######## block 1 ########
Figure 1. The metal 1 layer (block 1).
The bar under the picture is 20 um long. Supply wires on this layer in grey.
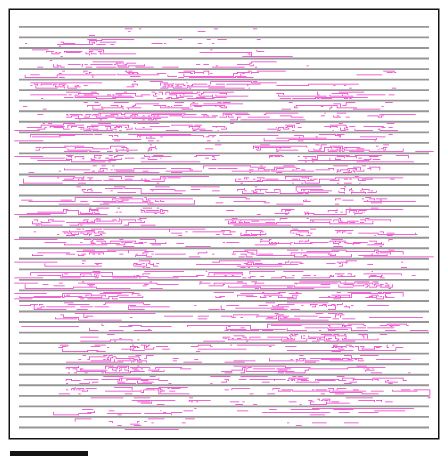

--- src/rtl/stage_sequencer_if.sv ---
`default_nettype none
// ============================================================================
// Module   : stage_sequencer_if
// Brief    : Control/status bundle between the stage sequencer and the core.
// Revision : 1.0
// ============================================================================
interface stage_sequencer_if #(
    parameter int CNT_W = 32
);
    logic             start;
    logic             halt_req;
    logic             dec_is_mem;
    logic             dec_is_in;
    logic             dec_is_out;
    logic             in_busy;
    logic             out_busy;
    logic             fetch_en;
    logic             decode_en;
    logic             execute_en;
    logic             mem_en;
    logic             wb_en;
    logic [2:0]       state;
    logic             busy;
    logic [CNT_W-1:0] retired;
    logic [CNT_W-1:0] stall_cycles;

    modport master (
        output start, halt_req, dec_is_mem, dec_is_in, dec_is_out, in_busy, out_busy,
        input  fetch_en, decode_en, execute_en, mem_en, wb_en, state, busy,
               retired, stall_cycles
    );

    modport slave (
        input  start, halt_req, dec_is_mem, dec_is_in, dec_is_out, in_busy, out_busy,
        output fetch_en, decode_en, execute_en, mem_en, wb_en, state, busy,
               retired, stall_cycles
    );
endinterface
`default_nettype wire

--- src/rtl/stage_sequencer.sv ---
`default_nettype none
// ============================================================================
// Module   : stage_sequencer
// Brief    : Per-stage enable sequencer for the multi-cycle core with fetch/mem
//            latency waits, I/O stalls, halt control and performance counters.
// Revision : 1.0
// ============================================================================
module stage_sequencer #(
    parameter int FETCH_LAT = 1,
    parameter int MEM_LAT   = 1,
    parameter bit SKIP_MEM  = 1'b0,
    parameter int CNT_W     = 32
) (
    input  wire logic        clk,
    input  wire logic        rstn,
    stage_sequencer_if.slave bus
);
    localparam int c_LAT_MAX = (FETCH_LAT > MEM_LAT) ? FETCH_LAT : MEM_LAT;
    localparam int c_LAT_W   = $clog2(c_LAT_MAX + 1);
    localparam logic [c_LAT_W-1:0] c_FETCH_LAST = c_LAT_W'(FETCH_LAT - 1);
    localparam logic [c_LAT_W-1:0] c_MEM_LAST   = c_LAT_W'(MEM_LAT - 1);
    localparam logic [CNT_W-1:0]   c_CNT_MAX    = '1;

    typedef enum logic [2:0] {
        c_IDLE   = 3'd0,
        c_WAIT   = 3'd1,
        c_FETCH  = 3'd2,
        c_DECODE = 3'd3,
        c_EXEC   = 3'd4,
        c_MEM    = 3'd5,
        c_WB     = 3'd6,
        c_HALT   = 3'd7
    } state_t;

    state_t             r_state;
    state_t             w_next;
    logic [c_LAT_W-1:0] r_lat;
    logic               r_fetch_en;
    logic               r_decode_en;
    logic               r_mem_en;
    logic               r_wb_en;
    logic               r_busy;
    logic [CNT_W-1:0]   r_retired;
    logic [CNT_W-1:0]   r_stall_cycles;
    logic               w_stall;

    always_comb begin
        w_stall = (bus.dec_is_in & bus.in_busy) | (bus.dec_is_out & bus.out_busy);
        w_next  = r_state;
        case (r_state)
            c_IDLE:   if (bus.start) w_next = c_WAIT;
            c_WAIT:   if (r_lat == c_FETCH_LAST) w_next = c_FETCH;
            c_FETCH:  w_next = c_DECODE;
            c_DECODE: w_next = c_EXEC;
            c_EXEC: begin
                if (!w_stall) begin
                    w_next = (SKIP_MEM && !bus.dec_is_mem) ? c_WB : c_MEM;
                end
            end
            c_MEM:    if (r_lat == c_MEM_LAST) w_next = c_WB;
            c_WB:     w_next = bus.halt_req ? c_HALT : c_WAIT;
            c_HALT:   if (!bus.start) w_next = c_IDLE;
            default:  w_next = c_IDLE;
        endcase
    end

    // Strobes are registered from the next state so each is high exactly in its state.
    always_ff @(posedge clk or negedge rstn) begin
        if (!rstn) begin
            r_state        <= c_IDLE;
            r_lat          <= '0;
            r_fetch_en     <= 1'b0;
            r_decode_en    <= 1'b0;
            r_mem_en       <= 1'b0;
            r_wb_en        <= 1'b0;
            r_busy         <= 1'b0;
            r_retired      <= '0;
            r_stall_cycles <= '0;
        end else begin
            r_state     <= w_next;
            r_lat       <= (w_next == r_state) ? r_lat + 1'b1 : '0;
            r_fetch_en  <= (w_next == c_FETCH);
            r_decode_en <= (w_next == c_DECODE);
            r_mem_en    <= (w_next == c_MEM) && (r_state != c_MEM);
            r_wb_en     <= (w_next == c_WB);
            r_busy      <= (w_next != c_IDLE) && (w_next != c_HALT);
            if (r_state == c_WB) begin
                r_retired <= r_retired + 1'b1;
            end
            if ((r_state == c_EXEC) && w_stall && (r_stall_cycles != c_CNT_MAX)) begin
                r_stall_cycles <= r_stall_cycles + 1'b1;
            end
        end
    end

    assign bus.fetch_en     = r_fetch_en;
    assign bus.decode_en    = r_decode_en;
    assign bus.execute_en   = (r_state == c_EXEC) && !w_stall;
    assign bus.mem_en       = r_mem_en;
    assign bus.wb_en        = r_wb_en;
    assign bus.state        = r_state;
    assign bus.busy         = r_busy;
    assign bus.retired      = r_retired;
    assign bus.stall_cycles = r_stall_cycles;
endmodule
`default_nettype wire

--- src/flat_wrapper.sv ---
// flat-port wrapper written by rule: the top's interface ports become plain ports
module stage_sequencer_flat 
#(
    parameter int FETCH_LAT = 1,
    parameter int MEM_LAT   = 1,
    parameter bit SKIP_MEM  = 1'b0,
    parameter int CNT_W     = 32
)
  (clk, rstn, bus_start, bus_halt_req, bus_dec_is_mem, bus_dec_is_in, bus_dec_is_out, bus_in_busy, bus_out_busy, bus_fetch_en, bus_decode_en, bus_execute_en, bus_mem_en, bus_wb_en, bus_state, bus_busy, bus_retired, bus_stall_cycles);
  stage_sequencer_if #(.CNT_W(CNT_W)) bus_i ();
  input  wire logic clk;
  input  wire logic rstn;
  input wire logic [$bits(bus_i.start)-1:0] bus_start;
  input wire logic [$bits(bus_i.halt_req)-1:0] bus_halt_req;
  input wire logic [$bits(bus_i.dec_is_mem)-1:0] bus_dec_is_mem;
  input wire logic [$bits(bus_i.dec_is_in)-1:0] bus_dec_is_in;
  input wire logic [$bits(bus_i.dec_is_out)-1:0] bus_dec_is_out;
  input wire logic [$bits(bus_i.in_busy)-1:0] bus_in_busy;
  input wire logic [$bits(bus_i.out_busy)-1:0] bus_out_busy;
  output wire logic [$bits(bus_i.fetch_en)-1:0] bus_fetch_en;
  output wire logic [$bits(bus_i.decode_en)-1:0] bus_decode_en;
  output wire logic [$bits(bus_i.execute_en)-1:0] bus_execute_en;
  output wire logic [$bits(bus_i.mem_en)-1:0] bus_mem_en;
  output wire logic [$bits(bus_i.wb_en)-1:0] bus_wb_en;
  output wire logic [$bits(bus_i.state)-1:0] bus_state;
  output wire logic [$bits(bus_i.busy)-1:0] bus_busy;
  output wire logic [$bits(bus_i.retired)-1:0] bus_retired;
  output wire logic [$bits(bus_i.stall_cycles)-1:0] bus_stall_cycles;
  assign bus_i.start = bus_start;
  assign bus_i.halt_req = bus_halt_req;
  assign bus_i.dec_is_mem = bus_dec_is_mem;
  assign bus_i.dec_is_in = bus_dec_is_in;
  assign bus_i.dec_is_out = bus_dec_is_out;
  assign bus_i.in_busy = bus_in_busy;
  assign bus_i.out_busy = bus_out_busy;
  assign bus_fetch_en = bus_i.fetch_en;
  assign bus_decode_en = bus_i.decode_en;
  assign bus_execute_en = bus_i.execute_en;
  assign bus_mem_en = bus_i.mem_en;
  assign bus_wb_en = bus_i.wb_en;
  assign bus_state = bus_i.state;
  assign bus_busy = bus_i.busy;
  assign bus_retired = bus_i.retired;
  assign bus_stall_cycles = bus_i.stall_cycles;
  stage_sequencer #(.FETCH_LAT(FETCH_LAT), .MEM_LAT(MEM_LAT), .SKIP_MEM(SKIP_MEM), .CNT_W(CNT_W)) u_core (.clk(clk), .rstn(rstn), .bus(bus_i));
endmodule
--- config.mk ---
export PLATFORM = sky130hd
export DESIGN_NAME = stage_sequencer_flat
export DESIGN_NICKNAME = d
export VERILOG_FILES = /design/src/rtl/stage_sequencer_if.sv /design/src/rtl/stage_sequencer.sv /design/src/flat_wrapper.sv
export SDC_FILE = /design/constraint.sdc
export NUM_CORES = 1
export LEC_CHECK = 0
export ABC_AREA = 1
export CAP_MARGIN = 20
export CORE_MARGIN = 2
export CORE_UTILIZATION = 40
export DETAILED_ROUTE_END_ITERATION = 10
export GPL_ROUTABILITY_DRIVEN = 0
export PLACE_DENSITY = 0.6
export SYNTH_ARGS = -nofsm -noshare
export SYNTH_HDL_FRONTEND = slang
export SYNTH_SLANG_ARGS = --single-unit
--- constraint.sdc ---
create_clock -name clk -period 1.85 [get_ports clk]
set_input_delay 0.2775 -clock clk [delete_from_list [all_inputs] [get_ports clk]]
set_output_delay 0.2775 -clock clk [all_outputs]
set_load 0.005 [all_outputs]
######## block 2 ########
--- src/rtl/pueo_thresh_pkg.sv ---
// Shared widths, threshold type and loader FSM states for the beam threshold-load path.
package pueo_thresh_pkg;

   localparam int unsigned THRESH_BITS = 18;
   localparam int unsigned NSETS       = 2;

   typedef logic [THRESH_BITS-1:0] thresh_t;

   typedef enum logic [1:0] {
      IDLE,
      SHIFT,
      UPDATE,
      DONE
   } state_t;

endpackage

--- src/rtl/thresh_ram.sv ---
// Per-set, per-beam threshold store: one host write port, one registered read port.
module thresh_ram
   import pueo_thresh_pkg::*;
#(
   parameter int unsigned NBEAMS      = 48,
   parameter thresh_t     INIT_THRESH = 18'h3FFFF
) (
   input  logic                          clk_i,
   input  logic                          we_i,
   input  logic                          wsel_i,
   input  logic [$clog2(NBEAMS)-1:0]     waddr_i,
   input  logic [THRESH_BITS-1:0]        wdata_i,
   input  logic [$clog2(NBEAMS)-1:0]     raddr_i,
   output logic [NSETS*THRESH_BITS-1:0]  rdata_o
);

   // Power-up content only; reset never touches the array.
   thresh_t mem [NSETS][NBEAMS] = '{default: INIT_THRESH};
   thresh_t rd_q [NSETS];

   // Same-address write is forwarded so a read in the write cycle sees the new value.
   always_ff @(posedge clk_i) begin
      if (we_i) begin
         mem[wsel_i][waddr_i] <= wdata_i;
      end
      for (int s = 0; s < NSETS; s++) begin
         rd_q[s] <= (we_i && (wsel_i == 1'(s)) && (waddr_i == raddr_i)) ? wdata_i
                                                                         : mem[s][raddr_i];
      end
   end

   for (genvar s = 0; s < NSETS; s++) begin : g_rd
      assign rdata_o[s*THRESH_BITS +: THRESH_BITS] = rd_q[s];
   end

endmodule

--- src/rtl/beam_thresh_loader.sv ---
// Shifts stored per-beam thresholds into the beam cascade (last beam first) and then
// pulses a per-set update so all beams switch thresholds on the same clock.
module beam_thresh_loader
   import pueo_thresh_pkg::*;
#(
   parameter int unsigned NBEAMS      = 48,
   parameter thresh_t     INIT_THRESH = 18'h3FFFF
) (
   input  logic                          clk_i,
   input  logic                          rst_i,
   input  logic [$clog2(NBEAMS)-1:0]     thr_addr_i,
   input  logic                          thr_sel_i,
   input  logic [THRESH_BITS-1:0]        thr_dat_i,
   input  logic                          thr_wr_i,
   output logic                          thr_ready_o,
   input  logic [NSETS-1:0]              load_i,
   output logic                          busy_o,
   output logic                          done_o,
   output logic [NSETS*THRESH_BITS-1:0]  thresh_o,
   output logic [NSETS-1:0]              thresh_wr_o,
   output logic [NSETS-1:0]              thresh_update_o
);

   localparam int unsigned AW = $clog2(NBEAMS);
   localparam int unsigned DW = NSETS * THRESH_BITS;
   localparam logic [AW-1:0] LAST_BEAM = AW'(NBEAMS - 1);

   state_t           state_q, state_d;
   logic [AW-1:0]    idx_q, idx_d;
   logic [NSETS-1:0] mask_q, mask_d;
   logic [AW-1:0]    rd_addr;
   logic [DW-1:0]    rdata;
   logic [DW-1:0]    set_mask;
   logic             ram_we;
   logic             busy_d;
   logic             done_d;
   logic [DW-1:0]    thresh_d;
   logic [NSETS-1:0] thresh_wr_d;
   logic [NSETS-1:0] thresh_update_d;

   assign ram_we = thr_wr_i & thr_ready_o & (32'(thr_addr_i) < NBEAMS);

   thresh_ram #(
      .NBEAMS      (NBEAMS),
      .INIT_THRESH (INIT_THRESH)
   ) u_ram (
      .clk_i   (clk_i),
      .we_i    (ram_we),
      .wsel_i  (thr_sel_i),
      .waddr_i (thr_addr_i),
      .wdata_i (thr_dat_i),
      .raddr_i (rd_addr),
      .rdata_o (rdata)
   );

   // Unselected set's data half is forced to zero.
   always_comb begin
      set_mask = '0;
      for (int s = 0; s < NSETS; s++) begin
         set_mask[s*THRESH_BITS +: THRESH_BITS] = {THRESH_BITS{mask_q[s]}};
      end
   end

   always_ff @(posedge clk_i) begin
      if (rst_i) begin
         state_q         <= IDLE;
         idx_q           <= '0;
         mask_q          <= '0;
         busy_o          <= 1'b0;
         thr_ready_o     <= 1'b1;
         done_o          <= 1'b0;
         thresh_o        <= '0;
         thresh_wr_o     <= '0;
         thresh_update_o <= '0;
      end else begin
         state_q         <= state_d;
         idx_q           <= idx_d;
         mask_q          <= mask_d;
         busy_o          <= busy_d;
         thr_ready_o     <= ~busy_d;
         done_o          <= done_d;
         thresh_o        <= thresh_d;
         thresh_wr_o     <= thresh_wr_d;
         thresh_update_o <= thresh_update_d;
      end
   end

   // Read address always runs one beam ahead of the strobe being registered.
   always_comb begin
      state_d         = state_q;
      idx_d           = idx_q;
      mask_d          = mask_q;
      rd_addr         = '0;
      done_d          = 1'b0;
      thresh_d        = '0;
      thresh_wr_d     = '0;
      thresh_update_d = '0;

      case (state_q)
         IDLE: begin
            rd_addr = LAST_BEAM;
            if ((load_i != '0) && !busy_o) begin
               mask_d  = load_i;
               idx_d   = LAST_BEAM;
               state_d = SHIFT;
            end
         end
         SHIFT: begin
            thresh_wr_d = mask_q;
            thresh_d    = rdata & set_mask;
            idx_d       = idx_q - AW'(1);
            if (idx_q != '0) begin
               rd_addr = idx_q - AW'(1);
            end else begin
               state_d = UPDATE;
            end
         end
         UPDATE: begin
            thresh_update_d = mask_q;
            state_d         = DONE;
         end
         DONE: begin
            done_d  = 1'b1;
            state_d = IDLE;
         end
         default: state_d = IDLE;
      endcase

      // Busy stays up through the done pulse.
      busy_d = (state_d != IDLE) || (state_q == DONE);
   end

endmodule

--- config.mk ---
export PLATFORM = sky130hd
export DESIGN_NAME = beam_thresh_loader
export DESIGN_NICKNAME = d
export VERILOG_FILES = /design/src/rtl/pueo_thresh_pkg.sv /design/src/rtl/thresh_ram.sv /design/src/rtl/beam_thresh_loader.sv
export SDC_FILE = /design/constraint.sdc
export NUM_CORES = 2
export LEC_CHECK = 0
export CAP_MARGIN = 30
export CORE_AREA = 2 2 481 483
export CTS_BUF_LIST = sky130_fd_sc_hd__clkbuf_4 sky130_fd_sc_hd__clkbuf_8 sky130_fd_sc_hd__clkbuf_16
export CTS_CLUSTER_DIAMETER = 120
export DETAILED_ROUTE_END_ITERATION = 8
export DIE_AREA = 0 0 483 485
export HOLD_SLACK_MARGIN = 0.1
export PLACE_DENSITY = 0.4
export SLEW_MARGIN = 20
export SYNTH_ARGS = -nofsm -noshare
export SYNTH_HDL_FRONTEND = slang
export SYNTH_HIERARCHICAL = 1
export SYNTH_SLANG_ARGS = --single-unit
--- constraint.sdc ---
create_clock -name clk_i -period 3.85 [get_ports clk_i]
set_input_delay 0.385 -clock clk_i [delete_from_list [all_inputs] [get_ports clk_i]]
set_output_delay 0.385 -clock clk_i [all_outputs]
set_load 0.03 [all_outputs]
######## block 3 ########
===== src/rtl/window_seq_ctrl.sv =====
// Window sequencing controller for a 3x3 sliding window fed by two chained
// line buffers. It walks the frame raster, enables line-buffer shifts on
// accepted pixels, and flags each position where the taps hold a full window.
module window_seq_ctrl #(
    parameter int MAX_WIDTH  = 128,
    parameter int MAX_HEIGHT = 128
) (
    input  logic        clk,
    input  logic        rst_n,
    input  logic        start,
    input  logic [31:0] cfg_width,
    input  logic [31:0] cfg_height,
    input  logic        in_valid,
    output logic        in_ready,
    output logic [31:0] lb_curr_width,
    output logic        lb_data_valid,
    output logic        win_valid,
    output logic [31:0] win_row,
    output logic [31:0] win_col,
    output logic        busy,
    output logic        done,
    output logic        err_cfg
);

    localparam int CW = (MAX_WIDTH  > 1) ? $clog2(MAX_WIDTH)  : 1;
    localparam int RW = (MAX_HEIGHT > 1) ? $clog2(MAX_HEIGHT) : 1;
    localparam logic [31:0] MAXW = 32'(MAX_WIDTH);
    localparam logic [31:0] MAXH = 32'(MAX_HEIGHT);

    typedef enum logic [1:0] {
        IDLE,
        RUN,
        DONE
    } state_e;

    state_e          state_q;
    logic [31:0]     width_q;
    logic [31:0]     height_q;
    logic [CW-1:0]   col_q;
    logic [RW-1:0]   row_q;
    logic            win_valid_q;
    logic [CW-1:0]   win_col_q;
    logic [RW-1:0]   win_row_q;
    logic            err_cfg_q;

    logic            accept;
    logic            cfg_ok;
    logic            col_last;
    logic            row_last;
    logic            win_full;

    assign in_ready      = (state_q == RUN);
    assign accept        = in_valid & in_ready;
    assign lb_data_valid = accept;
    assign busy          = (state_q != IDLE);
    assign done          = (state_q == DONE);
    assign err_cfg       = err_cfg_q;
    assign lb_curr_width = width_q;
    assign win_valid     = win_valid_q;
    assign win_col       = 32'(win_col_q);
    assign win_row       = 32'(win_row_q);

    assign cfg_ok   = (cfg_width  >= 32'd3) && (cfg_width  <= MAXW) &&
                      (cfg_height >= 32'd3) && (cfg_height <= MAXH);
    assign col_last = (32'(col_q) == (width_q  - 32'd1));
    assign row_last = (32'(row_q) == (height_q - 32'd1));
    // Two full rows and two full columns already shifted in means the taps
    // hold a complete window anchored two pixels up-left of the current one.
    assign win_full = (row_q >= RW'(2)) && (col_q >= CW'(2));

    // Frame FSM: config latch, raster counters and registered window/err flags.
    always_ff @(posedge clk or negedge rst_n) begin
        if (!rst_n) begin
            state_q     <= IDLE;
            width_q     <= '0;
            height_q    <= '0;
            col_q       <= '0;
            row_q       <= '0;
            win_valid_q <= 1'b0;
            win_col_q   <= '0;
            win_row_q   <= '0;
            err_cfg_q   <= 1'b0;
        end else begin
            win_valid_q <= 1'b0;
            err_cfg_q   <= 1'b0;
            case (state_q)
                IDLE: begin
                    if (start) begin
                        if (cfg_ok) begin
                            width_q  <= cfg_width;
                            height_q <= cfg_height;
                            col_q    <= '0;
                            row_q    <= '0;
                            state_q  <= RUN;
                        end else begin
                            err_cfg_q <= 1'b1;
                        end
                    end
                end
                RUN: begin
                    if (accept) begin
                        if (win_full) begin
                            win_valid_q <= 1'b1;
                            win_row_q   <= row_q - RW'(2);
                            win_col_q   <= col_q - CW'(2);
                        end
                        if (col_last) begin
                            col_q <= '0;
                            if (row_last) begin
                                state_q <= DONE;
                            end else begin
                                row_q <= row_q + RW'(1);
                            end
                        end else begin
                            col_q <= col_q + CW'(1);
                        end
                    end
                end
                DONE: begin
                    state_q <= IDLE;
                end
                default: begin
                    state_q <= IDLE;
                end
            endcase
        end
    end

endmodule

===== config.mk =====
export PLATFORM = sky130hd
export DESIGN_NAME = window_seq_ctrl
export DESIGN_NICKNAME = d
export VERILOG_FILES = /design/src/rtl/window_seq_ctrl.sv
export SDC_FILE = /design/constraint.sdc
export NUM_CORES = 1
export LEC_CHECK = 0
export CAP_MARGIN = 5
export CORE_ASPECT_RATIO = 0.5
export CORE_MARGIN = 2
export CORE_UTILIZATION = 40
export DETAILED_ROUTE_END_ITERATION = 8
export GPL_TIMING_DRIVEN = 0
export PLACE_DENSITY = 0.7
export SYNTH_ARGS = -nofsm -noshare
export SYNTH_HDL_FRONTEND = slang
export SYNTH_SLANG_ARGS = --single-unit

===== constraint.sdc =====
create_clock -name clk -period 4.3 [get_ports clk]
set_input_delay 0.645 -clock clk [delete_from_list [all_inputs] [get_ports clk]]
set_output_delay 0.645 -clock clk [all_outputs]
set_load 0.01 [all_outputs]

Figure 2. Zoomed window (block 2).
The bar under the picture is 10 um long. Window x 342 to 382, y 101 to 141 um. Cells in grey, sequential cells in the stronger grey; small squares are vias.
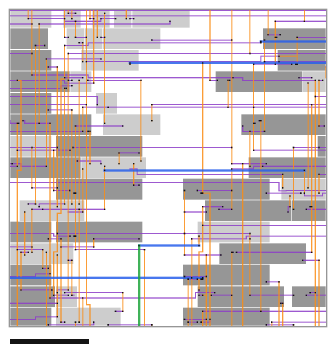
metal 4: shown in green. metal 3: shown in blue. metal 2: shown in orange. metal 1: shown in purple.
Sequential cells in the window: 18. Most frequent: edfxtp_1 (18), mux4_2 (5), nor2_2 (5). 37 logic cells have their middle in the window. Netlist names of flops here include u_ram/mem (18).

==> flow_summary.json, block 2 <==
{
  "crit_start": "idx_q[1]$_SDFFE_PP0P_",
  "slew_viol_final": 0,
  "ys_async_sr_fraction_pct": 0,
  "startpoint_type": "flop",
  "hold_path_end": "u_ram/mem[1][688]$_DFFE_PP_",
  "yosysTopAreaCellShare_pct": 75.8,
  "sh_seq_area_pct": 64.2,
  "status": "finished, final reports clean",
  "setup_viol": 0,
  "yosysTopAreaCell": "edfxtp_1",
  "hp-class": "in -> reg",
  "power.share.clock_pct": 38.5,
  "min_delay_path_depth": 1,
  "p_seq_share_pct": 43.8,
  "n_fill_cell": 20900,
  "fp_util_pct": 29.9,
  "ys_top_cells_by_count": "edfxtp_1 (1,728), mux4_2 (432), a22oi_1 (217)",
  "synth_flops": 1817,
  "clk-power_mw": 19.4,
  "fin_area_um2": 83700,
  "min_period_over_period_pct": 96.6,
  "cts_tree": "built",
  "p_total_mw": 50.5,
  "dp_slack_ns": -0.106,
  "core_um2": 229000
}
-- block 2: worst max-delay path: stages, from the launching register on --
cell,delay [ns]
dfxtp_1,0.36
inv_1,0.10
ha_1,0.20
nor2b_1,0.15
a21o_1,0.20
o22ai_4,0.21
buf_12,0.26
buf_4,0.27
buf_4,0.21
mux4_2,0.51
a22oi_1,0.29
nand2_1,0.25
a22o_1,0.26
a221o_1,0.27
-- block 2: repair_timing --
action | CTS | global route
resized | 6 | 10
hold buffers | 4 | 4
setup buffers | 0 | 2
endpoints found under the setup margin | 4 | 14
hold endpoints to repair | 87 | 82
gates cloned | 0 | 1
pin swaps | 0 | 1
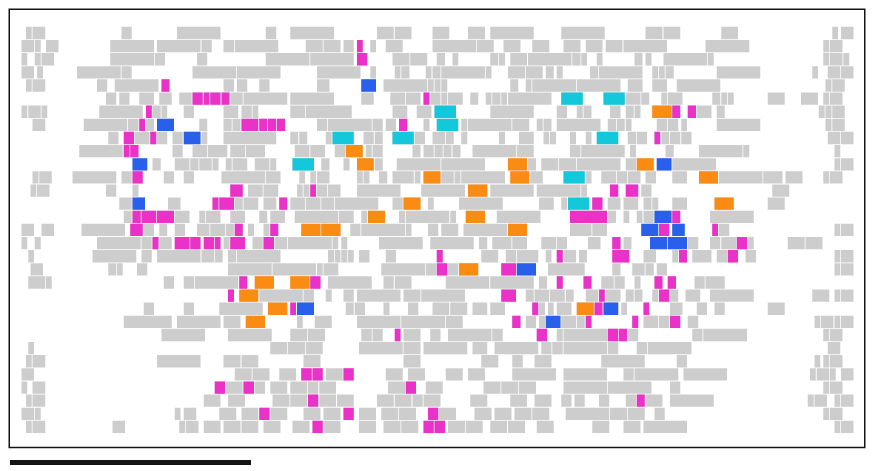
Figure 3: block 3, gate families picked out.
The bar under the picture is 50 um long.
NOR gates: shown in magenta, cells 93, most used nor4_1. AND-OR and OR-AND gates: shown in blue, cells 15. adder and majority cells: shown in cyan, cells 10, most used ha_1. multiplexers: shown in orange, cells 23, most used mux2_2, where centre.
combinational share of cell area: 40.3%
dominant logic cell type in the layout: clkdlybuf4s50_1
post-route insts no fill: 1,024

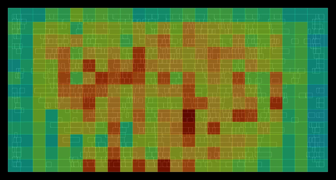
Figure 4: block 3, routing congestion map.
final core area utilization: 54.5%
wire length per cell: 15.7 um
GRT met3 Usage: 3.62%

==> flow_summary.json, block 3 <==
{
  "path_common_cell": "clkbuf_1",
  "cp_max_fo": 10,
  "post_cts_resized": 0,
  "synth-adder-area-share_pct": 2.09,
  "status": "finished, final reports clean",
  "synth.distinct_cells": 71,
  "vias": 5383,
  "grtUsageTotal_pct": 20.7,
  "gr-usage-met2_pct": 33.4,
  "p_seq_mw": 1.00,
  "wl_met1_um": 7470,
  "cts_tree": "built",
  "yosysSeqAreaShare_pct": 40.2,
  "yosysTopAreaCellShare_pct": 40.2,
  "cts_hold_buf": 0,
  "crit_chain": "clkdlybuf4s50_1, or4_1, a2111oi_0, nor4_1, nand3_1, or2_2, clkbuf_1, clkbuf_1, clkbuf_1, and2_1",
  "power_leader": "sequential cells",
  "syn_area_um2": 5980,
  "antenna_left": 0,
  "port-buffer-count": 119,
  "dpl-instance-area_um2": 7620,
  "wl_met3_um": 896
}
-- block 3: area by class of cell --
type                       count  area (um2)
inverter                      23        86.3
fill                        1288        6630
clock buffer                  10         229
timing repair buffer         120        1220
buffer                        75         478
tap                          198         248
sequential                    96        2400
clock inverter                 6        66.3
multi-input combinational    496        3190
-- block 3: flip-flops by register name, indices dropped and copies added, names as in the netlist --
name / cells
col_q: 7
win_row_q: 7
row_q: 7
lb_curr_width: 32
win_col_q: 7
height_q: 32
err_cfg: 1
state_q: 2
win_valid: 1
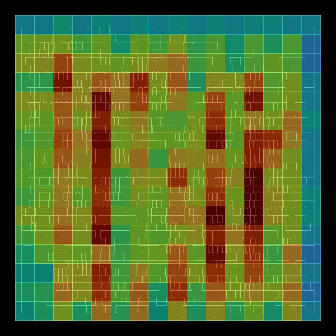
Figure 5: block 1, routing congestion map.
GRT met1 Usage: 26.4%
total track usage: 21.3%

About Figure 1:
742 nets have wire on it. The longest straight run is 26.2 um. The layer holds 44% of the routed length. The wires run mostly horizontal.

==> flow_summary.json, block 1 <==
{
  "status": "finished, final reports clean",
  "buffers": 102,
  "power.share.clock_pct": 34.8,
  "drt-total-wl_um": 12400,
  "yosysTopAreaCell": "dfrtp_1",
  "fin_area_um2": 5930,
  "required_ns": 2.08,
  "min_period_over_period_pct": 94.0,
  "r2r_start": "u_core.bus.stall_cycles[0]$_DFFE_PN0P_",
  "ys_cells": 695,
  "worst_pin_slew_ns": 0.438,
  "flop-count": 73,
  "slew-limit-headroom_pct": 70.7,
  "cts_buffers": 9,
  "regArea_um2": 1830,
  "grt-ovfl-total": 0,
  "clk_pin_slew_worst_paths_ns": 0.06,
  "syn_area_um2": 4530,
  "ys_area_um2": 4530,
  "final_util_pct": 54.2,
  "synth_flops": 73
}
==> block 1: repair_timing <==
action / CTS / global route
endpoints found under the setup margin: 1 / 31
buffers inserted: 1 / 2
gates resized: 4 / 3
pin swaps: 0 / 2
hold buffers: 1 / 0
hold endpoints to repair: 27 / 0
==> block 1: critical path, stage by stage, from the launching register on <==
cell and delay [ns]:
dfrtp_1 0.35, ha_2 0.23, inv_1 0.12, nor2_8 0.17
nand2_4 0.09, nor2_8 0.15, nand2_4 0.08, nand2_4 0.09
buf_4 0.22, o21ai_0 0.10

######## block 4 ########
Figure 6. Routing congestion map (block 4).
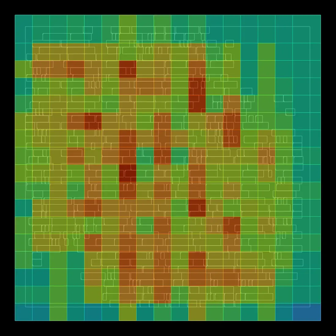

**src/rtl/testmasterslave7_feeder.sv**
```systemverilog
// Upstream feeder for the TestMasterSlave7 slave input. Buffers words from a blocking
// sync/notify producer and emits one word per PERIOD cycles as a one-cycle strobe.
module testmasterslave7_feeder #(
  parameter int unsigned DEPTH       = 4,
  parameter int unsigned PERIOD      = 3,
  parameter int unsigned START_LEVEL = 2
) (
  input  logic                       clk,
  input  logic                       rst,
  input  logic signed [31:0]         b_in,
  input  logic                       b_in_sync,
  output logic                       b_in_notify,
  output logic signed [31:0]         m_out,
  output logic                       m_out_sync,
  output logic [$clog2(DEPTH+1)-1:0] fill
);

  localparam int unsigned DW = 32;
  localparam int unsigned FW = $clog2(DEPTH + 1);
  localparam int unsigned PW = (DEPTH > 1) ? $clog2(DEPTH) : 1;
  localparam int unsigned TW = (PERIOD > 1) ? $clog2(PERIOD) : 1;

  localparam logic [TW-1:0] TICK_LAST  = TW'(PERIOD - 1);
  localparam logic [FW-1:0] FILL_FULL  = FW'(DEPTH);
  localparam logic [FW-1:0] FILL_START = FW'(START_LEVEL);
  localparam logic [PW-1:0] PTR_LAST   = PW'(DEPTH - 1);

  typedef enum logic {
    SECTION_PRIME = 1'b0,
    SECTION_RUN   = 1'b1
  } section_t;

  section_t             section;
  logic [TW-1:0]        tick;
  logic [PW-1:0]        head;
  logic [PW-1:0]        tail;
  logic signed [DW-1:0] mem [DEPTH];

  logic                 push_c;
  logic                 pop_c;
  logic [FW-1:0]        fill_next_c;

  // Notify is gated by reset so the producer never sees a slot while held in reset.
  assign b_in_notify = rst && (fill < FILL_FULL);

  always_comb begin
    push_c      = b_in_sync && b_in_notify;
    pop_c       = (section == SECTION_RUN) && (tick == TICK_LAST) && (fill != '0);
    fill_next_c = fill;
    if (push_c && !pop_c) begin
      fill_next_c = fill + FW'(1);
    end else if (pop_c && !push_c) begin
      fill_next_c = fill - FW'(1);
    end
  end

  // Storage needs no reset: only entries between head and tail are ever read.
  always_ff @(posedge clk) begin
    if (push_c) begin
      mem[tail] <= b_in;
    end
  end

  always_ff @(posedge clk or negedge rst) begin
    if (!rst) begin
      section    <= SECTION_PRIME;
      tick       <= '0;
      head       <= '0;
      tail       <= '0;
      fill       <= '0;
      m_out      <= '0;
      m_out_sync <= 1'b0;
    end else begin
      fill <= fill_next_c;

      if (push_c) begin
        tail <= (tail == PTR_LAST) ? '0 : tail + PW'(1);
      end

      if (pop_c) begin
        head       <= (head == PTR_LAST) ? '0 : head + PW'(1);
        m_out      <= mem[head];
        m_out_sync <= 1'b1;
      end else begin
        m_out_sync <= 1'b0;
      end

      case (section)
        SECTION_PRIME: begin
          tick <= '0;
          if (fill_next_c >= FILL_START) begin
            section <= SECTION_RUN;
          end
        end
        SECTION_RUN: begin
          tick <= (tick == TICK_LAST) ? '0 : tick + TW'(1);
          // Draining the last word with nothing arriving means re-priming.
          if (pop_c && !push_c && (fill == FW'(1))) begin
            section <= SECTION_PRIME;
            tick    <= '0;
          end
        end
      endcase
    end
  end

endmodule
```
**config.mk**
```make
export PLATFORM = sky130hd
export DESIGN_NAME = testmasterslave7_feeder
export DESIGN_NICKNAME = d
export VERILOG_FILES = /design/src/rtl/testmasterslave7_feeder.sv
export SDC_FILE = /design/constraint.sdc
export NUM_CORES = 1
export LEC_CHECK = 0
export CAP_MARGIN = 20
export CORE_MARGIN = 4
export CORE_UTILIZATION = 50
export DETAILED_ROUTE_END_ITERATION = 10
export PLACE_DENSITY = 0.75
export SYNTH_ARGS = -nofsm -noshare
export SYNTH_HDL_FRONTEND = slang
export SYNTH_SLANG_ARGS = --single-unit
```
**constraint.sdc**
```tcl
create_clock -name clk -period 2.1 [get_ports clk]
set_clock_uncertainty 0.05 [all_clocks]
set_input_delay 0.525 -clock clk [delete_from_list [all_inputs] [get_ports clk]]
set_output_delay 0.525 -clock clk [all_outputs]
set_load 0.01 [all_outputs]
```
######## block 5 ########
### config.mk
export PLATFORM = sky130hd
export DESIGN_NAME = board_mem_arbiter
export DESIGN_NICKNAME = d
export VERILOG_FILES = /design/src/rtl/snake_pkg.sv /design/src/rtl/render_fetch_sched.sv /design/src/rtl/board_mem_arbiter.sv
export SDC_FILE = /design/constraint.sdc
export NUM_CORES = 1
export LEC_CHECK = 0
export CAP_MARGIN = 10
export CELL_PAD_IN_SITES_DETAIL_PLACEMENT = 1
export CELL_PAD_IN_SITES_GLOBAL_PLACEMENT = 1
export CORE_MARGIN = 2
export CORE_UTILIZATION = 28
export CTS_BUF_LIST = sky130_fd_sc_hd__clkbuf_4 sky130_fd_sc_hd__clkbuf_8 sky130_fd_sc_hd__clkbuf_16
export DETAILED_ROUTE_END_ITERATION = 16
export HOLD_SLACK_MARGIN = 0.12
export PLACE_DENSITY_LB_ADDON = 0.2
export SLEW_MARGIN = 20
export SYNTH_ARGS = -nofsm -noshare
export SYNTH_HDL_FRONTEND = slang
export SYNTH_HIERARCHICAL = 1
export SYNTH_SLANG_ARGS = --single-unit
### constraint.sdc
create_clock -name clk -period 4.5 [get_ports clk]
set_clock_uncertainty 0.1 [all_clocks]
set_input_delay 0.9 -clock clk [delete_from_list [all_inputs] [get_ports clk]]
set_output_delay 0.9 -clock clk [all_outputs]
set_load 0.1 [all_outputs]
### src/rtl/snake_pkg.sv
// Shared constants and tile encodings for the snake game video/board path.
package snake_pkg;

    localparam int unsigned H_ACTIVE  = 640;
    localparam int unsigned H_TOTAL   = 800;
    localparam int unsigned V_ACTIVE  = 480;
    localparam int unsigned V_TOTAL   = 525;
    localparam int unsigned CELL_LOG2 = 4;
    localparam int unsigned COLS      = 40;
    localparam int unsigned ROWS      = 30;
    localparam int unsigned ADDR_W    = 11;
    localparam int unsigned DATA_W    = 4;

    typedef enum logic [DATA_W-1:0] {
        TILE_EMPTY      = 4'd0,
        TILE_SNAKE_BODY = 4'd1,
        TILE_SNAKE_HEAD = 4'd2,
        TILE_FOOD       = 4'd3,
        TILE_WALL       = 4'd4
    } tile_e;

    // row*COLS without a multiplier: 40 = 32 + 8.
    function automatic logic [ADDR_W-1:0] row_base(input logic [5:0] row);
        logic [ADDR_W-1:0] r;
        r = {5'b0, row};
        return (r << 5) + (r << 3);
    endfunction

endpackage

### src/rtl/render_fetch_sched.sv
// Decides, from the VGA counters alone, whether this cycle is a render fetch slot
// and which board cell it reads: the next cell on this line, or column 0 of the next line.
module render_fetch_sched
    import snake_pkg::*;
(
    input  logic              pix_en,
    input  logic [9:0]        hcount,
    input  logic [9:0]        vcount,
    output logic              slot,
    output logic [ADDR_W-1:0] addr
);

    logic       phase;
    logic       case_a;
    logic       case_b;
    logic [9:0] nl;

    always_comb begin
        // NOTE: every output of a combinational block gets a default first so no latch is inferred.
        slot   = 1'b0;
        addr   = '0;
        phase  = pix_en && (hcount[3:0] == 4'd8);
        nl     = (vcount == 10'(V_TOTAL - 1)) ? 10'd0 : vcount + 10'd1;
        case_a = (hcount < 10'(H_ACTIVE - 16)) && (vcount < 10'(V_ACTIVE));
        case_b = (hcount == 10'(H_TOTAL - 8)) && (nl < 10'(V_ACTIVE));

        if (phase && case_a) begin
            slot = 1'b1;
            addr = row_base(vcount[9:4]) + {5'b0, hcount[9:4]} + 11'd1;
        end else if (phase && case_b) begin
            slot = 1'b1;
            addr = row_base(nl[9:4]);
        end
    end

endmodule

### src/rtl/board_mem_arbiter.sv
// Shares the board RAM between the fixed-schedule render prefetcher (always wins)
// and the game-logic req/gnt port; stages fetched tile codes for the pixel mux.
module board_mem_arbiter
    import snake_pkg::*;
(
    input  logic              clk,
    input  logic              rst_n,
    input  logic              pix_en,
    input  logic [9:0]        hcount,
    input  logic [9:0]        vcount,
    input  logic              lg_req,
    input  logic              lg_we,
    input  logic [ADDR_W-1:0] lg_addr,
    input  logic [DATA_W-1:0] lg_wdata,
    output logic              lg_gnt,
    output logic              lg_rvalid,
    output logic [DATA_W-1:0] lg_rdata,
    output logic              mem_en,
    output logic              mem_we,
    output logic [ADDR_W-1:0] mem_addr,
    output logic [DATA_W-1:0] mem_wdata,
    input  logic [DATA_W-1:0] mem_rdata,
    output logic [DATA_W-1:0] tile_code
);

    logic              slot;
    logic [ADDR_W-1:0] rf_addr;

    logic [DATA_W-1:0] tile_code_q, tile_code_d;
    logic [DATA_W-1:0] next_code_q, next_code_d;
    logic              render_pend_q, render_pend_d;
    logic              lg_rvalid_q, lg_rvalid_d;

    render_fetch_sched u_sched (
        .pix_en (pix_en),
        .hcount (hcount),
        .vcount (vcount),
        .slot   (slot),
        .addr   (rf_addr)
    );

    always_comb begin
        mem_en        = 1'b0;
        mem_we        = 1'b0;
        mem_addr      = '0;
        mem_wdata     = '0;
        lg_gnt        = 1'b0;
        lg_rvalid_d   = 1'b0;
        render_pend_d = slot;
        next_code_d   = render_pend_q ? mem_rdata : next_code_q;
        tile_code_d   = (pix_en && hcount[3:0] == 4'd15) ? next_code_q : tile_code_q;

        if (slot) begin
            mem_en   = 1'b1;
            mem_addr = rf_addr;
        end else if (lg_req) begin
            mem_en      = 1'b1;
            mem_we      = lg_we;
            mem_addr    = lg_addr;
            mem_wdata   = lg_wdata;
            lg_gnt      = 1'b1;
            lg_rvalid_d = !lg_we;
        end
    end

    // NOTE: state updates use non-blocking assignments; reset is synchronous, so it only acts on a clk edge.
    always_ff @(posedge clk) begin
        if (!rst_n) begin
            tile_code_q   <= '0;
            next_code_q   <= '0;
            render_pend_q <= 1'b0;
            lg_rvalid_q   <= 1'b0;
        end else begin
            tile_code_q   <= tile_code_d;
            next_code_q   <= next_code_d;
            render_pend_q <= render_pend_d;
            lg_rvalid_q   <= lg_rvalid_d;
        end
    end

    // RAM output is already registered; it is presented as-is in the valid cycle.
    assign lg_rdata  = mem_rdata;
    assign lg_rvalid = lg_rvalid_q;
    assign tile_code = tile_code_q;

endmodule

######## block 6 ########
**config.mk**
```make
export PLATFORM = sky130hd
export DESIGN_NAME = mem_bus_arbiter
export DESIGN_NICKNAME = d
export VERILOG_FILES = /design/src/rtl/mem_bus_arbiter.sv
export SDC_FILE = /design/constraint.sdc
export NUM_CORES = 1
export LEC_CHECK = 0
export ABC_AREA = 1
export CAP_MARGIN = 20
export CELL_PAD_IN_SITES_DETAIL_PLACEMENT = 1
export CELL_PAD_IN_SITES_GLOBAL_PLACEMENT = 1
export CORE_ASPECT_RATIO = 0.8
export CORE_MARGIN = 8
export CORE_UTILIZATION = 10
export CTS_BUF_LIST = sky130_fd_sc_hd__clkbuf_8 sky130_fd_sc_hd__clkbuf_16
export DETAILED_ROUTE_END_ITERATION = 16
export GPL_TIMING_DRIVEN = 0
export MAX_ROUTING_LAYER = met4
export PLACE_DENSITY_LB_ADDON = 0.1
export SLEW_MARGIN = 0
export SYNTH_ARGS = -nofsm -noshare
export SYNTH_HDL_FRONTEND = slang
export SYNTH_SLANG_ARGS = --single-unit
```
**constraint.sdc**
```tcl
create_clock -name clk -period 1.4 [get_ports clk]
set_input_delay 0.28 -clock clk [delete_from_list [all_inputs] [get_ports clk]]
set_output_delay 0.28 -clock clk [all_outputs]
set_load 0.02 [all_outputs]
```
**src/rtl/mem_bus_arbiter.sv**
```systemverilog
// Two-master arbiter for the bus_query memory bus: grants M0 (I-cache) or M1 (D-cache)
// one whole transaction at a time, forwards only the active phase, and flags burst beat-count errors.
package mem_bus_pkg;
    typedef struct packed {
        logic        arvalid;
        logic [31:0] araddr;
        logic [3:0]  rlen;
        logic        rready;
        logic        awvalid;
        logic [31:0] waddr;
        logic [3:0]  wlen;
        logic        wvalid;
        logic [31:0] wdata;
        logic [3:0]  wstrb;
        logic        wlast;
        logic        bready;
    } bus_query_req_t;

    typedef struct packed {
        logic        rready;   // read-address ready
        logic        rvalid;
        logic [31:0] rdata;
        logic        rlast;
        logic        awready;
        logic        wready;
        logic        bvalid;
    } bus_query_resp_t;
endpackage

module mem_bus_arbiter
    import mem_bus_pkg::*;
#(
    parameter int FIXED_PRIO = 0,
    parameter int MAX_BURST  = 16
) (
    input  logic            clk,
    input  logic            rst,
    input  bus_query_req_t  m0_req,
    output bus_query_resp_t m0_resp,
    input  bus_query_req_t  m1_req,
    output bus_query_resp_t m1_resp,
    output bus_query_req_t  s_req,
    input  bus_query_resp_t s_resp,
    output logic [1:0]      grant,
    output logic            proto_err
);
    typedef enum logic [2:0] {IDLE, RD_ADDR, RD_DATA, WR_ADDR, WR_DATA, WR_RESP} state_t;

    state_t          state_reg, state_next;
    logic            owner_reg, owner_next;
    logic            last_owner_reg, last_owner_next;
    logic [4:0]      cnt_reg, cnt_next;
    logic [4:0]      len_reg, len_next;
    logic            proto_err_reg, proto_err_next;
    logic [4:0]      cnt_plus;
    logic            done;
    bus_query_req_t  m0_eff;
    bus_query_req_t  own_req;
    bus_query_resp_t own_resp;
    bus_query_resp_t resp_arr [2];

    function automatic logic [4:0] burst_len(input logic [3:0] field);
        return (field == 4'd0) ? 5'(MAX_BURST) : {1'b0, field};
    endfunction

    assign cnt_plus = cnt_reg + 5'd1;

    // The I-cache never writes: its write-side fields are forced to zero.
    always_comb begin
        m0_eff         = m0_req;
        m0_eff.awvalid = 1'b0;
        m0_eff.waddr   = '0;
        m0_eff.wlen    = '0;
        m0_eff.wvalid  = 1'b0;
        m0_eff.wdata   = '0;
        m0_eff.wstrb   = '0;
        m0_eff.wlast   = 1'b0;
        m0_eff.bready  = 1'b0;
        own_req        = owner_reg ? m1_req : m0_eff;
    end

    always_ff @(posedge clk) begin
        if (rst) begin
            state_reg      <= IDLE;
            owner_reg      <= 1'b0;
            last_owner_reg <= 1'b1;
            cnt_reg        <= '0;
            len_reg        <= '0;
            proto_err_reg  <= 1'b0;
        end else begin
            state_reg      <= state_next;
            owner_reg      <= owner_next;
            last_owner_reg <= last_owner_next;
            cnt_reg        <= cnt_next;
            len_reg        <= len_next;
            proto_err_reg  <= proto_err_next;
        end
    end

    always_comb begin
        state_next      = state_reg;
        owner_next      = owner_reg;
        last_owner_next = last_owner_reg;
        cnt_next        = cnt_reg;
        len_next        = len_reg;
        proto_err_next  = proto_err_reg;
        done            = 1'b0;
        s_req           = '0;
        own_resp        = '0;

        case (state_reg)
            IDLE: begin
                if (m0_eff.arvalid || m1_req.arvalid || m1_req.awvalid) begin
                    // On a tie, round-robin favours whoever did not own the bus last.
                    if (m0_eff.arvalid && (m1_req.arvalid || m1_req.awvalid))
                        owner_next = (FIXED_PRIO != 0) ? 1'b1 : ~last_owner_reg;
                    else
                        owner_next = ~m0_eff.arvalid;
                    state_next = (owner_next && m1_req.awvalid) ? WR_ADDR : RD_ADDR;
                end
            end
            RD_ADDR: begin
                s_req.arvalid   = own_req.arvalid;
                s_req.araddr    = own_req.araddr;
                s_req.rlen      = own_req.rlen;
                own_resp.rready = s_resp.rready;
                if (own_req.arvalid && s_resp.rready) begin
                    len_next   = burst_len(own_req.rlen);
                    cnt_next   = '0;
                    state_next = RD_DATA;
                end
            end
            RD_DATA: begin
                s_req.rready    = own_req.rready;
                own_resp.rvalid = s_resp.rvalid;
                own_resp.rdata  = s_resp.rdata;
                own_resp.rlast  = s_resp.rlast;
                if (s_resp.rvalid && own_req.rready) begin
                    cnt_next = cnt_plus;
                    // Burst ends on rlast or on the expected final beat, whichever comes first.
                    if (s_resp.rlast || cnt_plus == len_reg) begin
                        if (!(s_resp.rlast && cnt_plus == len_reg))
                            proto_err_next = 1'b1;
                        done = 1'b1;
                    end
                end
            end
            WR_ADDR: begin
                s_req.awvalid    = own_req.awvalid;
                s_req.waddr      = own_req.waddr;
                s_req.wlen       = own_req.wlen;
                own_resp.awready = s_resp.awready;
                if (own_req.awvalid && s_resp.awready) begin
                    len_next   = burst_len(own_req.wlen);
                    cnt_next   = '0;
                    state_next = WR_DATA;
                end
            end
            WR_DATA: begin
                s_req.wvalid    = own_req.wvalid;
                s_req.wdata     = own_req.wdata;
                s_req.wstrb     = own_req.wstrb;
                s_req.wlast     = own_req.wlast;
                own_resp.wready = s_resp.wready;
                if (own_req.wvalid && s_resp.wready) begin
                    cnt_next = cnt_plus;
                    if (own_req.wlast) begin
                        if (cnt_plus != len_reg)
                            proto_err_next = 1'b1;
                        state_next = WR_RESP;
                    end
                end
            end
            WR_RESP: begin
                s_req.bready    = own_req.bready;
                own_resp.bvalid = s_resp.bvalid;
                if (s_resp.bvalid && own_req.bready)
                    done = 1'b1;
            end
            default: state_next = IDLE;
        endcase

        if (done) begin
            state_next      = IDLE;
            last_owner_next = owner_reg;
            cnt_next        = '0;
        end
    end

    genvar gi;
    generate
        for (gi = 0; gi < 2; gi++) begin : g_resp
            assign resp_arr[gi] = (state_reg != IDLE && owner_reg == 1'(gi)) ? own_resp : '0;
        end
    endgenerate

    assign m0_resp   = resp_arr[0];
    assign m1_resp   = resp_arr[1];
    assign grant     = (state_reg == IDLE) ? 2'b00 : (owner_reg ? 2'b10 : 2'b01);
    assign proto_err = proto_err_reg;
endmodule

```
######## block 7 ########
<file path="src/rtl/addsub_pkg.sv">
// Shared types and constants for the add/subtract accumulator.
//   ADDSUB_WIDTH : default operand/accumulator width
//   ADDSUB_SMAX  : most positive signed value at ADDSUB_WIDTH
//   ADDSUB_SMIN  : most negative signed value at ADDSUB_WIDTH
//   state_t      : accumulator control states (IDLE, RUN, DONE)
package addsub_pkg;

    localparam int unsigned ADDSUB_WIDTH = 4;

    localparam logic [ADDSUB_WIDTH-1:0] ADDSUB_SMAX = {1'b0, {(ADDSUB_WIDTH-1){1'b1}}};
    localparam logic [ADDSUB_WIDTH-1:0] ADDSUB_SMIN = {1'b1, {(ADDSUB_WIDTH-1){1'b0}}};

    typedef enum logic [1:0] {
        IDLE = 2'd0,
        RUN  = 2'd1,
        DONE = 2'd2
    } state_t;

endpackage

</file>
<file path="src/rtl/addsub_core.sv">
// Combinational WIDTH-bit two's-complement adder/subtractor with overflow.
// Ports:
//   a, b      : signed operands
//   sel       : 0 -> a + b, 1 -> a - b
//   result    : low WIDTH bits of the exact result (wraps)
//   overflow  : signed overflow of this single operation
module addsub_core
    import addsub_pkg::*;
#(
    parameter int unsigned WIDTH = ADDSUB_WIDTH
) (
    input  logic [WIDTH-1:0] a,
    input  logic [WIDTH-1:0] b,
    input  logic             sel,
    output logic [WIDTH-1:0] result,
    output logic             overflow
);

    logic sa;
    logic sb;
    logic sr;

    assign result = sel ? (a - b) : (a + b);

    assign sa = a[WIDTH-1];
    assign sb = b[WIDTH-1];
    assign sr = result[WIDTH-1];

    // Add overflows when like signs give an unlike result; subtract when
    // unlike signs give a result whose sign departs from the minuend.
    assign overflow = sel ? ((sa != sb) && (sr != sa))
                          : ((sa == sb) && (sr != sa));

endmodule

</file>
<file path="src/rtl/addsub_accumulator.sv">
// Burst accumulator: takes a counted burst of signed operands over a
// valid/ready handshake, adds/subtracts each into a running total via
// addsub_core, then presents the total and a sticky overflow flag.
// Optional macro ADDSUB_ACC_SATURATE_EN: clamp the total on overflow
// instead of wrapping.
// Ports:
//   clk, rst            : clock, asynchronous active-high reset
//   start, len          : begin a burst of len operands (sampled in IDLE)
//   in_valid, in_ready  : operand handshake
//   in_data, in_sub     : operand and add(0)/subtract(1) select
//   out_valid, out_ready: result handshake
//   out_sum, out_ovf    : accumulated total and sticky overflow
//   busy                : state is not IDLE
module addsub_accumulator
    import addsub_pkg::*;
#(
    parameter int unsigned WIDTH = ADDSUB_WIDTH,
    parameter int unsigned CNT_W = 4
) (
    input  logic             clk,
    input  logic             rst,
    input  logic             start,
    input  logic [CNT_W-1:0] len,
    input  logic             in_valid,
    output logic             in_ready,
    input  logic [WIDTH-1:0] in_data,
    input  logic             in_sub,
    output logic             out_valid,
    input  logic             out_ready,
    output logic [WIDTH-1:0] out_sum,
    output logic             out_ovf,
    output logic             busy
);

`ifdef ADDSUB_ACC_SATURATE_EN
    localparam logic [WIDTH-1:0] SAT_MAX = {1'b0, {(WIDTH-1){1'b1}}};
    localparam logic [WIDTH-1:0] SAT_MIN = {1'b1, {(WIDTH-1){1'b0}}};
`endif

    state_t           state_q, state_d;
    logic [WIDTH-1:0] acc_q, acc_d;
    logic             ovf_q, ovf_d;
    logic [CNT_W-1:0] rem_q, rem_d;

    logic [WIDTH-1:0] core_result;
    logic             core_ovf;
    logic [WIDTH-1:0] step_val;

    addsub_core #(.WIDTH(WIDTH)) u_core (
        .a        (acc_q),
        .b        (in_data),
        .sel      (in_sub),
        .result   (core_result),
        .overflow (core_ovf)
    );

    // Value the accumulator takes on an accepted operand.
`ifdef ADDSUB_ACC_SATURATE_EN
    // On overflow the true result lies beyond the accumulator's side of
    // zero, so the clamp direction follows the sign of the old total.
    assign step_val = core_ovf ? (acc_q[WIDTH-1] ? SAT_MIN : SAT_MAX) : core_result;
`else
    assign step_val = core_result;
`endif

    // State and datapath registers.
    always_ff @(posedge clk or posedge rst) begin
        if (rst) begin
            state_q <= IDLE;
            acc_q   <= '0;
            ovf_q   <= 1'b0;
            rem_q   <= '0;
        end else begin
            state_q <= state_d;
            acc_q   <= acc_d;
            ovf_q   <= ovf_d;
            rem_q   <= rem_d;
        end
    end

    // Next-state and datapath update.
    always_comb begin
        state_d = state_q;
        acc_d   = acc_q;
        ovf_d   = ovf_q;
        rem_d   = rem_q;
        unique case (state_q)
            IDLE: begin
                if (start) begin
                    acc_d   = '0;
                    ovf_d   = 1'b0;
                    rem_d   = len;
                    state_d = (len == '0) ? DONE : RUN;
                end
            end
            RUN: begin
                if (in_valid) begin
                    acc_d = step_val;
                    ovf_d = ovf_q | core_ovf;
                    rem_d = rem_q - CNT_W'(1);
                    if (rem_q == CNT_W'(1)) begin
                        state_d = DONE;
                    end
                end
            end
            DONE: begin
                if (out_ready) begin
                    state_d = IDLE;
                end
            end
            default: begin
                state_d = IDLE;
            end
        endcase
    end

    // Handshake flags decode only from the registered state.
    assign in_ready  = (state_q == RUN);
    assign out_valid = (state_q == DONE);
    assign busy      = (state_q != IDLE);
    assign out_sum   = acc_q;
    assign out_ovf   = ovf_q;

endmodule

</file>
<file path="config.mk">
export PLATFORM = sky130hd
export DESIGN_NAME = addsub_accumulator
export DESIGN_NICKNAME = d
export VERILOG_FILES = /design/src/rtl/addsub_pkg.sv /design/src/rtl/addsub_core.sv /design/src/rtl/addsub_accumulator.sv
export SDC_FILE = /design/constraint.sdc
export NUM_CORES = 1
export LEC_CHECK = 0
export CAP_MARGIN = 20
export CORE_MARGIN = 2
export CORE_UTILIZATION = 40
export DETAILED_ROUTE_END_ITERATION = 6
export PLACE_DENSITY = 0.72
export SYNTH_ARGS = -nofsm -noshare
export SYNTH_HDL_FRONTEND = slang
export SYNTH_SLANG_ARGS = --single-unit
</file>
<file path="constraint.sdc">
create_clock -name clk -period 4.1 [get_ports clk]
set_input_delay 0.82 -clock clk [delete_from_list [all_inputs] [get_ports clk]]
set_output_delay 0.82 -clock clk [all_outputs]
set_load 0.03 [all_outputs]
</file>
Figure 7. The metal 3 layer (block 7).
The bar under the picture is 10 um long.
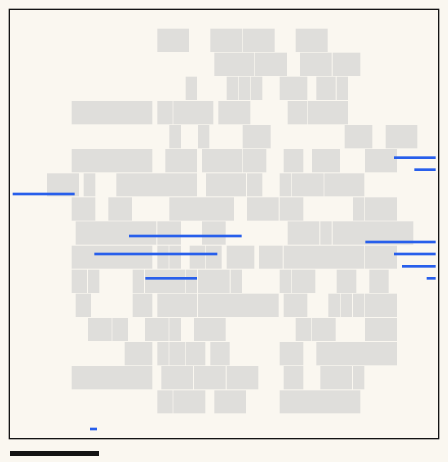
The layer carries 61.2 um of wire. The longest straight run is 13.6 um. The wires run mostly horizontal. 10 nets have wire on it.
GRT met3 Usage: 5.93%
Post-Route WL: 1620 um

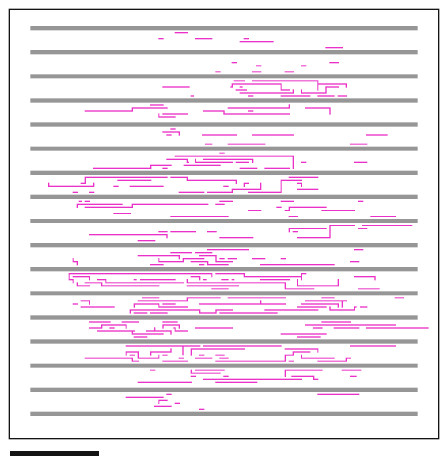
Figure 8: block 7, the metal 1 layer.
The bar under the picture is 10 um long. Supply wires on this layer in grey.
The layer holds 45% of the routed length. The wires run mostly horizontal. 109 nets have wire on it.
GRT met1 Usage: 20.4%
via count: 704

==> flow_summary.json, block 7 <==
{
  "antenna_left": 0,
  "ys_async_sr_fraction_pct": 100,
  "yosysTopAreaCell": "dfrtp_1",
  "yosysTopAreaCellShare_pct": 35.1,
  "grt-ovfl-total": 0,
  "grt_pass1_wl_um": 2680,
  "status": "finished, final reports clean",
  "cp.depth": 3,
  "chipArea_um2": 2330,
  "synth_cells": 86,
  "cts_root_buf": "clkbuf_4",
  "flop-count": 11,
  "ys_cells": 86,
  "port-buffer-count": 21,
  "largestClassByArea": "logic gates",
  "htree_levels": 1,
  "startpoint_type": "flop",
  "edf_count": 0,
  "setup_tns_ns": 0,
  "simple_gate_share_pct": 19.3,
  "dp.cells": 132,
  "gr-usage-met2_pct": 27.9,
  "setup_viol": 0,
  "power.density_nw_per_um2": 658
}
-- block 7: cells in the final DEF, fill, tap and decap left out, types with 2 or more instances in the layout --
| cell type | instances |
|---|---|
| clkdlybuf4s50_1 | 21 |
| dfrtp_1 | 11 |
| inv_1 | 9 |
| nand2_1 | 8 |
| nor2_1 | 6 |
| ha_1 | 6 |
| a21oi_1 | 5 |
| xnor2_1 | 5 |
| mux2i_1 | 3 |
| o21ai_0 | 3 |
| clkbuf_4 | 3 |
| nor3b_1 | 2 |
| nand2b_1 | 2 |
| nand3b_1 | 2 |
| a21o_1 | 2 |
| or3_1 | 2 |
| o31ai_1 | 2 |
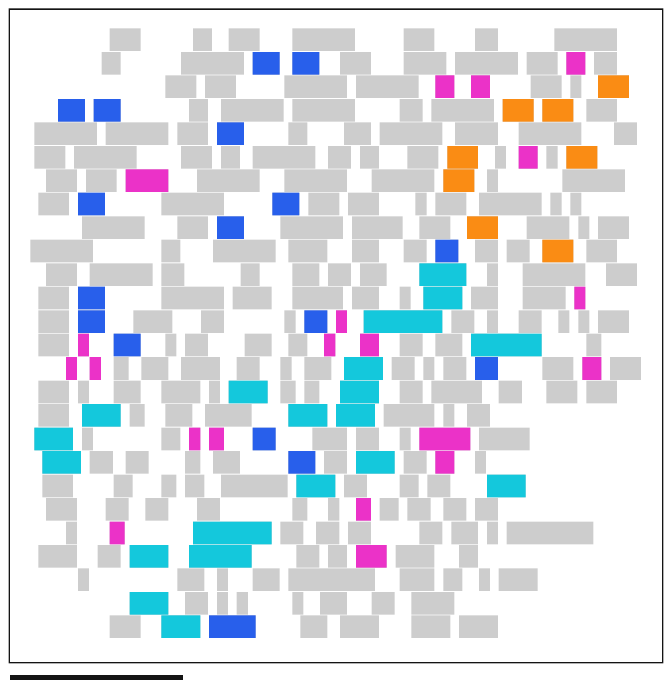
Figure 9: block 5, gate families picked out.
The bar under the picture is 20 um long.
AND-OR and OR-AND gates: shown in blue, cells 17, most used a22o_1. adder and majority cells: shown in cyan, cells 20, most used ha_1. multiplexers: shown in orange, cells 8, most used mux2i_1, where upper right. NOR gates: shown in magenta, cells 20, most used nor2_1, where widely spread.
post-route insts no fill: 345
combinational share of cell area: 45.2%
dominant logic cell type in the layout: buf_4

==> flow_summary.json, block 5 <==
{
  "yosys_warnings": 6,
  "dpl-instance-area_um2": 2540,
  "final-comb-area_um2": 1270,
  "min_from": "tile_code[0]$_SDFFE_PN0P_",
  "cts_tree": "built",
  "synth_flops": 10,
  "r2r_setup_slack_ns": 3.56,
  "logic_family": "AND-OR/OR-AND gates",
  "min_delay_path_depth": 2,
  "p_total_mw": 0.537,
  "final-clk-cell-share_pct": 1.95,
  "wire_per_inst_um": 14.6,
  "regArea_um2": 200,
  "status": "finished, final reports clean",
  "cp_num_buf_inv": 3,
  "htree_levels": 1,
  "grt_use_met3_pct": 2.65,
  "flop-count": 10,
  "r2r_start": "render_pend_q$_SDFF_PN0_",
  "startpoint_type": "input port",
  "simple_gate_share_pct": 21.0,
  "dp_slack_ns": -0.213,
  "vias_per_cell": 4.78,
  "synth-adder-area-share_pct": 18.5,
  "power.density_nw_per_um2": 190
}
[block 5: worst min-delay path: cells and delay by family (launching register included)]
family	cells	cell delay, ns
flip-flops	1	0.30
multiplexers	1	0.05
AND/OR/NAND/NOR	1	0.05
[block 5: sequential cells by signal, indices dropped and copies added (netlist names)]
name,count
lg_rvalid,1
next_code_q,4
render_pend_q,1
tile_code,4
[block 5: power breakdown]
part	total, mW	internal (mW)	switching [mW]
Sequential	0.0895	0.0893	0.000223
Combinational	0.336	0.152	0.184
Clock	0.111	0.0768	0.0346
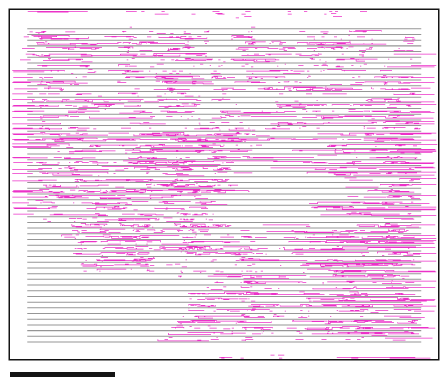
Figure 10: block 6, the metal 1 layer.
The bar under the picture is 50 um long. Supply wires on this layer in grey.
The longest straight run is 61.6 um. The layer carries 11,400 um of wire. The wires run mostly horizontal.
GRT met1 Usage: 17.5%
Post-Route WL: 27,500 um
via count: 5,753

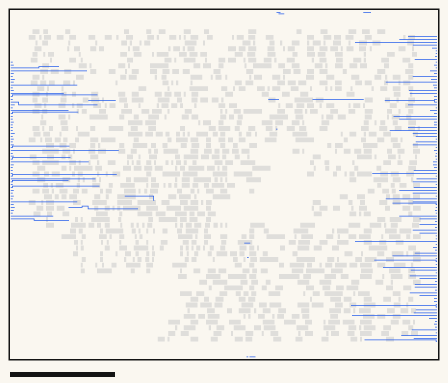
Figure 11: block 6, the metal 3 layer.
The bar under the picture is 50 um long.
The layer carries 1,730 um of wire. The wires run mostly horizontal. The longest straight run is 51.3 um. The layer holds 6.3% of the routed length.

==> flow_summary.json, block 6 <==
{
  "power.density_nw_per_um2": 1290,
  "synth.distinct_cells": 31,
  "post_cts_resized": 899,
  "required_ns": 1.12,
  "synth-adder-area-share_pct": 0.441,
  "finalNetCount": 1346,
  "status": "complete, but fails checks",
  "clk_path_buf_depth": 2,
  "antenna_found_initial": 0,
  "worst_pin_slew_ns": 0.425,
  "comb_cells": 469,
  "cts_setup_buffers": 15,
  "busiest_layer": "met2",
  "fin_ws_ns": -0.541,
  "r2r-end": "len_reg[4]$_SDFFE_PP0P_",
  "dp_hpwl_um": 22500,
  "wl_met3_um": 1730,
  "setup_viol": 207,
  "cts_hold_buf": 0,
  "critical_path.endpoint": "m1_resp[18]",
  "ir_drop_mv": 0.567,
  "crit_start": "owner_reg$_SDFFE_PP0P_",
  "p_int_mw": 6.81,
  "worst-r2r-cell-count": 12,
  "synth_flops": 16,
  "n_fill_cell": 3227,
  "violations": "setup timing"
}
==> block 6: Yosys cell counts, drive strengths merged <==
cell type,n
a211oi,1
o21a,1
dfxtp,16
nand4,5
mux2i,2
ha,1
inv,70
a31oi,1
nor2,108
or2,1
o21ai,14
nand2,191
o31ai,1
xnor2,1
nand3,19
buf,25
nand3b,1
clkbuf,17
a21oi,47
nor3,73
xor2,1
==> block 6: worst max-delay path: stages, from the launching register on <==
cell and delay, ns:
dfxtp_2 0.32, buf_6 0.13, clkinv_4 0.06, buf_12 0.13
nor2_4 0.17, inv_8 0.09, clkbuf_16 0.18, nor3_4 0.18
buf_6 0.14
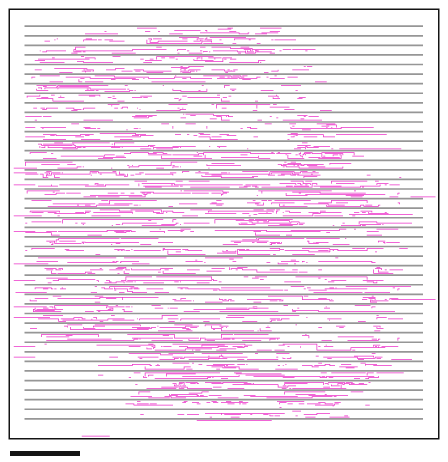
Figure 12: block 4, the metal 1 layer.
The bar under the picture is 20 um long. Supply wires on this layer in grey.
The longest straight run is 28.5 um. The wires run mostly horizontal.

## Picture notes: Figure 6
wire length per cell: 19.3 um
gr busiest metal: met2

==> flow_summary.json, block 4 <==
{
  "status": "finished, final reports clean",
  "worst_setup_path_end_kind": "output port",
  "ys_top_cells_by_count": "edfxtp_1 (128), nand2_1 (100), dfrtp_1 (43)",
  "cap_viol_max_count": 0,
  "synth_cells": 365,
  "ys_async_sr_fraction_pct": 25.1,
  "power_leader": "sequential cells",
  "rsz0062_at_grt": "false",
  "clk-power_mw": 3.09,
  "drt-total-wl_um": 12500,
  "numClockSinks": 171,
  "cp_slowest_stage_delay_ns": 0.54,
  "grt_use_met1_pct": 26.4,
  "grt_pass1_wl_um": 20200,
  "cts_tree": "built",
  "synth-xor-area-share_pct": 0.136,
  "holdWs_ns": 0.0521,
  "syn-num-nets": 409,
  "clk_path_buf_depth": 2,
  "area_growth_pct": 27.0,
  "r2r-end": "section$_DFF_PN0_",
  "grt_use_met3_pct": 3.90,
  "min_period_over_period_pct": 96.0,
  "hp-class": "in -> async",
  "worst-r2r-cell-count": 8,
  "final_hold_viol_count": 0,
  "dpl-instance-area_um2": 7590,
  "edf_count": 128,
  "mostFrequentLayoutCell": "edfxtp_1"
}
block 4: through the flow:
| step | total power [mW] | worst slack, ns | std cells |
|---|---|---|---|
| floorplan | 6.36 | 0.113 | 365 |
| global placement | 7.69 | -0.102 | 615 |
| detailed placement | 7.79 | -0.172 | 615 |
| CTS | 10.9 | 0.0472 | 647 |
| global route | 11.4 | 0.0203 | 647 |
| finish | 10.8 | 0.0848 | 647 |
block 4: flip-flops by register name, summed over array words and instances, names as in the netlist:
signal / flops
fill: 3
head: 2
m_out: 32
m_out_sync: 1
mem: 128
section: 1
tail: 2
tick: 2

## Gallery

Routing congestion map.
Plate I
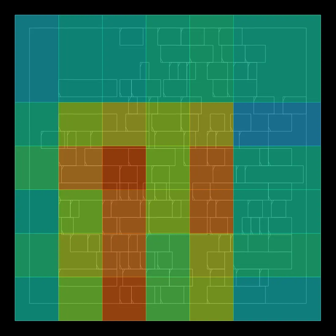
Plate II
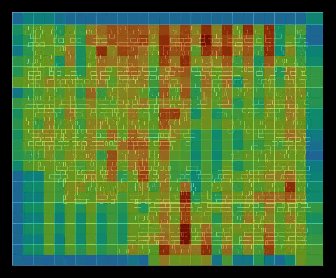
Plate III
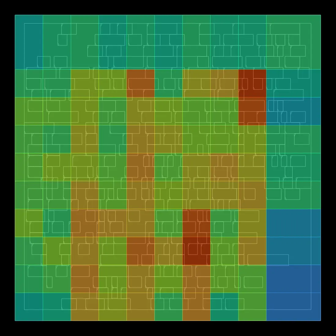
- least wire per cell: Plate I
Plate III is block 5.
Plate I is block 7.
Plate II is block 6.


######## block 8 ########
Figure 13. The metal 3 layer (block 8).
The bar under the picture is 50 um long.
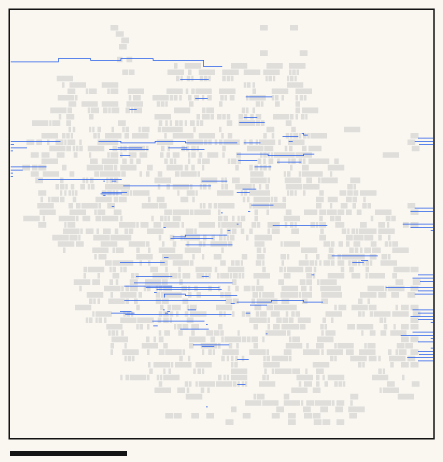

==> src/rtl/systolic_seq.sv <==
// systolic_seq: operand sequencer for a 2x2 systolic tile array.
//
// Holds an operand buffer of 8-bit elements: A rows (cfg_sel=0) and
// B columns (cfg_sel=1), two lanes each, K elements per lane. On start it
// streams each lane as 2-cycle nibble frames (high nibble with ctrl=1,
// then low nibble with ctrl=0). Lane 1 runs SKEW cycles behind lane 0.
// After streaming, it spends DRAIN cycles in DRAIN and then pulses done.
// While a run is active, it reassembles 8-bit result frames from the
// bottom-edge nibble outputs.
//
// Ports:
//   clk, rst                  clock, synchronous active-high reset
//   cfg_we/sel/lane/idx/data  buffer write, accepted only in IDLE
//   start                     begin a run, accepted only in IDLE and not in the done cycle
//   busy, done                run in progress, one-cycle completion pulse
//   row_in/row_ctrl_in        row-edge nibbles and frame strobes (lane 0, lane 1)
//   col_in/col_ctrl_in        column-edge nibbles and frame strobes
//   col_out/col_ctrl_out      bottom-edge result nibbles and strobes
//   res_valid/res_data        per-lane result pulse and byte (byte holds between pulses)
//   perf_results              present only with SYSTOLIC_SEQ_PERF_EN defined; saturating
//                             count of result bytes in the current or most recent run
module systolic_seq #(
  parameter int K     = 4,
  parameter int SKEW  = 2,
  parameter int DRAIN = 8
) (
  input  logic                 clk,
  input  logic                 rst,
  input  logic                 cfg_we,
  input  logic                 cfg_sel,
  input  logic                 cfg_lane,
  input  logic [$clog2(K)-1:0] cfg_idx,
  input  logic [7:0]           cfg_data,
  input  logic                 start,
  output logic                 busy,
  output logic                 done,
  output logic [1:0][3:0]      row_in,
  output logic [1:0]           row_ctrl_in,
  output logic [1:0][3:0]      col_in,
  output logic [1:0]           col_ctrl_in,
  input  logic [1:0][3:0]      col_out,
  input  logic [1:0]           col_ctrl_out,
  output logic [1:0]           res_valid,
  output logic [1:0][7:0]      res_data
`ifdef SYSTOLIC_SEQ_PERF_EN
  ,
  output logic [7:0]           perf_results
`endif
);

  localparam int          IW    = $clog2(K);
  localparam int unsigned SK    = SKEW;
  localparam int unsigned FLEN  = 2 * K;
  localparam logic [7:0]  SLAST = 8'(2 * K + SKEW - 1);
  localparam logic [7:0]  DLAST = 8'(DRAIN - 1);

  typedef enum logic [1:0] {S_IDLE, S_STREAM, S_DRAIN} state_t;

  state_t                       r_state, w_state_nxt;
  logic [7:0]                   r_cnt, w_cnt_nxt;
  logic                         r_done, w_done_nxt;
  logic                         w_start_acc;
  // Indexed [sel][lane][idx].
  logic [1:0][1:0][K-1:0][7:0]  r_buf, w_buf_nxt;
  logic [1:0][3:0]              r_row, r_col;
  logic [1:0]                   r_rowc, r_colc;
  logic [4:0]                   w_fa0, w_fa1, w_fb0, w_fb1;
  int unsigned                  w_s0, w_s1;
  logic [1:0]                   r_ph;
  logic [1:0][3:0]              r_hi;
  logic [1:0]                   r_rv;
  logic [1:0][7:0]              r_rd;

  // Returns {ctrl, nibble} for frame position t of a lane. Positions at
  // or beyond 2K are outside any frame and yield zero.
  function automatic logic [4:0] f_frame(input logic [K-1:0][7:0] lane,
                                         input int unsigned t);
    logic [7:0] e;
    logic [4:0] r;
    r = '0;
    if (t < FLEN) begin
      e = lane[IW'(t >> 1)];
      r = t[0] ? {1'b0, e[3:0]} : {1'b1, e[7:4]};
    end
    return r;
  endfunction

  always_comb begin
    // A write in the same cycle as start must be visible to the run,
    // so the next-buffer value also feeds the first stream outputs.
    w_buf_nxt = r_buf;
    if (cfg_we && (r_state == S_IDLE))
      w_buf_nxt[cfg_sel][cfg_lane][cfg_idx] = cfg_data;

    w_state_nxt = r_state;
    w_cnt_nxt   = r_cnt;
    w_done_nxt  = 1'b0;
    w_start_acc = 1'b0;
    unique case (r_state)
      S_IDLE: begin
        if (start && !r_done) begin
          w_start_acc = 1'b1;
          w_state_nxt = S_STREAM;
          w_cnt_nxt   = '0;
        end
      end
      S_STREAM: begin
        if (r_cnt == SLAST) begin
          w_state_nxt = S_DRAIN;
          w_cnt_nxt   = '0;
        end else begin
          w_cnt_nxt = r_cnt + 8'd1;
        end
      end
      S_DRAIN: begin
        if (r_cnt == DLAST) begin
          w_state_nxt = S_IDLE;
          w_cnt_nxt   = '0;
          w_done_nxt  = 1'b1;
        end else begin
          w_cnt_nxt = r_cnt + 8'd1;
        end
      end
      default: begin
        w_state_nxt = S_IDLE;
        w_cnt_nxt   = '0;
      end
    endcase

    // Stream outputs are registered from the next count, so that frame
    // position 0 appears in the first cycle after start is accepted.
    w_s0  = 32'(w_cnt_nxt);
    w_s1  = (w_s0 >= SK) ? (w_s0 - SK) : FLEN;
    w_fa0 = '0;
    w_fa1 = '0;
    w_fb0 = '0;
    w_fb1 = '0;
    if (w_state_nxt == S_STREAM) begin
      w_fa0 = f_frame(w_buf_nxt[0][0], w_s0);
      w_fa1 = f_frame(w_buf_nxt[0][1], w_s1);
      w_fb0 = f_frame(w_buf_nxt[1][0], w_s0);
      w_fb1 = f_frame(w_buf_nxt[1][1], w_s1);
    end
  end

  always_ff @(posedge clk) begin
    if (rst) begin
      r_state <= S_IDLE;
      r_cnt   <= '0;
      r_done  <= 1'b0;
      r_buf   <= '0;
      r_row   <= '0;
      r_rowc  <= '0;
      r_col   <= '0;
      r_colc  <= '0;
    end else begin
      r_state <= w_state_nxt;
      r_cnt   <= w_cnt_nxt;
      r_done  <= w_done_nxt;
      r_buf   <= w_buf_nxt;
      r_row   <= {w_fa1[3:0], w_fa0[3:0]};
      r_rowc  <= {w_fa1[4], w_fa0[4]};
      r_col   <= {w_fb1[3:0], w_fb0[3:0]};
      r_colc  <= {w_fb1[4], w_fb0[4]};
    end
  end

  // Result assembly per lane. A strobe always starts a new byte, even
  // in the low-nibble cycle. A partial byte is discarded once the
  // sequencer is back in IDLE.
  always_ff @(posedge clk) begin
    if (rst) begin
      r_ph <= '0;
      r_hi <= '0;
      r_rv <= '0;
      r_rd <= '0;
    end else begin
      for (int unsigned l = 0; l < 2; l++) begin
        r_rv[l] <= 1'b0;
        if (r_state == S_IDLE) begin
          r_ph[l] <= 1'b0;
        end else if (col_ctrl_out[l]) begin
          r_hi[l] <= col_out[l];
          r_ph[l] <= 1'b1;
        end else if (r_ph[l]) begin
          r_rd[l] <= {r_hi[l], col_out[l]};
          r_rv[l] <= 1'b1;
          r_ph[l] <= 1'b0;
        end
      end
    end
  end

`ifdef SYSTOLIC_SEQ_PERF_EN
  logic [7:0] r_perf;
  logic [8:0] w_perf_sum;

  always_comb begin
    w_perf_sum = {1'b0, r_perf} + {8'd0, r_rv[0]} + {8'd0, r_rv[1]};
  end

  always_ff @(posedge clk) begin
    if (rst)
      r_perf <= '0;
    else if (w_start_acc)
      r_perf <= '0;
    else
      r_perf <= w_perf_sum[8] ? 8'hFF : w_perf_sum[7:0];
  end

  assign perf_results = r_perf;
`endif

  assign busy        = (r_state != S_IDLE);
  assign done        = r_done;
  assign row_in      = r_row;
  assign row_ctrl_in = r_rowc;
  assign col_in      = r_col;
  assign col_ctrl_in = r_colc;
  assign res_valid   = r_rv;
  assign res_data    = r_rd;

endmodule

==> config.mk <==
export PLATFORM = sky130hd
export DESIGN_NAME = systolic_seq
export DESIGN_NICKNAME = d
export VERILOG_FILES = /design/src/rtl/systolic_seq.sv
export SDC_FILE = /design/constraint.sdc
export NUM_CORES = 1
export LEC_CHECK = 0
export CAP_MARGIN = 20
export CORE_AREA = 5 5 176 178
export DETAILED_ROUTE_END_ITERATION = 16
export DIE_AREA = 0 0 181 183
export PLACE_DENSITY = 0.5
export SLEW_MARGIN = 20
export SYNTH_ARGS = -nofsm -noshare
export SYNTH_HDL_FRONTEND = slang
export SYNTH_SLANG_ARGS = --single-unit
==> constraint.sdc <==
create_clock -name clk -period 7.35 [get_ports clk]
set_input_delay 1.1025 -clock clk [delete_from_list [all_inputs] [get_ports clk]]
set_output_delay 1.1025 -clock clk [all_outputs]
set_load 0.05 [all_outputs]
######## block 9 ########
===== src/rtl/sync_fifo_flags_if.sv =====
// sync_fifo_flags_if -- handshake bundle for the flagged synchronous FIFO.
//
// Signals:
//   wr_en, wr_data        write request and write word     (master -> slave)
//   rd_en                 read request                     (master -> slave)
//   rd_data               read word                        (slave -> master)
//   wr_full, rd_empty     occupancy == DEPTH / == 0        (slave -> master)
//   almost_full/_empty    threshold flags                  (slave -> master)
//   fill_count            occupancy 0..DEPTH               (slave -> master)
//   overflow, underflow   one-cycle error pulses           (slave -> master)
interface sync_fifo_flags_if #(
    parameter int ADDR_WIDTH = 2,
    parameter int DATA_WIDTH = 16
);
    logic                  wr_en;
    logic [DATA_WIDTH-1:0] wr_data;
    logic                  rd_en;
    logic [DATA_WIDTH-1:0] rd_data;
    logic                  wr_full;
    logic                  rd_empty;
    logic                  almost_full;
    logic                  almost_empty;
    logic [ADDR_WIDTH:0]   fill_count;
    logic                  overflow;
    logic                  underflow;

    modport master (
        output wr_en, wr_data, rd_en,
        input  rd_data, wr_full, rd_empty, almost_full, almost_empty,
               fill_count, overflow, underflow
    );

    modport slave (
        input  wr_en, wr_data, rd_en,
        output rd_data, wr_full, rd_empty, almost_full, almost_empty,
               fill_count, overflow, underflow
    );
endinterface


===== src/rtl/sync_fifo_flags.sv =====
// sync_fifo_flags -- single-clock FIFO with registered status flags.
//
// Ports:
//   clk    rising-edge clock
//   reset  synchronous active-low reset (clears pointers, count, flags, rd_data)
//   bus    sync_fifo_flags_if.slave: write/read handshake, read data,
//          full/empty/almost flags, fill_count, overflow/underflow pulses
//
// FWFT=0: rd_data is registered and updates the cycle after an accepted read.
// FWFT=1: rd_data shows the head entry whenever the FIFO is not empty.
module sync_fifo_flags #(
    parameter int ADDR_WIDTH = 2,
    parameter int DATA_WIDTH = 16,
    parameter int AF_THRESH  = (1 << ADDR_WIDTH) - 1,
    parameter int AE_THRESH  = 1,
    parameter bit FWFT       = 1'b0
) (
    input  logic             clk,
    input  logic             reset,
    sync_fifo_flags_if.slave bus
);
    localparam int              DEPTH   = 1 << ADDR_WIDTH;
    localparam int              CW      = ADDR_WIDTH + 1;
    localparam logic [CW-1:0]   DEPTH_C = CW'(DEPTH);
    localparam logic [CW-1:0]   AF_C    = CW'(AF_THRESH);
    localparam logic [CW-1:0]   AE_C    = CW'(AE_THRESH);
    localparam logic            AF_RST  = (AF_THRESH == 0);

    generate
        if (AF_THRESH < 1 || AF_THRESH > DEPTH || AE_THRESH < 0 || AE_THRESH >= DEPTH) begin : g_bad_thresh
            $error("sync_fifo_flags: AF_THRESH must be 1..DEPTH and AE_THRESH 0..DEPTH-1");
        end
    endgenerate

    logic [DATA_WIDTH-1:0] mem [DEPTH];
    logic [ADDR_WIDTH-1:0] wr_ptr;
    logic [ADDR_WIDTH-1:0] rd_ptr;
    logic [CW-1:0]         count;
    logic [CW-1:0]         count_nxt;
    logic                  full_q;
    logic                  empty_q;
    logic                  af_q;
    logic                  ae_q;
    logic                  ovf_q;
    logic                  udf_q;
    logic                  wr_acc;
    logic                  rd_acc;

    // A full FIFO still takes a write when a read frees a slot in the same cycle.
    assign rd_acc = bus.rd_en && !empty_q;
    assign wr_acc = bus.wr_en && (!full_q || rd_acc);

    always_comb begin
        count_nxt = count;
        case ({wr_acc, rd_acc})
            2'b10:   count_nxt = count + CW'(1);
            2'b01:   count_nxt = count - CW'(1);
            default: count_nxt = count;
        endcase
    end

    // Flags are computed from the next count so they line up with fill_count.
    always_ff @(posedge clk) begin
        if (!reset) begin
            wr_ptr  <= '0;
            rd_ptr  <= '0;
            count   <= '0;
            full_q  <= 1'b0;
            empty_q <= 1'b1;
            af_q    <= AF_RST;
            ae_q    <= 1'b1;
            ovf_q   <= 1'b0;
            udf_q   <= 1'b0;
        end else begin
            if (wr_acc) wr_ptr <= wr_ptr + ADDR_WIDTH'(1);
            if (rd_acc) rd_ptr <= rd_ptr + ADDR_WIDTH'(1);
            count   <= count_nxt;
            full_q  <= (count_nxt == DEPTH_C);
            empty_q <= (count_nxt == '0);
            af_q    <= (count_nxt >= AF_C);
            ae_q    <= (count_nxt <= AE_C);
            ovf_q   <= bus.wr_en && full_q && !rd_acc;
            udf_q   <= bus.rd_en && empty_q;
        end
    end

    // Storage is not reset; contents are meaningless once pointers are cleared.
    always_ff @(posedge clk) begin
        if (reset && wr_acc) mem[wr_ptr] <= bus.wr_data;
    end

    generate
        if (FWFT) begin : g_fwft
            assign bus.rd_data = empty_q ? '0 : mem[rd_ptr];
        end else begin : g_reg
            logic [DATA_WIDTH-1:0] rd_q;
            always_ff @(posedge clk) begin
                if (!reset)      rd_q <= '0;
                else if (rd_acc) rd_q <= mem[rd_ptr];
            end
            assign bus.rd_data = rd_q;
        end
    endgenerate

    assign bus.wr_full      = full_q;
    assign bus.rd_empty     = empty_q;
    assign bus.almost_full  = af_q;
    assign bus.almost_empty = ae_q;
    assign bus.fill_count   = count;
    assign bus.overflow     = ovf_q;
    assign bus.underflow    = udf_q;
endmodule

===== src/flat_wrapper.sv =====
// flat-port wrapper written by rule: the top's interface ports become plain ports
module sync_fifo_flags_flat 
#(
    parameter int ADDR_WIDTH = 2,
    parameter int DATA_WIDTH = 16,
    parameter int AF_THRESH  = (1 << ADDR_WIDTH) - 1,
    parameter int AE_THRESH  = 1,
    parameter bit FWFT       = 1'b0
)
  (clk, reset, bus_wr_en, bus_wr_data, bus_rd_en, bus_rd_data, bus_wr_full, bus_rd_empty, bus_almost_full, bus_almost_empty, bus_fill_count, bus_overflow, bus_underflow);
  sync_fifo_flags_if #(.ADDR_WIDTH(ADDR_WIDTH), .DATA_WIDTH(DATA_WIDTH)) bus_i ();
  input  logic clk;
  input  logic reset;
  input wire logic [$bits(bus_i.wr_en)-1:0] bus_wr_en;
  input wire logic [$bits(bus_i.wr_data)-1:0] bus_wr_data;
  input wire logic [$bits(bus_i.rd_en)-1:0] bus_rd_en;
  output wire logic [$bits(bus_i.rd_data)-1:0] bus_rd_data;
  output wire logic [$bits(bus_i.wr_full)-1:0] bus_wr_full;
  output wire logic [$bits(bus_i.rd_empty)-1:0] bus_rd_empty;
  output wire logic [$bits(bus_i.almost_full)-1:0] bus_almost_full;
  output wire logic [$bits(bus_i.almost_empty)-1:0] bus_almost_empty;
  output wire logic [$bits(bus_i.fill_count)-1:0] bus_fill_count;
  output wire logic [$bits(bus_i.overflow)-1:0] bus_overflow;
  output wire logic [$bits(bus_i.underflow)-1:0] bus_underflow;
  assign bus_i.wr_en = bus_wr_en;
  assign bus_i.wr_data = bus_wr_data;
  assign bus_i.rd_en = bus_rd_en;
  assign bus_rd_data = bus_i.rd_data;
  assign bus_wr_full = bus_i.wr_full;
  assign bus_rd_empty = bus_i.rd_empty;
  assign bus_almost_full = bus_i.almost_full;
  assign bus_almost_empty = bus_i.almost_empty;
  assign bus_fill_count = bus_i.fill_count;
  assign bus_overflow = bus_i.overflow;
  assign bus_underflow = bus_i.underflow;
  sync_fifo_flags #(.ADDR_WIDTH(ADDR_WIDTH), .DATA_WIDTH(DATA_WIDTH), .AF_THRESH(AF_THRESH), .AE_THRESH(AE_THRESH), .FWFT(FWFT)) u_core (.clk(clk), .reset(reset), .bus(bus_i));
endmodule

===== config.mk =====
export PLATFORM = sky130hd
export DESIGN_NAME = sync_fifo_flags_flat
export DESIGN_NICKNAME = d
export VERILOG_FILES = /design/src/rtl/sync_fifo_flags_if.sv /design/src/rtl/sync_fifo_flags.sv /design/src/flat_wrapper.sv
export SDC_FILE = /design/constraint.sdc
export NUM_CORES = 1
export LEC_CHECK = 0
export CAP_MARGIN = 20
export CORE_MARGIN = 2
export CORE_UTILIZATION = 25
export DETAILED_ROUTE_END_ITERATION = 10
export PLACE_DENSITY_LB_ADDON = 0.2
export SLEW_MARGIN = 20
export SYNTH_ARGS = -nofsm -noshare
export SYNTH_HDL_FRONTEND = slang
export SYNTH_SLANG_ARGS = --single-unit

===== constraint.sdc =====
create_clock -name clk -period 2.03 [get_ports clk]
set_input_delay 0.203 -clock clk [delete_from_list [all_inputs] [get_ports clk]]
set_output_delay 0.203 -clock clk [all_outputs]
set_load 0.01 [all_outputs]

######## block 10 ########
$ cat src/rtl/serial_accumulator.sv
// -----------------------------------------------------------------------------
// serial_accumulator
//
// Bit-serial accumulator fed LSB first by the adder B-input stream. The
// accumulator word recirculates through a WIDTH-bit shift register, one digit
// per clock. A free-running digit counter frames the words. The mode for a
// word is captured from (clr, add_en) on the last digit of the previous word.
// The modes are:
//   HOLD  (0,0) : recirculate unchanged
//   ADD   (0,1) : acc + adder_b stream
//   CLEAR (1,0) : acc := 0
//   LOAD  (1,1) : acc := adder_b stream
// A sticky two's-complement overflow flag is kept. A parallel snapshot of
// each finished word is published on acc_word.
//
// Parameters:
//   WIDTH      bits per word / digit positions per word cycle (4..72)
//
// Ports:
//   clk        in   clock, all state changes on the rising edge
//   rst        in   synchronous active-high reset
//   adder_b    in   serial operand bit for the current digit
//   add_en     in   add request, sampled on the last digit of a word
//   clr        in   clear request, sampled on the last digit of a word
//   acc_out    out  stored accumulator bit for the current digit
//   word_start out  high while the digit counter is 0
//   word_done  out  one-cycle pulse after a non-HOLD word completes
//   acc_word   out  parallel copy of the accumulator, updated once per word
//   overflow   out  sticky two's-complement overflow flag
// -----------------------------------------------------------------------------
module serial_accumulator #(
    parameter int WIDTH = 36
) (
    input  logic             clk,
    input  logic             rst,
    input  logic             adder_b,
    input  logic             add_en,
    input  logic             clr,
    output logic             acc_out,
    output logic             word_start,
    output logic             word_done,
    output logic [WIDTH-1:0] acc_word,
    output logic             overflow
);

    localparam int CW = $clog2(WIDTH);
    localparam logic [CW-1:0] LAST = CW'(WIDTH - 1);

    // Encoding matches {clr, add_en} so the request can be captured directly.
    typedef enum logic [1:0] {
        HOLD  = 2'b00,
        ADD   = 2'b01,
        CLEAR = 2'b10,
        LOAD  = 2'b11
    } mode_t;

    logic [CW-1:0]    cnt;
    logic [WIDTH-1:0] dl;
    logic             carry;
    mode_t            mode;

    logic last;
    logic op_a;
    logic op_b;
    logic new_bit;
    logic carry_nxt;

    function automatic logic maj(input logic x, input logic y, input logic z);
        return (x & y) | (x & z) | (y & z);
    endfunction

    always_comb begin
        last = (cnt == LAST);
        // Masked operands.
        // The stored word takes part only in HOLD and ADD.
        // The serial stream takes part only in ADD and LOAD.
        op_a = ((mode == HOLD) || (mode == ADD)) ? dl[0] : 1'b0;
        op_b = ((mode == ADD) || (mode == LOAD)) ? adder_b : 1'b0;
        // In HOLD the carry is always 0, so this reduces to recirculation.
        // In CLEAR all three terms are 0.
        new_bit   = op_a ^ op_b ^ carry;
        carry_nxt = maj(op_a, op_b, carry);
    end

    assign acc_out    = dl[0];
    assign word_start = (cnt == '0);

    always_ff @(posedge clk) begin
        if (rst) begin
            cnt       <= '0;
            dl        <= '0;
            carry     <= 1'b0;
            mode      <= HOLD;
            acc_word  <= '0;
            overflow  <= 1'b0;
            word_done <= 1'b0;
        end else begin
            cnt <= last ? '0 : cnt + 1'b1;
            dl  <= {new_bit, dl[WIDTH-1:1]};
            // Killing the carry at the word boundary drops the carry out of
            // the sign digit. It also gives digit 0 a zero carry-in.
            carry     <= last ? 1'b0 : carry_nxt;
            word_done <= last && (mode != HOLD);

            if (last) begin
                mode     <= mode_t'({clr, add_en});
                acc_word <= {new_bit, dl[WIDTH-1:1]};
            end

            // Signed overflow: both operands share a sign but the sum does not.
            // The clear at digit 0 and the set at the last digit cannot
            // coincide because WIDTH >= 4.
            if (last && ((mode == ADD) || (mode == LOAD)) &&
                (op_a == op_b) && (new_bit != op_a)) begin
                overflow <= 1'b1;
            end else if ((cnt == '0) && ((mode == CLEAR) || (mode == LOAD))) begin
                overflow <= 1'b0;
            end
        end
    end

endmodule

$ cat config.mk
export PLATFORM = sky130hd
export DESIGN_NAME = serial_accumulator
export DESIGN_NICKNAME = d
export VERILOG_FILES = /design/src/rtl/serial_accumulator.sv
export SDC_FILE = /design/constraint.sdc
export NUM_CORES = 1
export LEC_CHECK = 0
export CORE_MARGIN = 8
export CORE_UTILIZATION = 35
export DETAILED_ROUTE_END_ITERATION = 16
export PLACE_DENSITY_LB_ADDON = 0.1
export SYNTH_ARGS = -nofsm -noshare
export SYNTH_HDL_FRONTEND = slang
export SYNTH_SLANG_ARGS = --single-unit
$ cat constraint.sdc
create_clock -name clk -period 1.47 [get_ports clk]
set_clock_uncertainty 0.15 [all_clocks]
set_input_delay 0.294 -clock clk [delete_from_list [all_inputs] [get_ports clk]]
set_output_delay 0.294 -clock clk [all_outputs]
set_load 0.1 [all_outputs]
######## block 11 ########
--- config.mk ---
export PLATFORM = sky130hd
export DESIGN_NAME = mu0_mem_responder
export DESIGN_NICKNAME = d
export VERILOG_FILES = /design/src/rtl/mu0_mem_responder.sv
export SDC_FILE = /design/constraint.sdc
export NUM_CORES = 2
export LEC_CHECK = 0
export CELL_PAD_IN_SITES_DETAIL_PLACEMENT = 1
export CELL_PAD_IN_SITES_GLOBAL_PLACEMENT = 1
export CORE_ASPECT_RATIO = 1.2
export CORE_MARGIN = 2
export CORE_UTILIZATION = 33
export CTS_BUF_LIST = sky130_fd_sc_hd__clkbuf_16
export DETAILED_ROUTE_END_ITERATION = 16
export PLACE_DENSITY_LB_ADDON = 0.1
export SETUP_SLACK_MARGIN = 0.05
export SLEW_MARGIN = 20
export SYNTH_ARGS = -nofsm -noshare
export SYNTH_HDL_FRONTEND = slang
export SYNTH_SLANG_ARGS = --single-unit
export TNS_END_PERCENT = 30
--- constraint.sdc ---
create_clock -name Clk -period 5.58 [get_ports Clk]
set_clock_uncertainty 0.1 [all_clocks]
set_input_delay 1.116 -clock Clk [delete_from_list [all_inputs] [get_ports Clk]]
set_output_delay 1.116 -clock Clk [all_outputs]
set_load 0.01 [all_outputs]
--- src/rtl/mu0_mem_responder.sv ---
// ---------------------------------------------------------------------------
// mu0_mem_responder
//   Memory-side responder for the MU0 bus (12-bit word address, 16-bit data).
//   Takes one read or write request at a time from the CPU. It waits a
//   programmable number of cycles, then completes the access with a one-cycle
//   Ack and registered read data.
//
//   Ports
//     Clk    in   1       rising-edge clock
//     Reset  in   1       asynchronous, active-low reset
//     Req    in   1       request valid, sampled only while idle
//     Wr     in   1       1 = write, 0 = read (sampled with Req)
//     Addr   in   ADDR_W  word address (sampled with Req)
//     WData  in   DATA_W  write data (sampled with Req)
//     Ack    out  1       one-cycle completion pulse
//     RData  out  DATA_W  read data, or echo of the write data; valid with Ack
//     Busy   out  1       high while a transaction is in flight (registered)
//
//   Parameters
//     DATA_W       data word width
//     ADDR_W       bus address width
//     DEPTH_LOG2   log2 of implemented words; upper address bits alias
//     WAIT_STATES  extra cycles between capture and completion (0..15)
// ---------------------------------------------------------------------------
module mu0_mem_responder #(
    parameter int DATA_W      = 16,
    parameter int ADDR_W      = 12,
    parameter int DEPTH_LOG2  = 8,
    parameter int WAIT_STATES = 2
) (
    input  logic              Clk,
    input  logic              Reset,
    input  logic              Req,
    input  logic              Wr,
    input  logic [ADDR_W-1:0] Addr,
    input  logic [DATA_W-1:0] WData,
    output logic              Ack,
    output logic [DATA_W-1:0] RData,
    output logic              Busy
);

    localparam int         DEPTH = 1 << DEPTH_LOG2;
    localparam logic [3:0] WS    = 4'(WAIT_STATES);

    typedef enum logic [1:0] {
        S_IDLE = 2'd0,
        S_WAIT = 2'd1,
        S_DONE = 2'd2
    } state_t;

    state_t                  state, state_d;
    logic [3:0]              count, count_d;

    // Request fields held for the whole transaction, so that bus changes
    // during Busy have no effect.
    logic                    wr_q;
    logic [DEPTH_LOG2-1:0]   idx_q;
    logic [DATA_W-1:0]       wdata_q;

    logic                    capture;
    logic                    access;
    logic                    acc_wr;
    logic [DEPTH_LOG2-1:0]   acc_idx;
    logic [DATA_W-1:0]       acc_wdata;

    logic [DATA_W-1:0]       mem [DEPTH];

    // Only the low DEPTH_LOG2 address bits are decoded. Higher bits alias.
    generate
        if (ADDR_W > DEPTH_LOG2) begin : g_alias
            logic unused_addr_hi;
            assign unused_addr_hi = ^Addr[ADDR_W-1:DEPTH_LOG2];
        end
    endgenerate

    // ---------------------------------------------------------------- state
    always_ff @(posedge Clk or negedge Reset) begin
        if (!Reset) begin
            state <= S_IDLE;
            count <= '0;
        end else begin
            state <= state_d;
            count <= count_d;
        end
    end

    // ----------------------------------------------------------- next state
    always_comb begin
        state_d = state;
        count_d = count;
        unique case (state)
            S_IDLE: begin
                if (Req) begin
                    if (WS == 4'd0) begin
                        state_d = S_DONE;
                    end else begin
                        state_d = S_WAIT;
                        count_d = WS;
                    end
                end
            end
            S_WAIT: begin
                if (count == 4'd1) state_d = S_DONE;
                else               count_d = count - 4'd1;
            end
            S_DONE:  state_d = S_IDLE;
            default: state_d = S_IDLE;
        endcase
    end

    // --------------------------------------------------------- output decode
    // With zero wait states the access happens on the capture edge. In that
    // case the live bus fields are used, because the holding registers are
    // only being loaded on that same edge.
    always_comb begin
        capture   = (state == S_IDLE) && Req;
        access    = Reset && (((WS == 4'd0) && capture) ||
                              ((state == S_WAIT) && (count == 4'd1)));
        acc_wr    = capture ? Wr                      : wr_q;
        acc_idx   = capture ? Addr[DEPTH_LOG2-1:0]    : idx_q;
        acc_wdata = capture ? WData                   : wdata_q;
    end

    // -------------------------------------------------------------- datapath
    always_ff @(posedge Clk or negedge Reset) begin
        if (!Reset) begin
            Ack     <= 1'b0;
            Busy    <= 1'b0;
            RData   <= '0;
            wr_q    <= 1'b0;
            idx_q   <= '0;
            wdata_q <= '0;
        end else begin
            Ack  <= access;
            Busy <= (state_d != S_IDLE);
            if (capture) begin
                wr_q    <= Wr;
                idx_q   <= Addr[DEPTH_LOG2-1:0];
                wdata_q <= WData;
            end
            // A write echoes its data on RData. Otherwise RData holds its
            // value until the next access.
            if (access)
                RData <= acc_wr ? acc_wdata : mem[acc_idx];
        end
    end

    // The storage array has no reset. Its contents are undefined until
    // written. The access term is gated by Reset, so a reset that lands
    // before the access edge also cancels the write.
    always_ff @(posedge Clk) begin
        if (access && acc_wr)
            mem[acc_idx] <= acc_wdata;
    end

endmodule

Figure 14. Zoomed window (block 10).
The bar under the picture is 10 um long. Window x 59 to 99, y 6 to 46 um. Cells in grey, sequential cells in the stronger grey; small squares are vias.
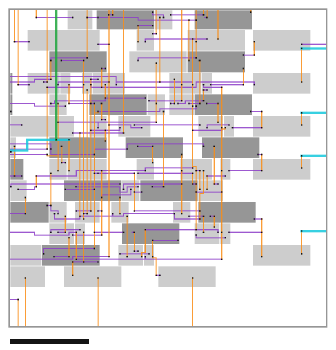
metal 1: shown in purple. metal 2: shown in orange. metal 4: shown in green. metal 3: shown in cyan.
Most frequent: dfxtp_1 (15), buf_12 (11). 63 logic cells have their middle in the window. Netlist names of flops here include acc_word (8), dl (7). Sequential cells in the window: 15.

==> flow_summary.json, block 10 <==
{
  "fin_ws_ns": -0.252,
  "antenna_found_initial": 0,
  "setup_viol": 46,
  "grt_pass1_wl_um": 9940,
  "violations": "setup timing",
  "status": "complete, but fails checks",
  "rsz0062_at_grt": "true",
  "ys_area_um2": 2810,
  "slew_viol_final": 0,
  "wl_met1_um": 2920,
  "comb_cells": 180,
  "clk_pin_slew_worst_paths_ns": 0.09,
  "slew-limit-headroom_pct": 81.2,
  "drive_above_1_share_pct": 48.3,
  "yosysTopAreaCell": "dfxtp_1"
}
[block 10: through the flow]
step / hold WS (ns) / instances / power, mW / setup TNS (ns)
3_5_place_dp: 0.292 / 429 / 2.46 / -1.84
3_3_place_gp: 0.286 / 429 / 2.46 / -1.73
4_1_cts: 0.219 / 448 / 4.11 / -2.14
2_1_floorplan: 0.277 / 286 / 2.40 / -0.270
5_1_grt: 0.253 / 454 / 4.27 / -6.81
6_report: 0.245 / 454 / 4.08 / -3.88
[block 10: state kept, by name, indices dropped and copies added (netlist names)]
register   count
acc_word      36
carry          1
cnt            6
dl            36
word_done      1
mode           2
overflow       1
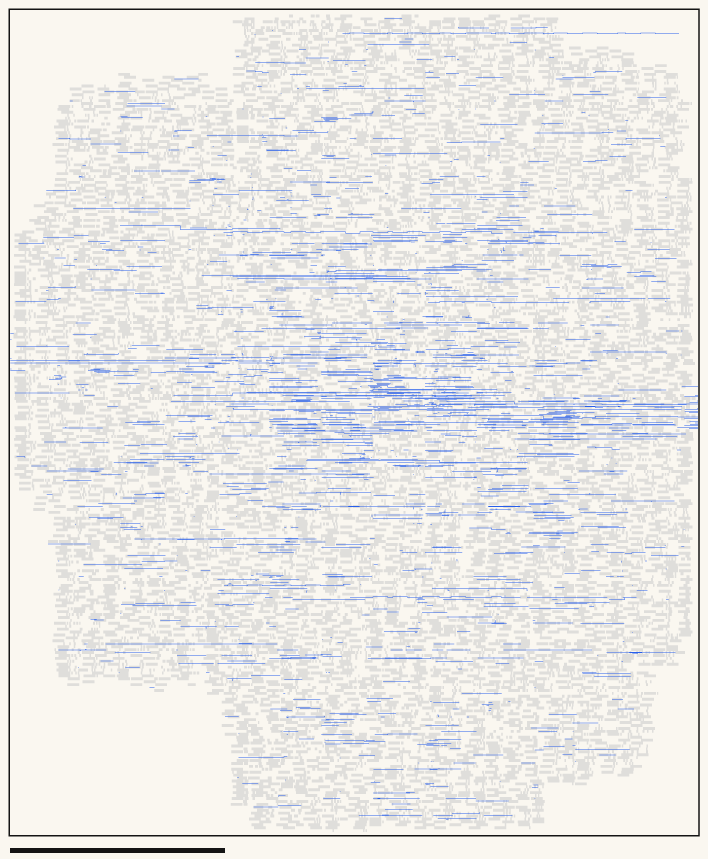
Figure 15: block 11, the metal 3 layer.
The bar under the picture is 200 um long.
The layer holds 4.9% of the routed length. The longest straight run is 238 um.
Post-Route WL: 600,000 um
GRT met3 Usage: 3.09%

==> flow_summary.json, block 11 <==
{
  "synthAoiAreaFrac_pct": 4.30,
  "status": "finished, final reports clean",
  "synth-adder-area-share_pct": 0.0156,
  "p_seq_mw": 39.8,
  "clk-power_mw": 29.0,
  "dp_slack_ns": -0.607,
  "grt-ovfl-total": 0,
  "r2r-end": "RData[9]$_DFFE_PN0P_",
  "yosysMostFrequentCell": "edfxtp_1",
  "clk_path_buf_depth": 4,
  "final-comb-area_um2": 34500,
  "busiest_layer": "met2",
  "antenna_found_initial": 50,
  "clkbuf_count": 444,
  "simple_gate_share_pct": 9.84,
  "rsz0062_at_grt": "false",
  "grt_use_met1_pct": 31.5,
  "num-nonclk-inverters": 20,
  "dp_hpwl_um": 393000,
  "drcViolationCount": 0,
  "cp.depth": 13,
  "largestClassByArea": "registers",
  "ys_sh_mux_pct": 6.73,
  "drive_above_1_share_pct": 20.3,
  "final_hold_viol_count": 0,
  "grtUsageTotal_pct": 24.0,
  "wire_per_inst_um": 32.9,
  "cts_root_buf": "clkbuf_16",
  "p_comb_share_pct": 38.3,
  "r2r_setup_slack_ns": 0.68
}
[block 11: metrics by stage]
| stage | total power [mW] | utilization [%] |
|---|---|---|
| 2_1_floorplan | 60.1 | - |
| 3_3_place_gp | 82.9 | 37.6 |
| 3_5_place_dp | 83.5 | 37.6 |
| 4_1_cts | 113 | 40.5 |
| 5_1_grt | 115 | 40.5 |
| 6_report | 111 | 40.5 |
[block 11: registers in the layout, summed over array words and instances (netlist names)]
register  flops
wdata_q      16
idx_q         8
RData        16
count         4
state         2
Busy          1
Ack           1
mem        4096
wr_q          1
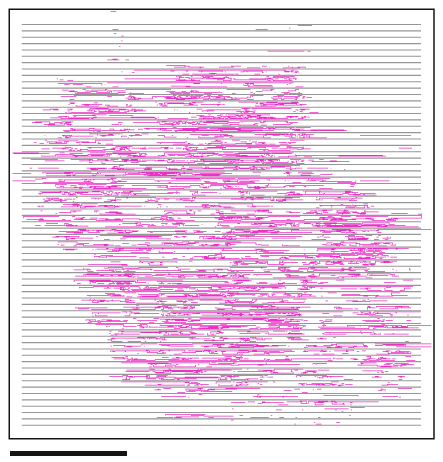
Figure 16: block 8, the metal 1 layer.
The bar under the picture is 50 um long. Supply wires on this layer in grey.
The layer holds 48% of the routed length. The longest straight run is 79.6 um.

## Picture notes: Figure 13
The longest straight run is 45.1 um. The layer holds 4.6% of the routed length. 91 nets have wire on it. The wires run mostly horizontal.
Post-Route WL: 27,000 um
via count: 7,680
GRT met3 Usage: 2.68%

==> flow_summary.json, block 8 <==
{
  "largestClassByArea": "logic gates",
  "worst_setup_path_end_kind": "flop",
  "fin_ws_ns": 2.93,
  "post_synth.cell_area_avg_um2": 8.06,
  "logic_family": "simple AND/OR/NAND/NOR gates",
  "die_y_um": 183,
  "required_ns": 7.70,
  "ys_area_um2": 8660,
  "mostFrequentLayoutCell": "dfxtp_1",
  "synth-xor-area-share_pct": 0.809,
  "leakage_nw": 3.47,
  "min_from": "r_hi[4]$_SDFFE_PP0P_",
  "status": "finished, final reports clean",
  "port-buffer-count": 65,
  "fmaxAchievable_mhz": 226,
  "dpl-instance-area_um2": 9580,
  "slew-limit-headroom_pct": 29.2,
  "regArea_um2": 3700,
  "p_seq_share_pct": 46.3,
  "htree_levels": 4,
  "synth.distinct_cells": 75,
  "antenna_left": 0,
  "ys_async_sr_fraction_pct": 0,
  "core.rowCount": 63,
  "drive_above_1_share_pct": 7.69,
  "r2r_start": "r_state[0]$_SDFF_PP0_",
  "fin_cells": 1495,
  "yosysMostFrequentCell": "dfxtp_1",
  "grtUsageTotal_pct": 15.9,
  "p_total_mw": 2.21
}
-- block 8: critical path: stages --
cell             delay, ns
clkdlybuf4s50_1       0.48
nand2b_1              0.16
a32oi_1               0.33
o21ai_4               0.31
inv_2                 0.59
ha_1                  0.31
inv_1                 0.07
nor2_1                0.39
a31oi_4               0.27
xnor2_1               0.32
a22oi_1               0.14
o32ai_1               0.26
-- block 8: power groups by stage --
stage	clock network (mW)	logic (mW)	registers, mW
global placement	0	0.233	1.05
floorplan	0	0.148	1.06
CTS	0.978	0.234	1.02
detailed placement	0	0.233	1.05
finish	0.953	0.234	1.02
global route	1.02	0.253	1.03
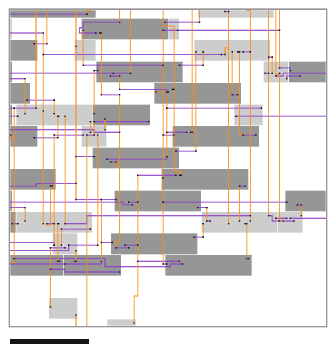
Figure 17: block 9, zoomed window.
The bar under the picture is 10 um long. Window x 71 to 111, y 10 to 50 um. Cells in grey, sequential cells in the stronger grey; small squares are vias.
metal 1: shown in purple. metal 2: shown in orange.
27 logic cells have their middle in the window. Netlist names of flops here include u_core.mem (11), u_core.bus.rd_data (4). Most frequent: edfxtp_1 (11). Sequential cells in the window: 15.

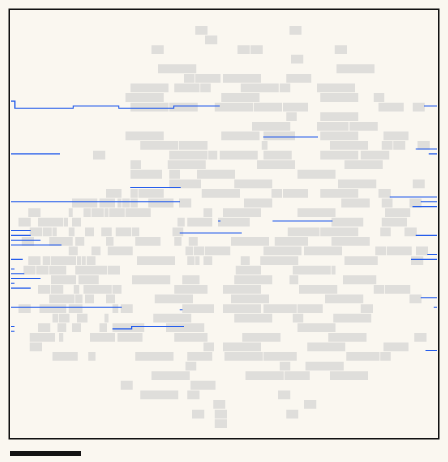
Figure 18: block 9, the metal 3 layer.
The bar under the picture is 20 um long.
The wires run mostly horizontal. 29 nets have wire on it. The layer carries 353 um of wire.
GRT met3 Usage: 3.90%
via count: 1,760

==> flow_summary.json, block 9 <==
{
  "drive_above_1_share_pct": 20.7,
  "setup_viol": 4,
  "finalCriticalPeriod_ns": 2.09,
  "crit_start": "u_core.bus.rd_empty$_SDFF_PN1_",
  "cts_setup_buffers": 0,
  "min_from": "bus_wr_en",
  "cts_buffers": 9,
  "fin_ws_ns": -0.0604,
  "status": "complete, but fails checks",
  "clkbuf_count": 11,
  "flop-count": 93,
  "post_synth.cell_area_avg_um2": 19.0,
  "rsz0062_at_grt": "true",
  "worst_setup_path_end_kind": "flop",
  "synth_flops": 93,
  "violations": "setup timing",
  "dp_hpwl_um": 4060,
  "dp_slack_ns": -0.377,
  "cp_num_buf_inv": 1
}
-- block 9: report_power, final --
part	switching [mW]	internal, mW	leakage [nW]
clock	0.669	0.865	0.136
combinational	0.408	0.594	0.608
sequential	0.113	2.20	0.818
total	1.19	3.66	1.56
-- block 9: metrics by stage --
stage	std cells	util, %	instance area (um2)	hold WS, ns	TNS (ns)
detailed placement	409	31.8	4250	0.462	-3.09
finish	427	34.2	4560	0.465	-0.102
CTS	425	33.9	4530	0.448	-0.0472
global placement	409	31.8	4250	0.455	-2.76
global route	427	34.2	4560	0.466	-0.624
floorplan	181	-	3460	0.302	-0.0114


==> screenshots <==
Zoomed window.
(a)
The bar under the picture is 10 um long. Window x 133 to 173, y 22 to 62 um. Cells in grey, sequential cells in the stronger grey; small squares are vias.
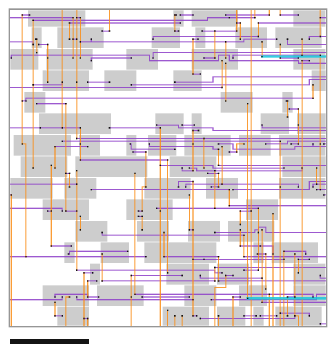
(b)
The bar under the picture is 10 um long. Window x 36 to 76, y 0 to 40 um. Cells in grey, sequential cells in the stronger grey; small squares are vias.
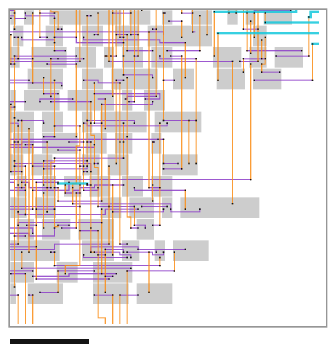
(c)
The bar under the picture is 10 um long. Window x 116 to 156, y 26 to 66 um. Cells in grey, sequential cells in the stronger grey; small squares are vias.
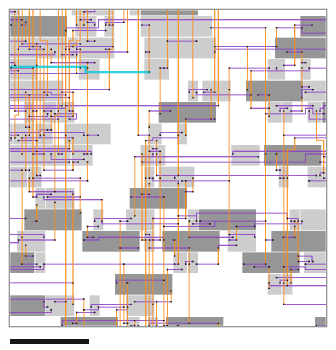
(d)
The bar under the picture is 10 um long. Window x 71 to 111, y 10 to 50 um. Cells in grey, sequential cells in the stronger grey; small squares are vias.
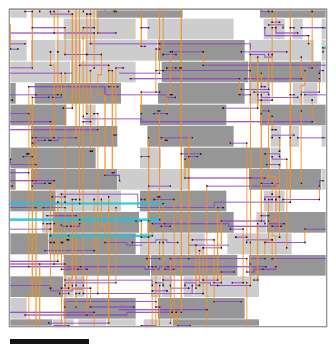
(e)
The bar under the picture is 10 um long. Window x 63 to 103, y 8 to 48 um. Cells in grey, sequential cells in the stronger grey; small squares are vias.
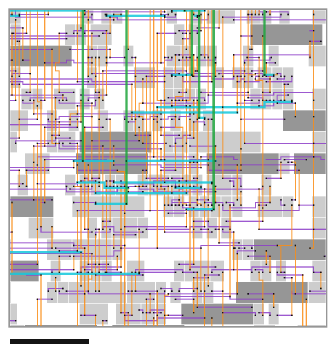
(f)
The bar under the picture is 10 um long. Window x 113 to 153, y 3 to 43 um. Cells in grey, sequential cells in the stronger grey; small squares are vias.
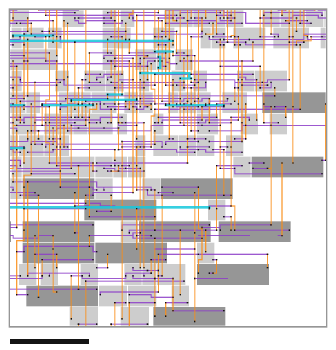
- smallest die: (b)
- (a) = block 6
- (b) = block 5
- (e) = block 1
- (d) = block 4
- (c) = block 8
- (f) = block 3

Key to (f):
metal 2: shown in orange. metal 3: shown in cyan. metal 1: shown in purple.
98 logic cells have their middle in the window. Most frequent: and2_1 (13), dfrtp_1 (13), nor3_1 (8). Sequential cells in the window: 13. Netlist names of flops here include lb_curr_width (13).


==> notes/layouts.md <==
Pictures saved along the way, in no particular order.

The metal 3 layer.
image #1
The bar under the picture is 50 um long.
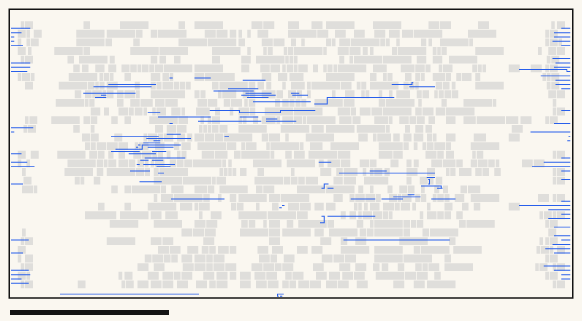
image #2
The bar under the picture is 20 um long.
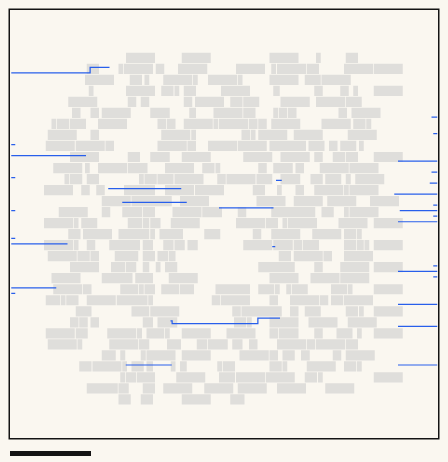
image #3
The bar under the picture is 100 um long.
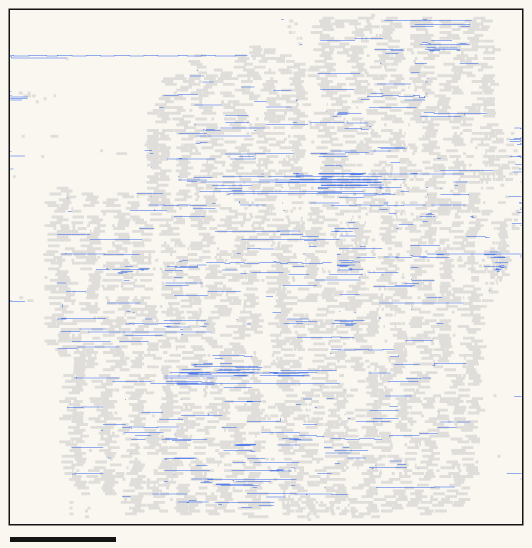
image #4
The bar under the picture is 20 um long.
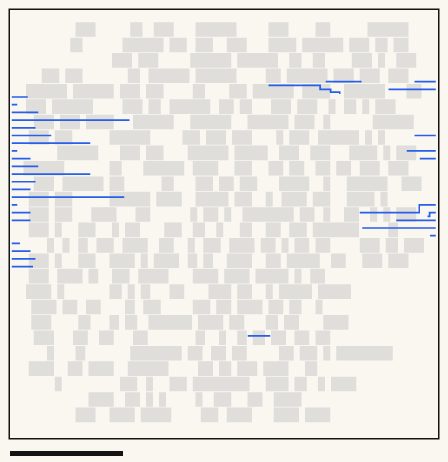
image #5
The bar under the picture is 20 um long.
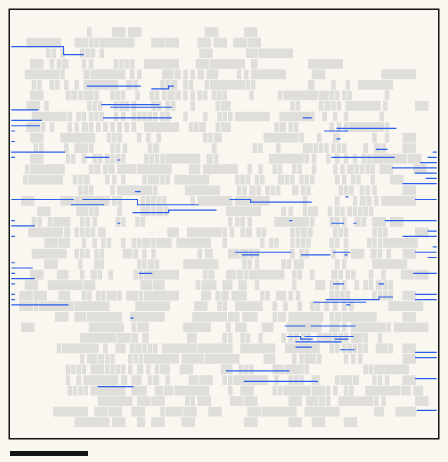
image #6
The bar under the picture is 20 um long.
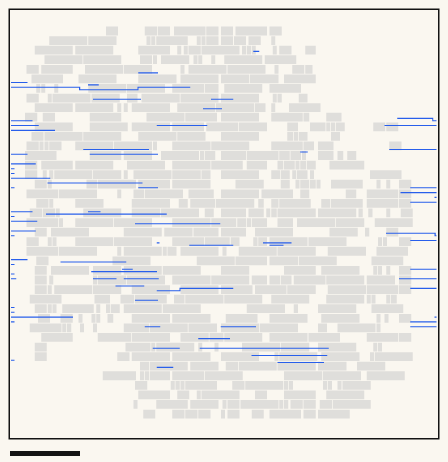
The one with the smallest die is image #4.
| from | picture |
|---|---|
| block 10 | image #2 |
| block 3 | image #1 |
| block 5 | image #4 |
| block 4 | image #6 |
| block 2 | image #3 |
| block 1 | image #5 |

Key to image #6:
The wires run mostly horizontal. 64 nets have wire on it. The layer holds 5.4% of the routed length.

No activity file was given, so power comes from the tool's default toggle rates.
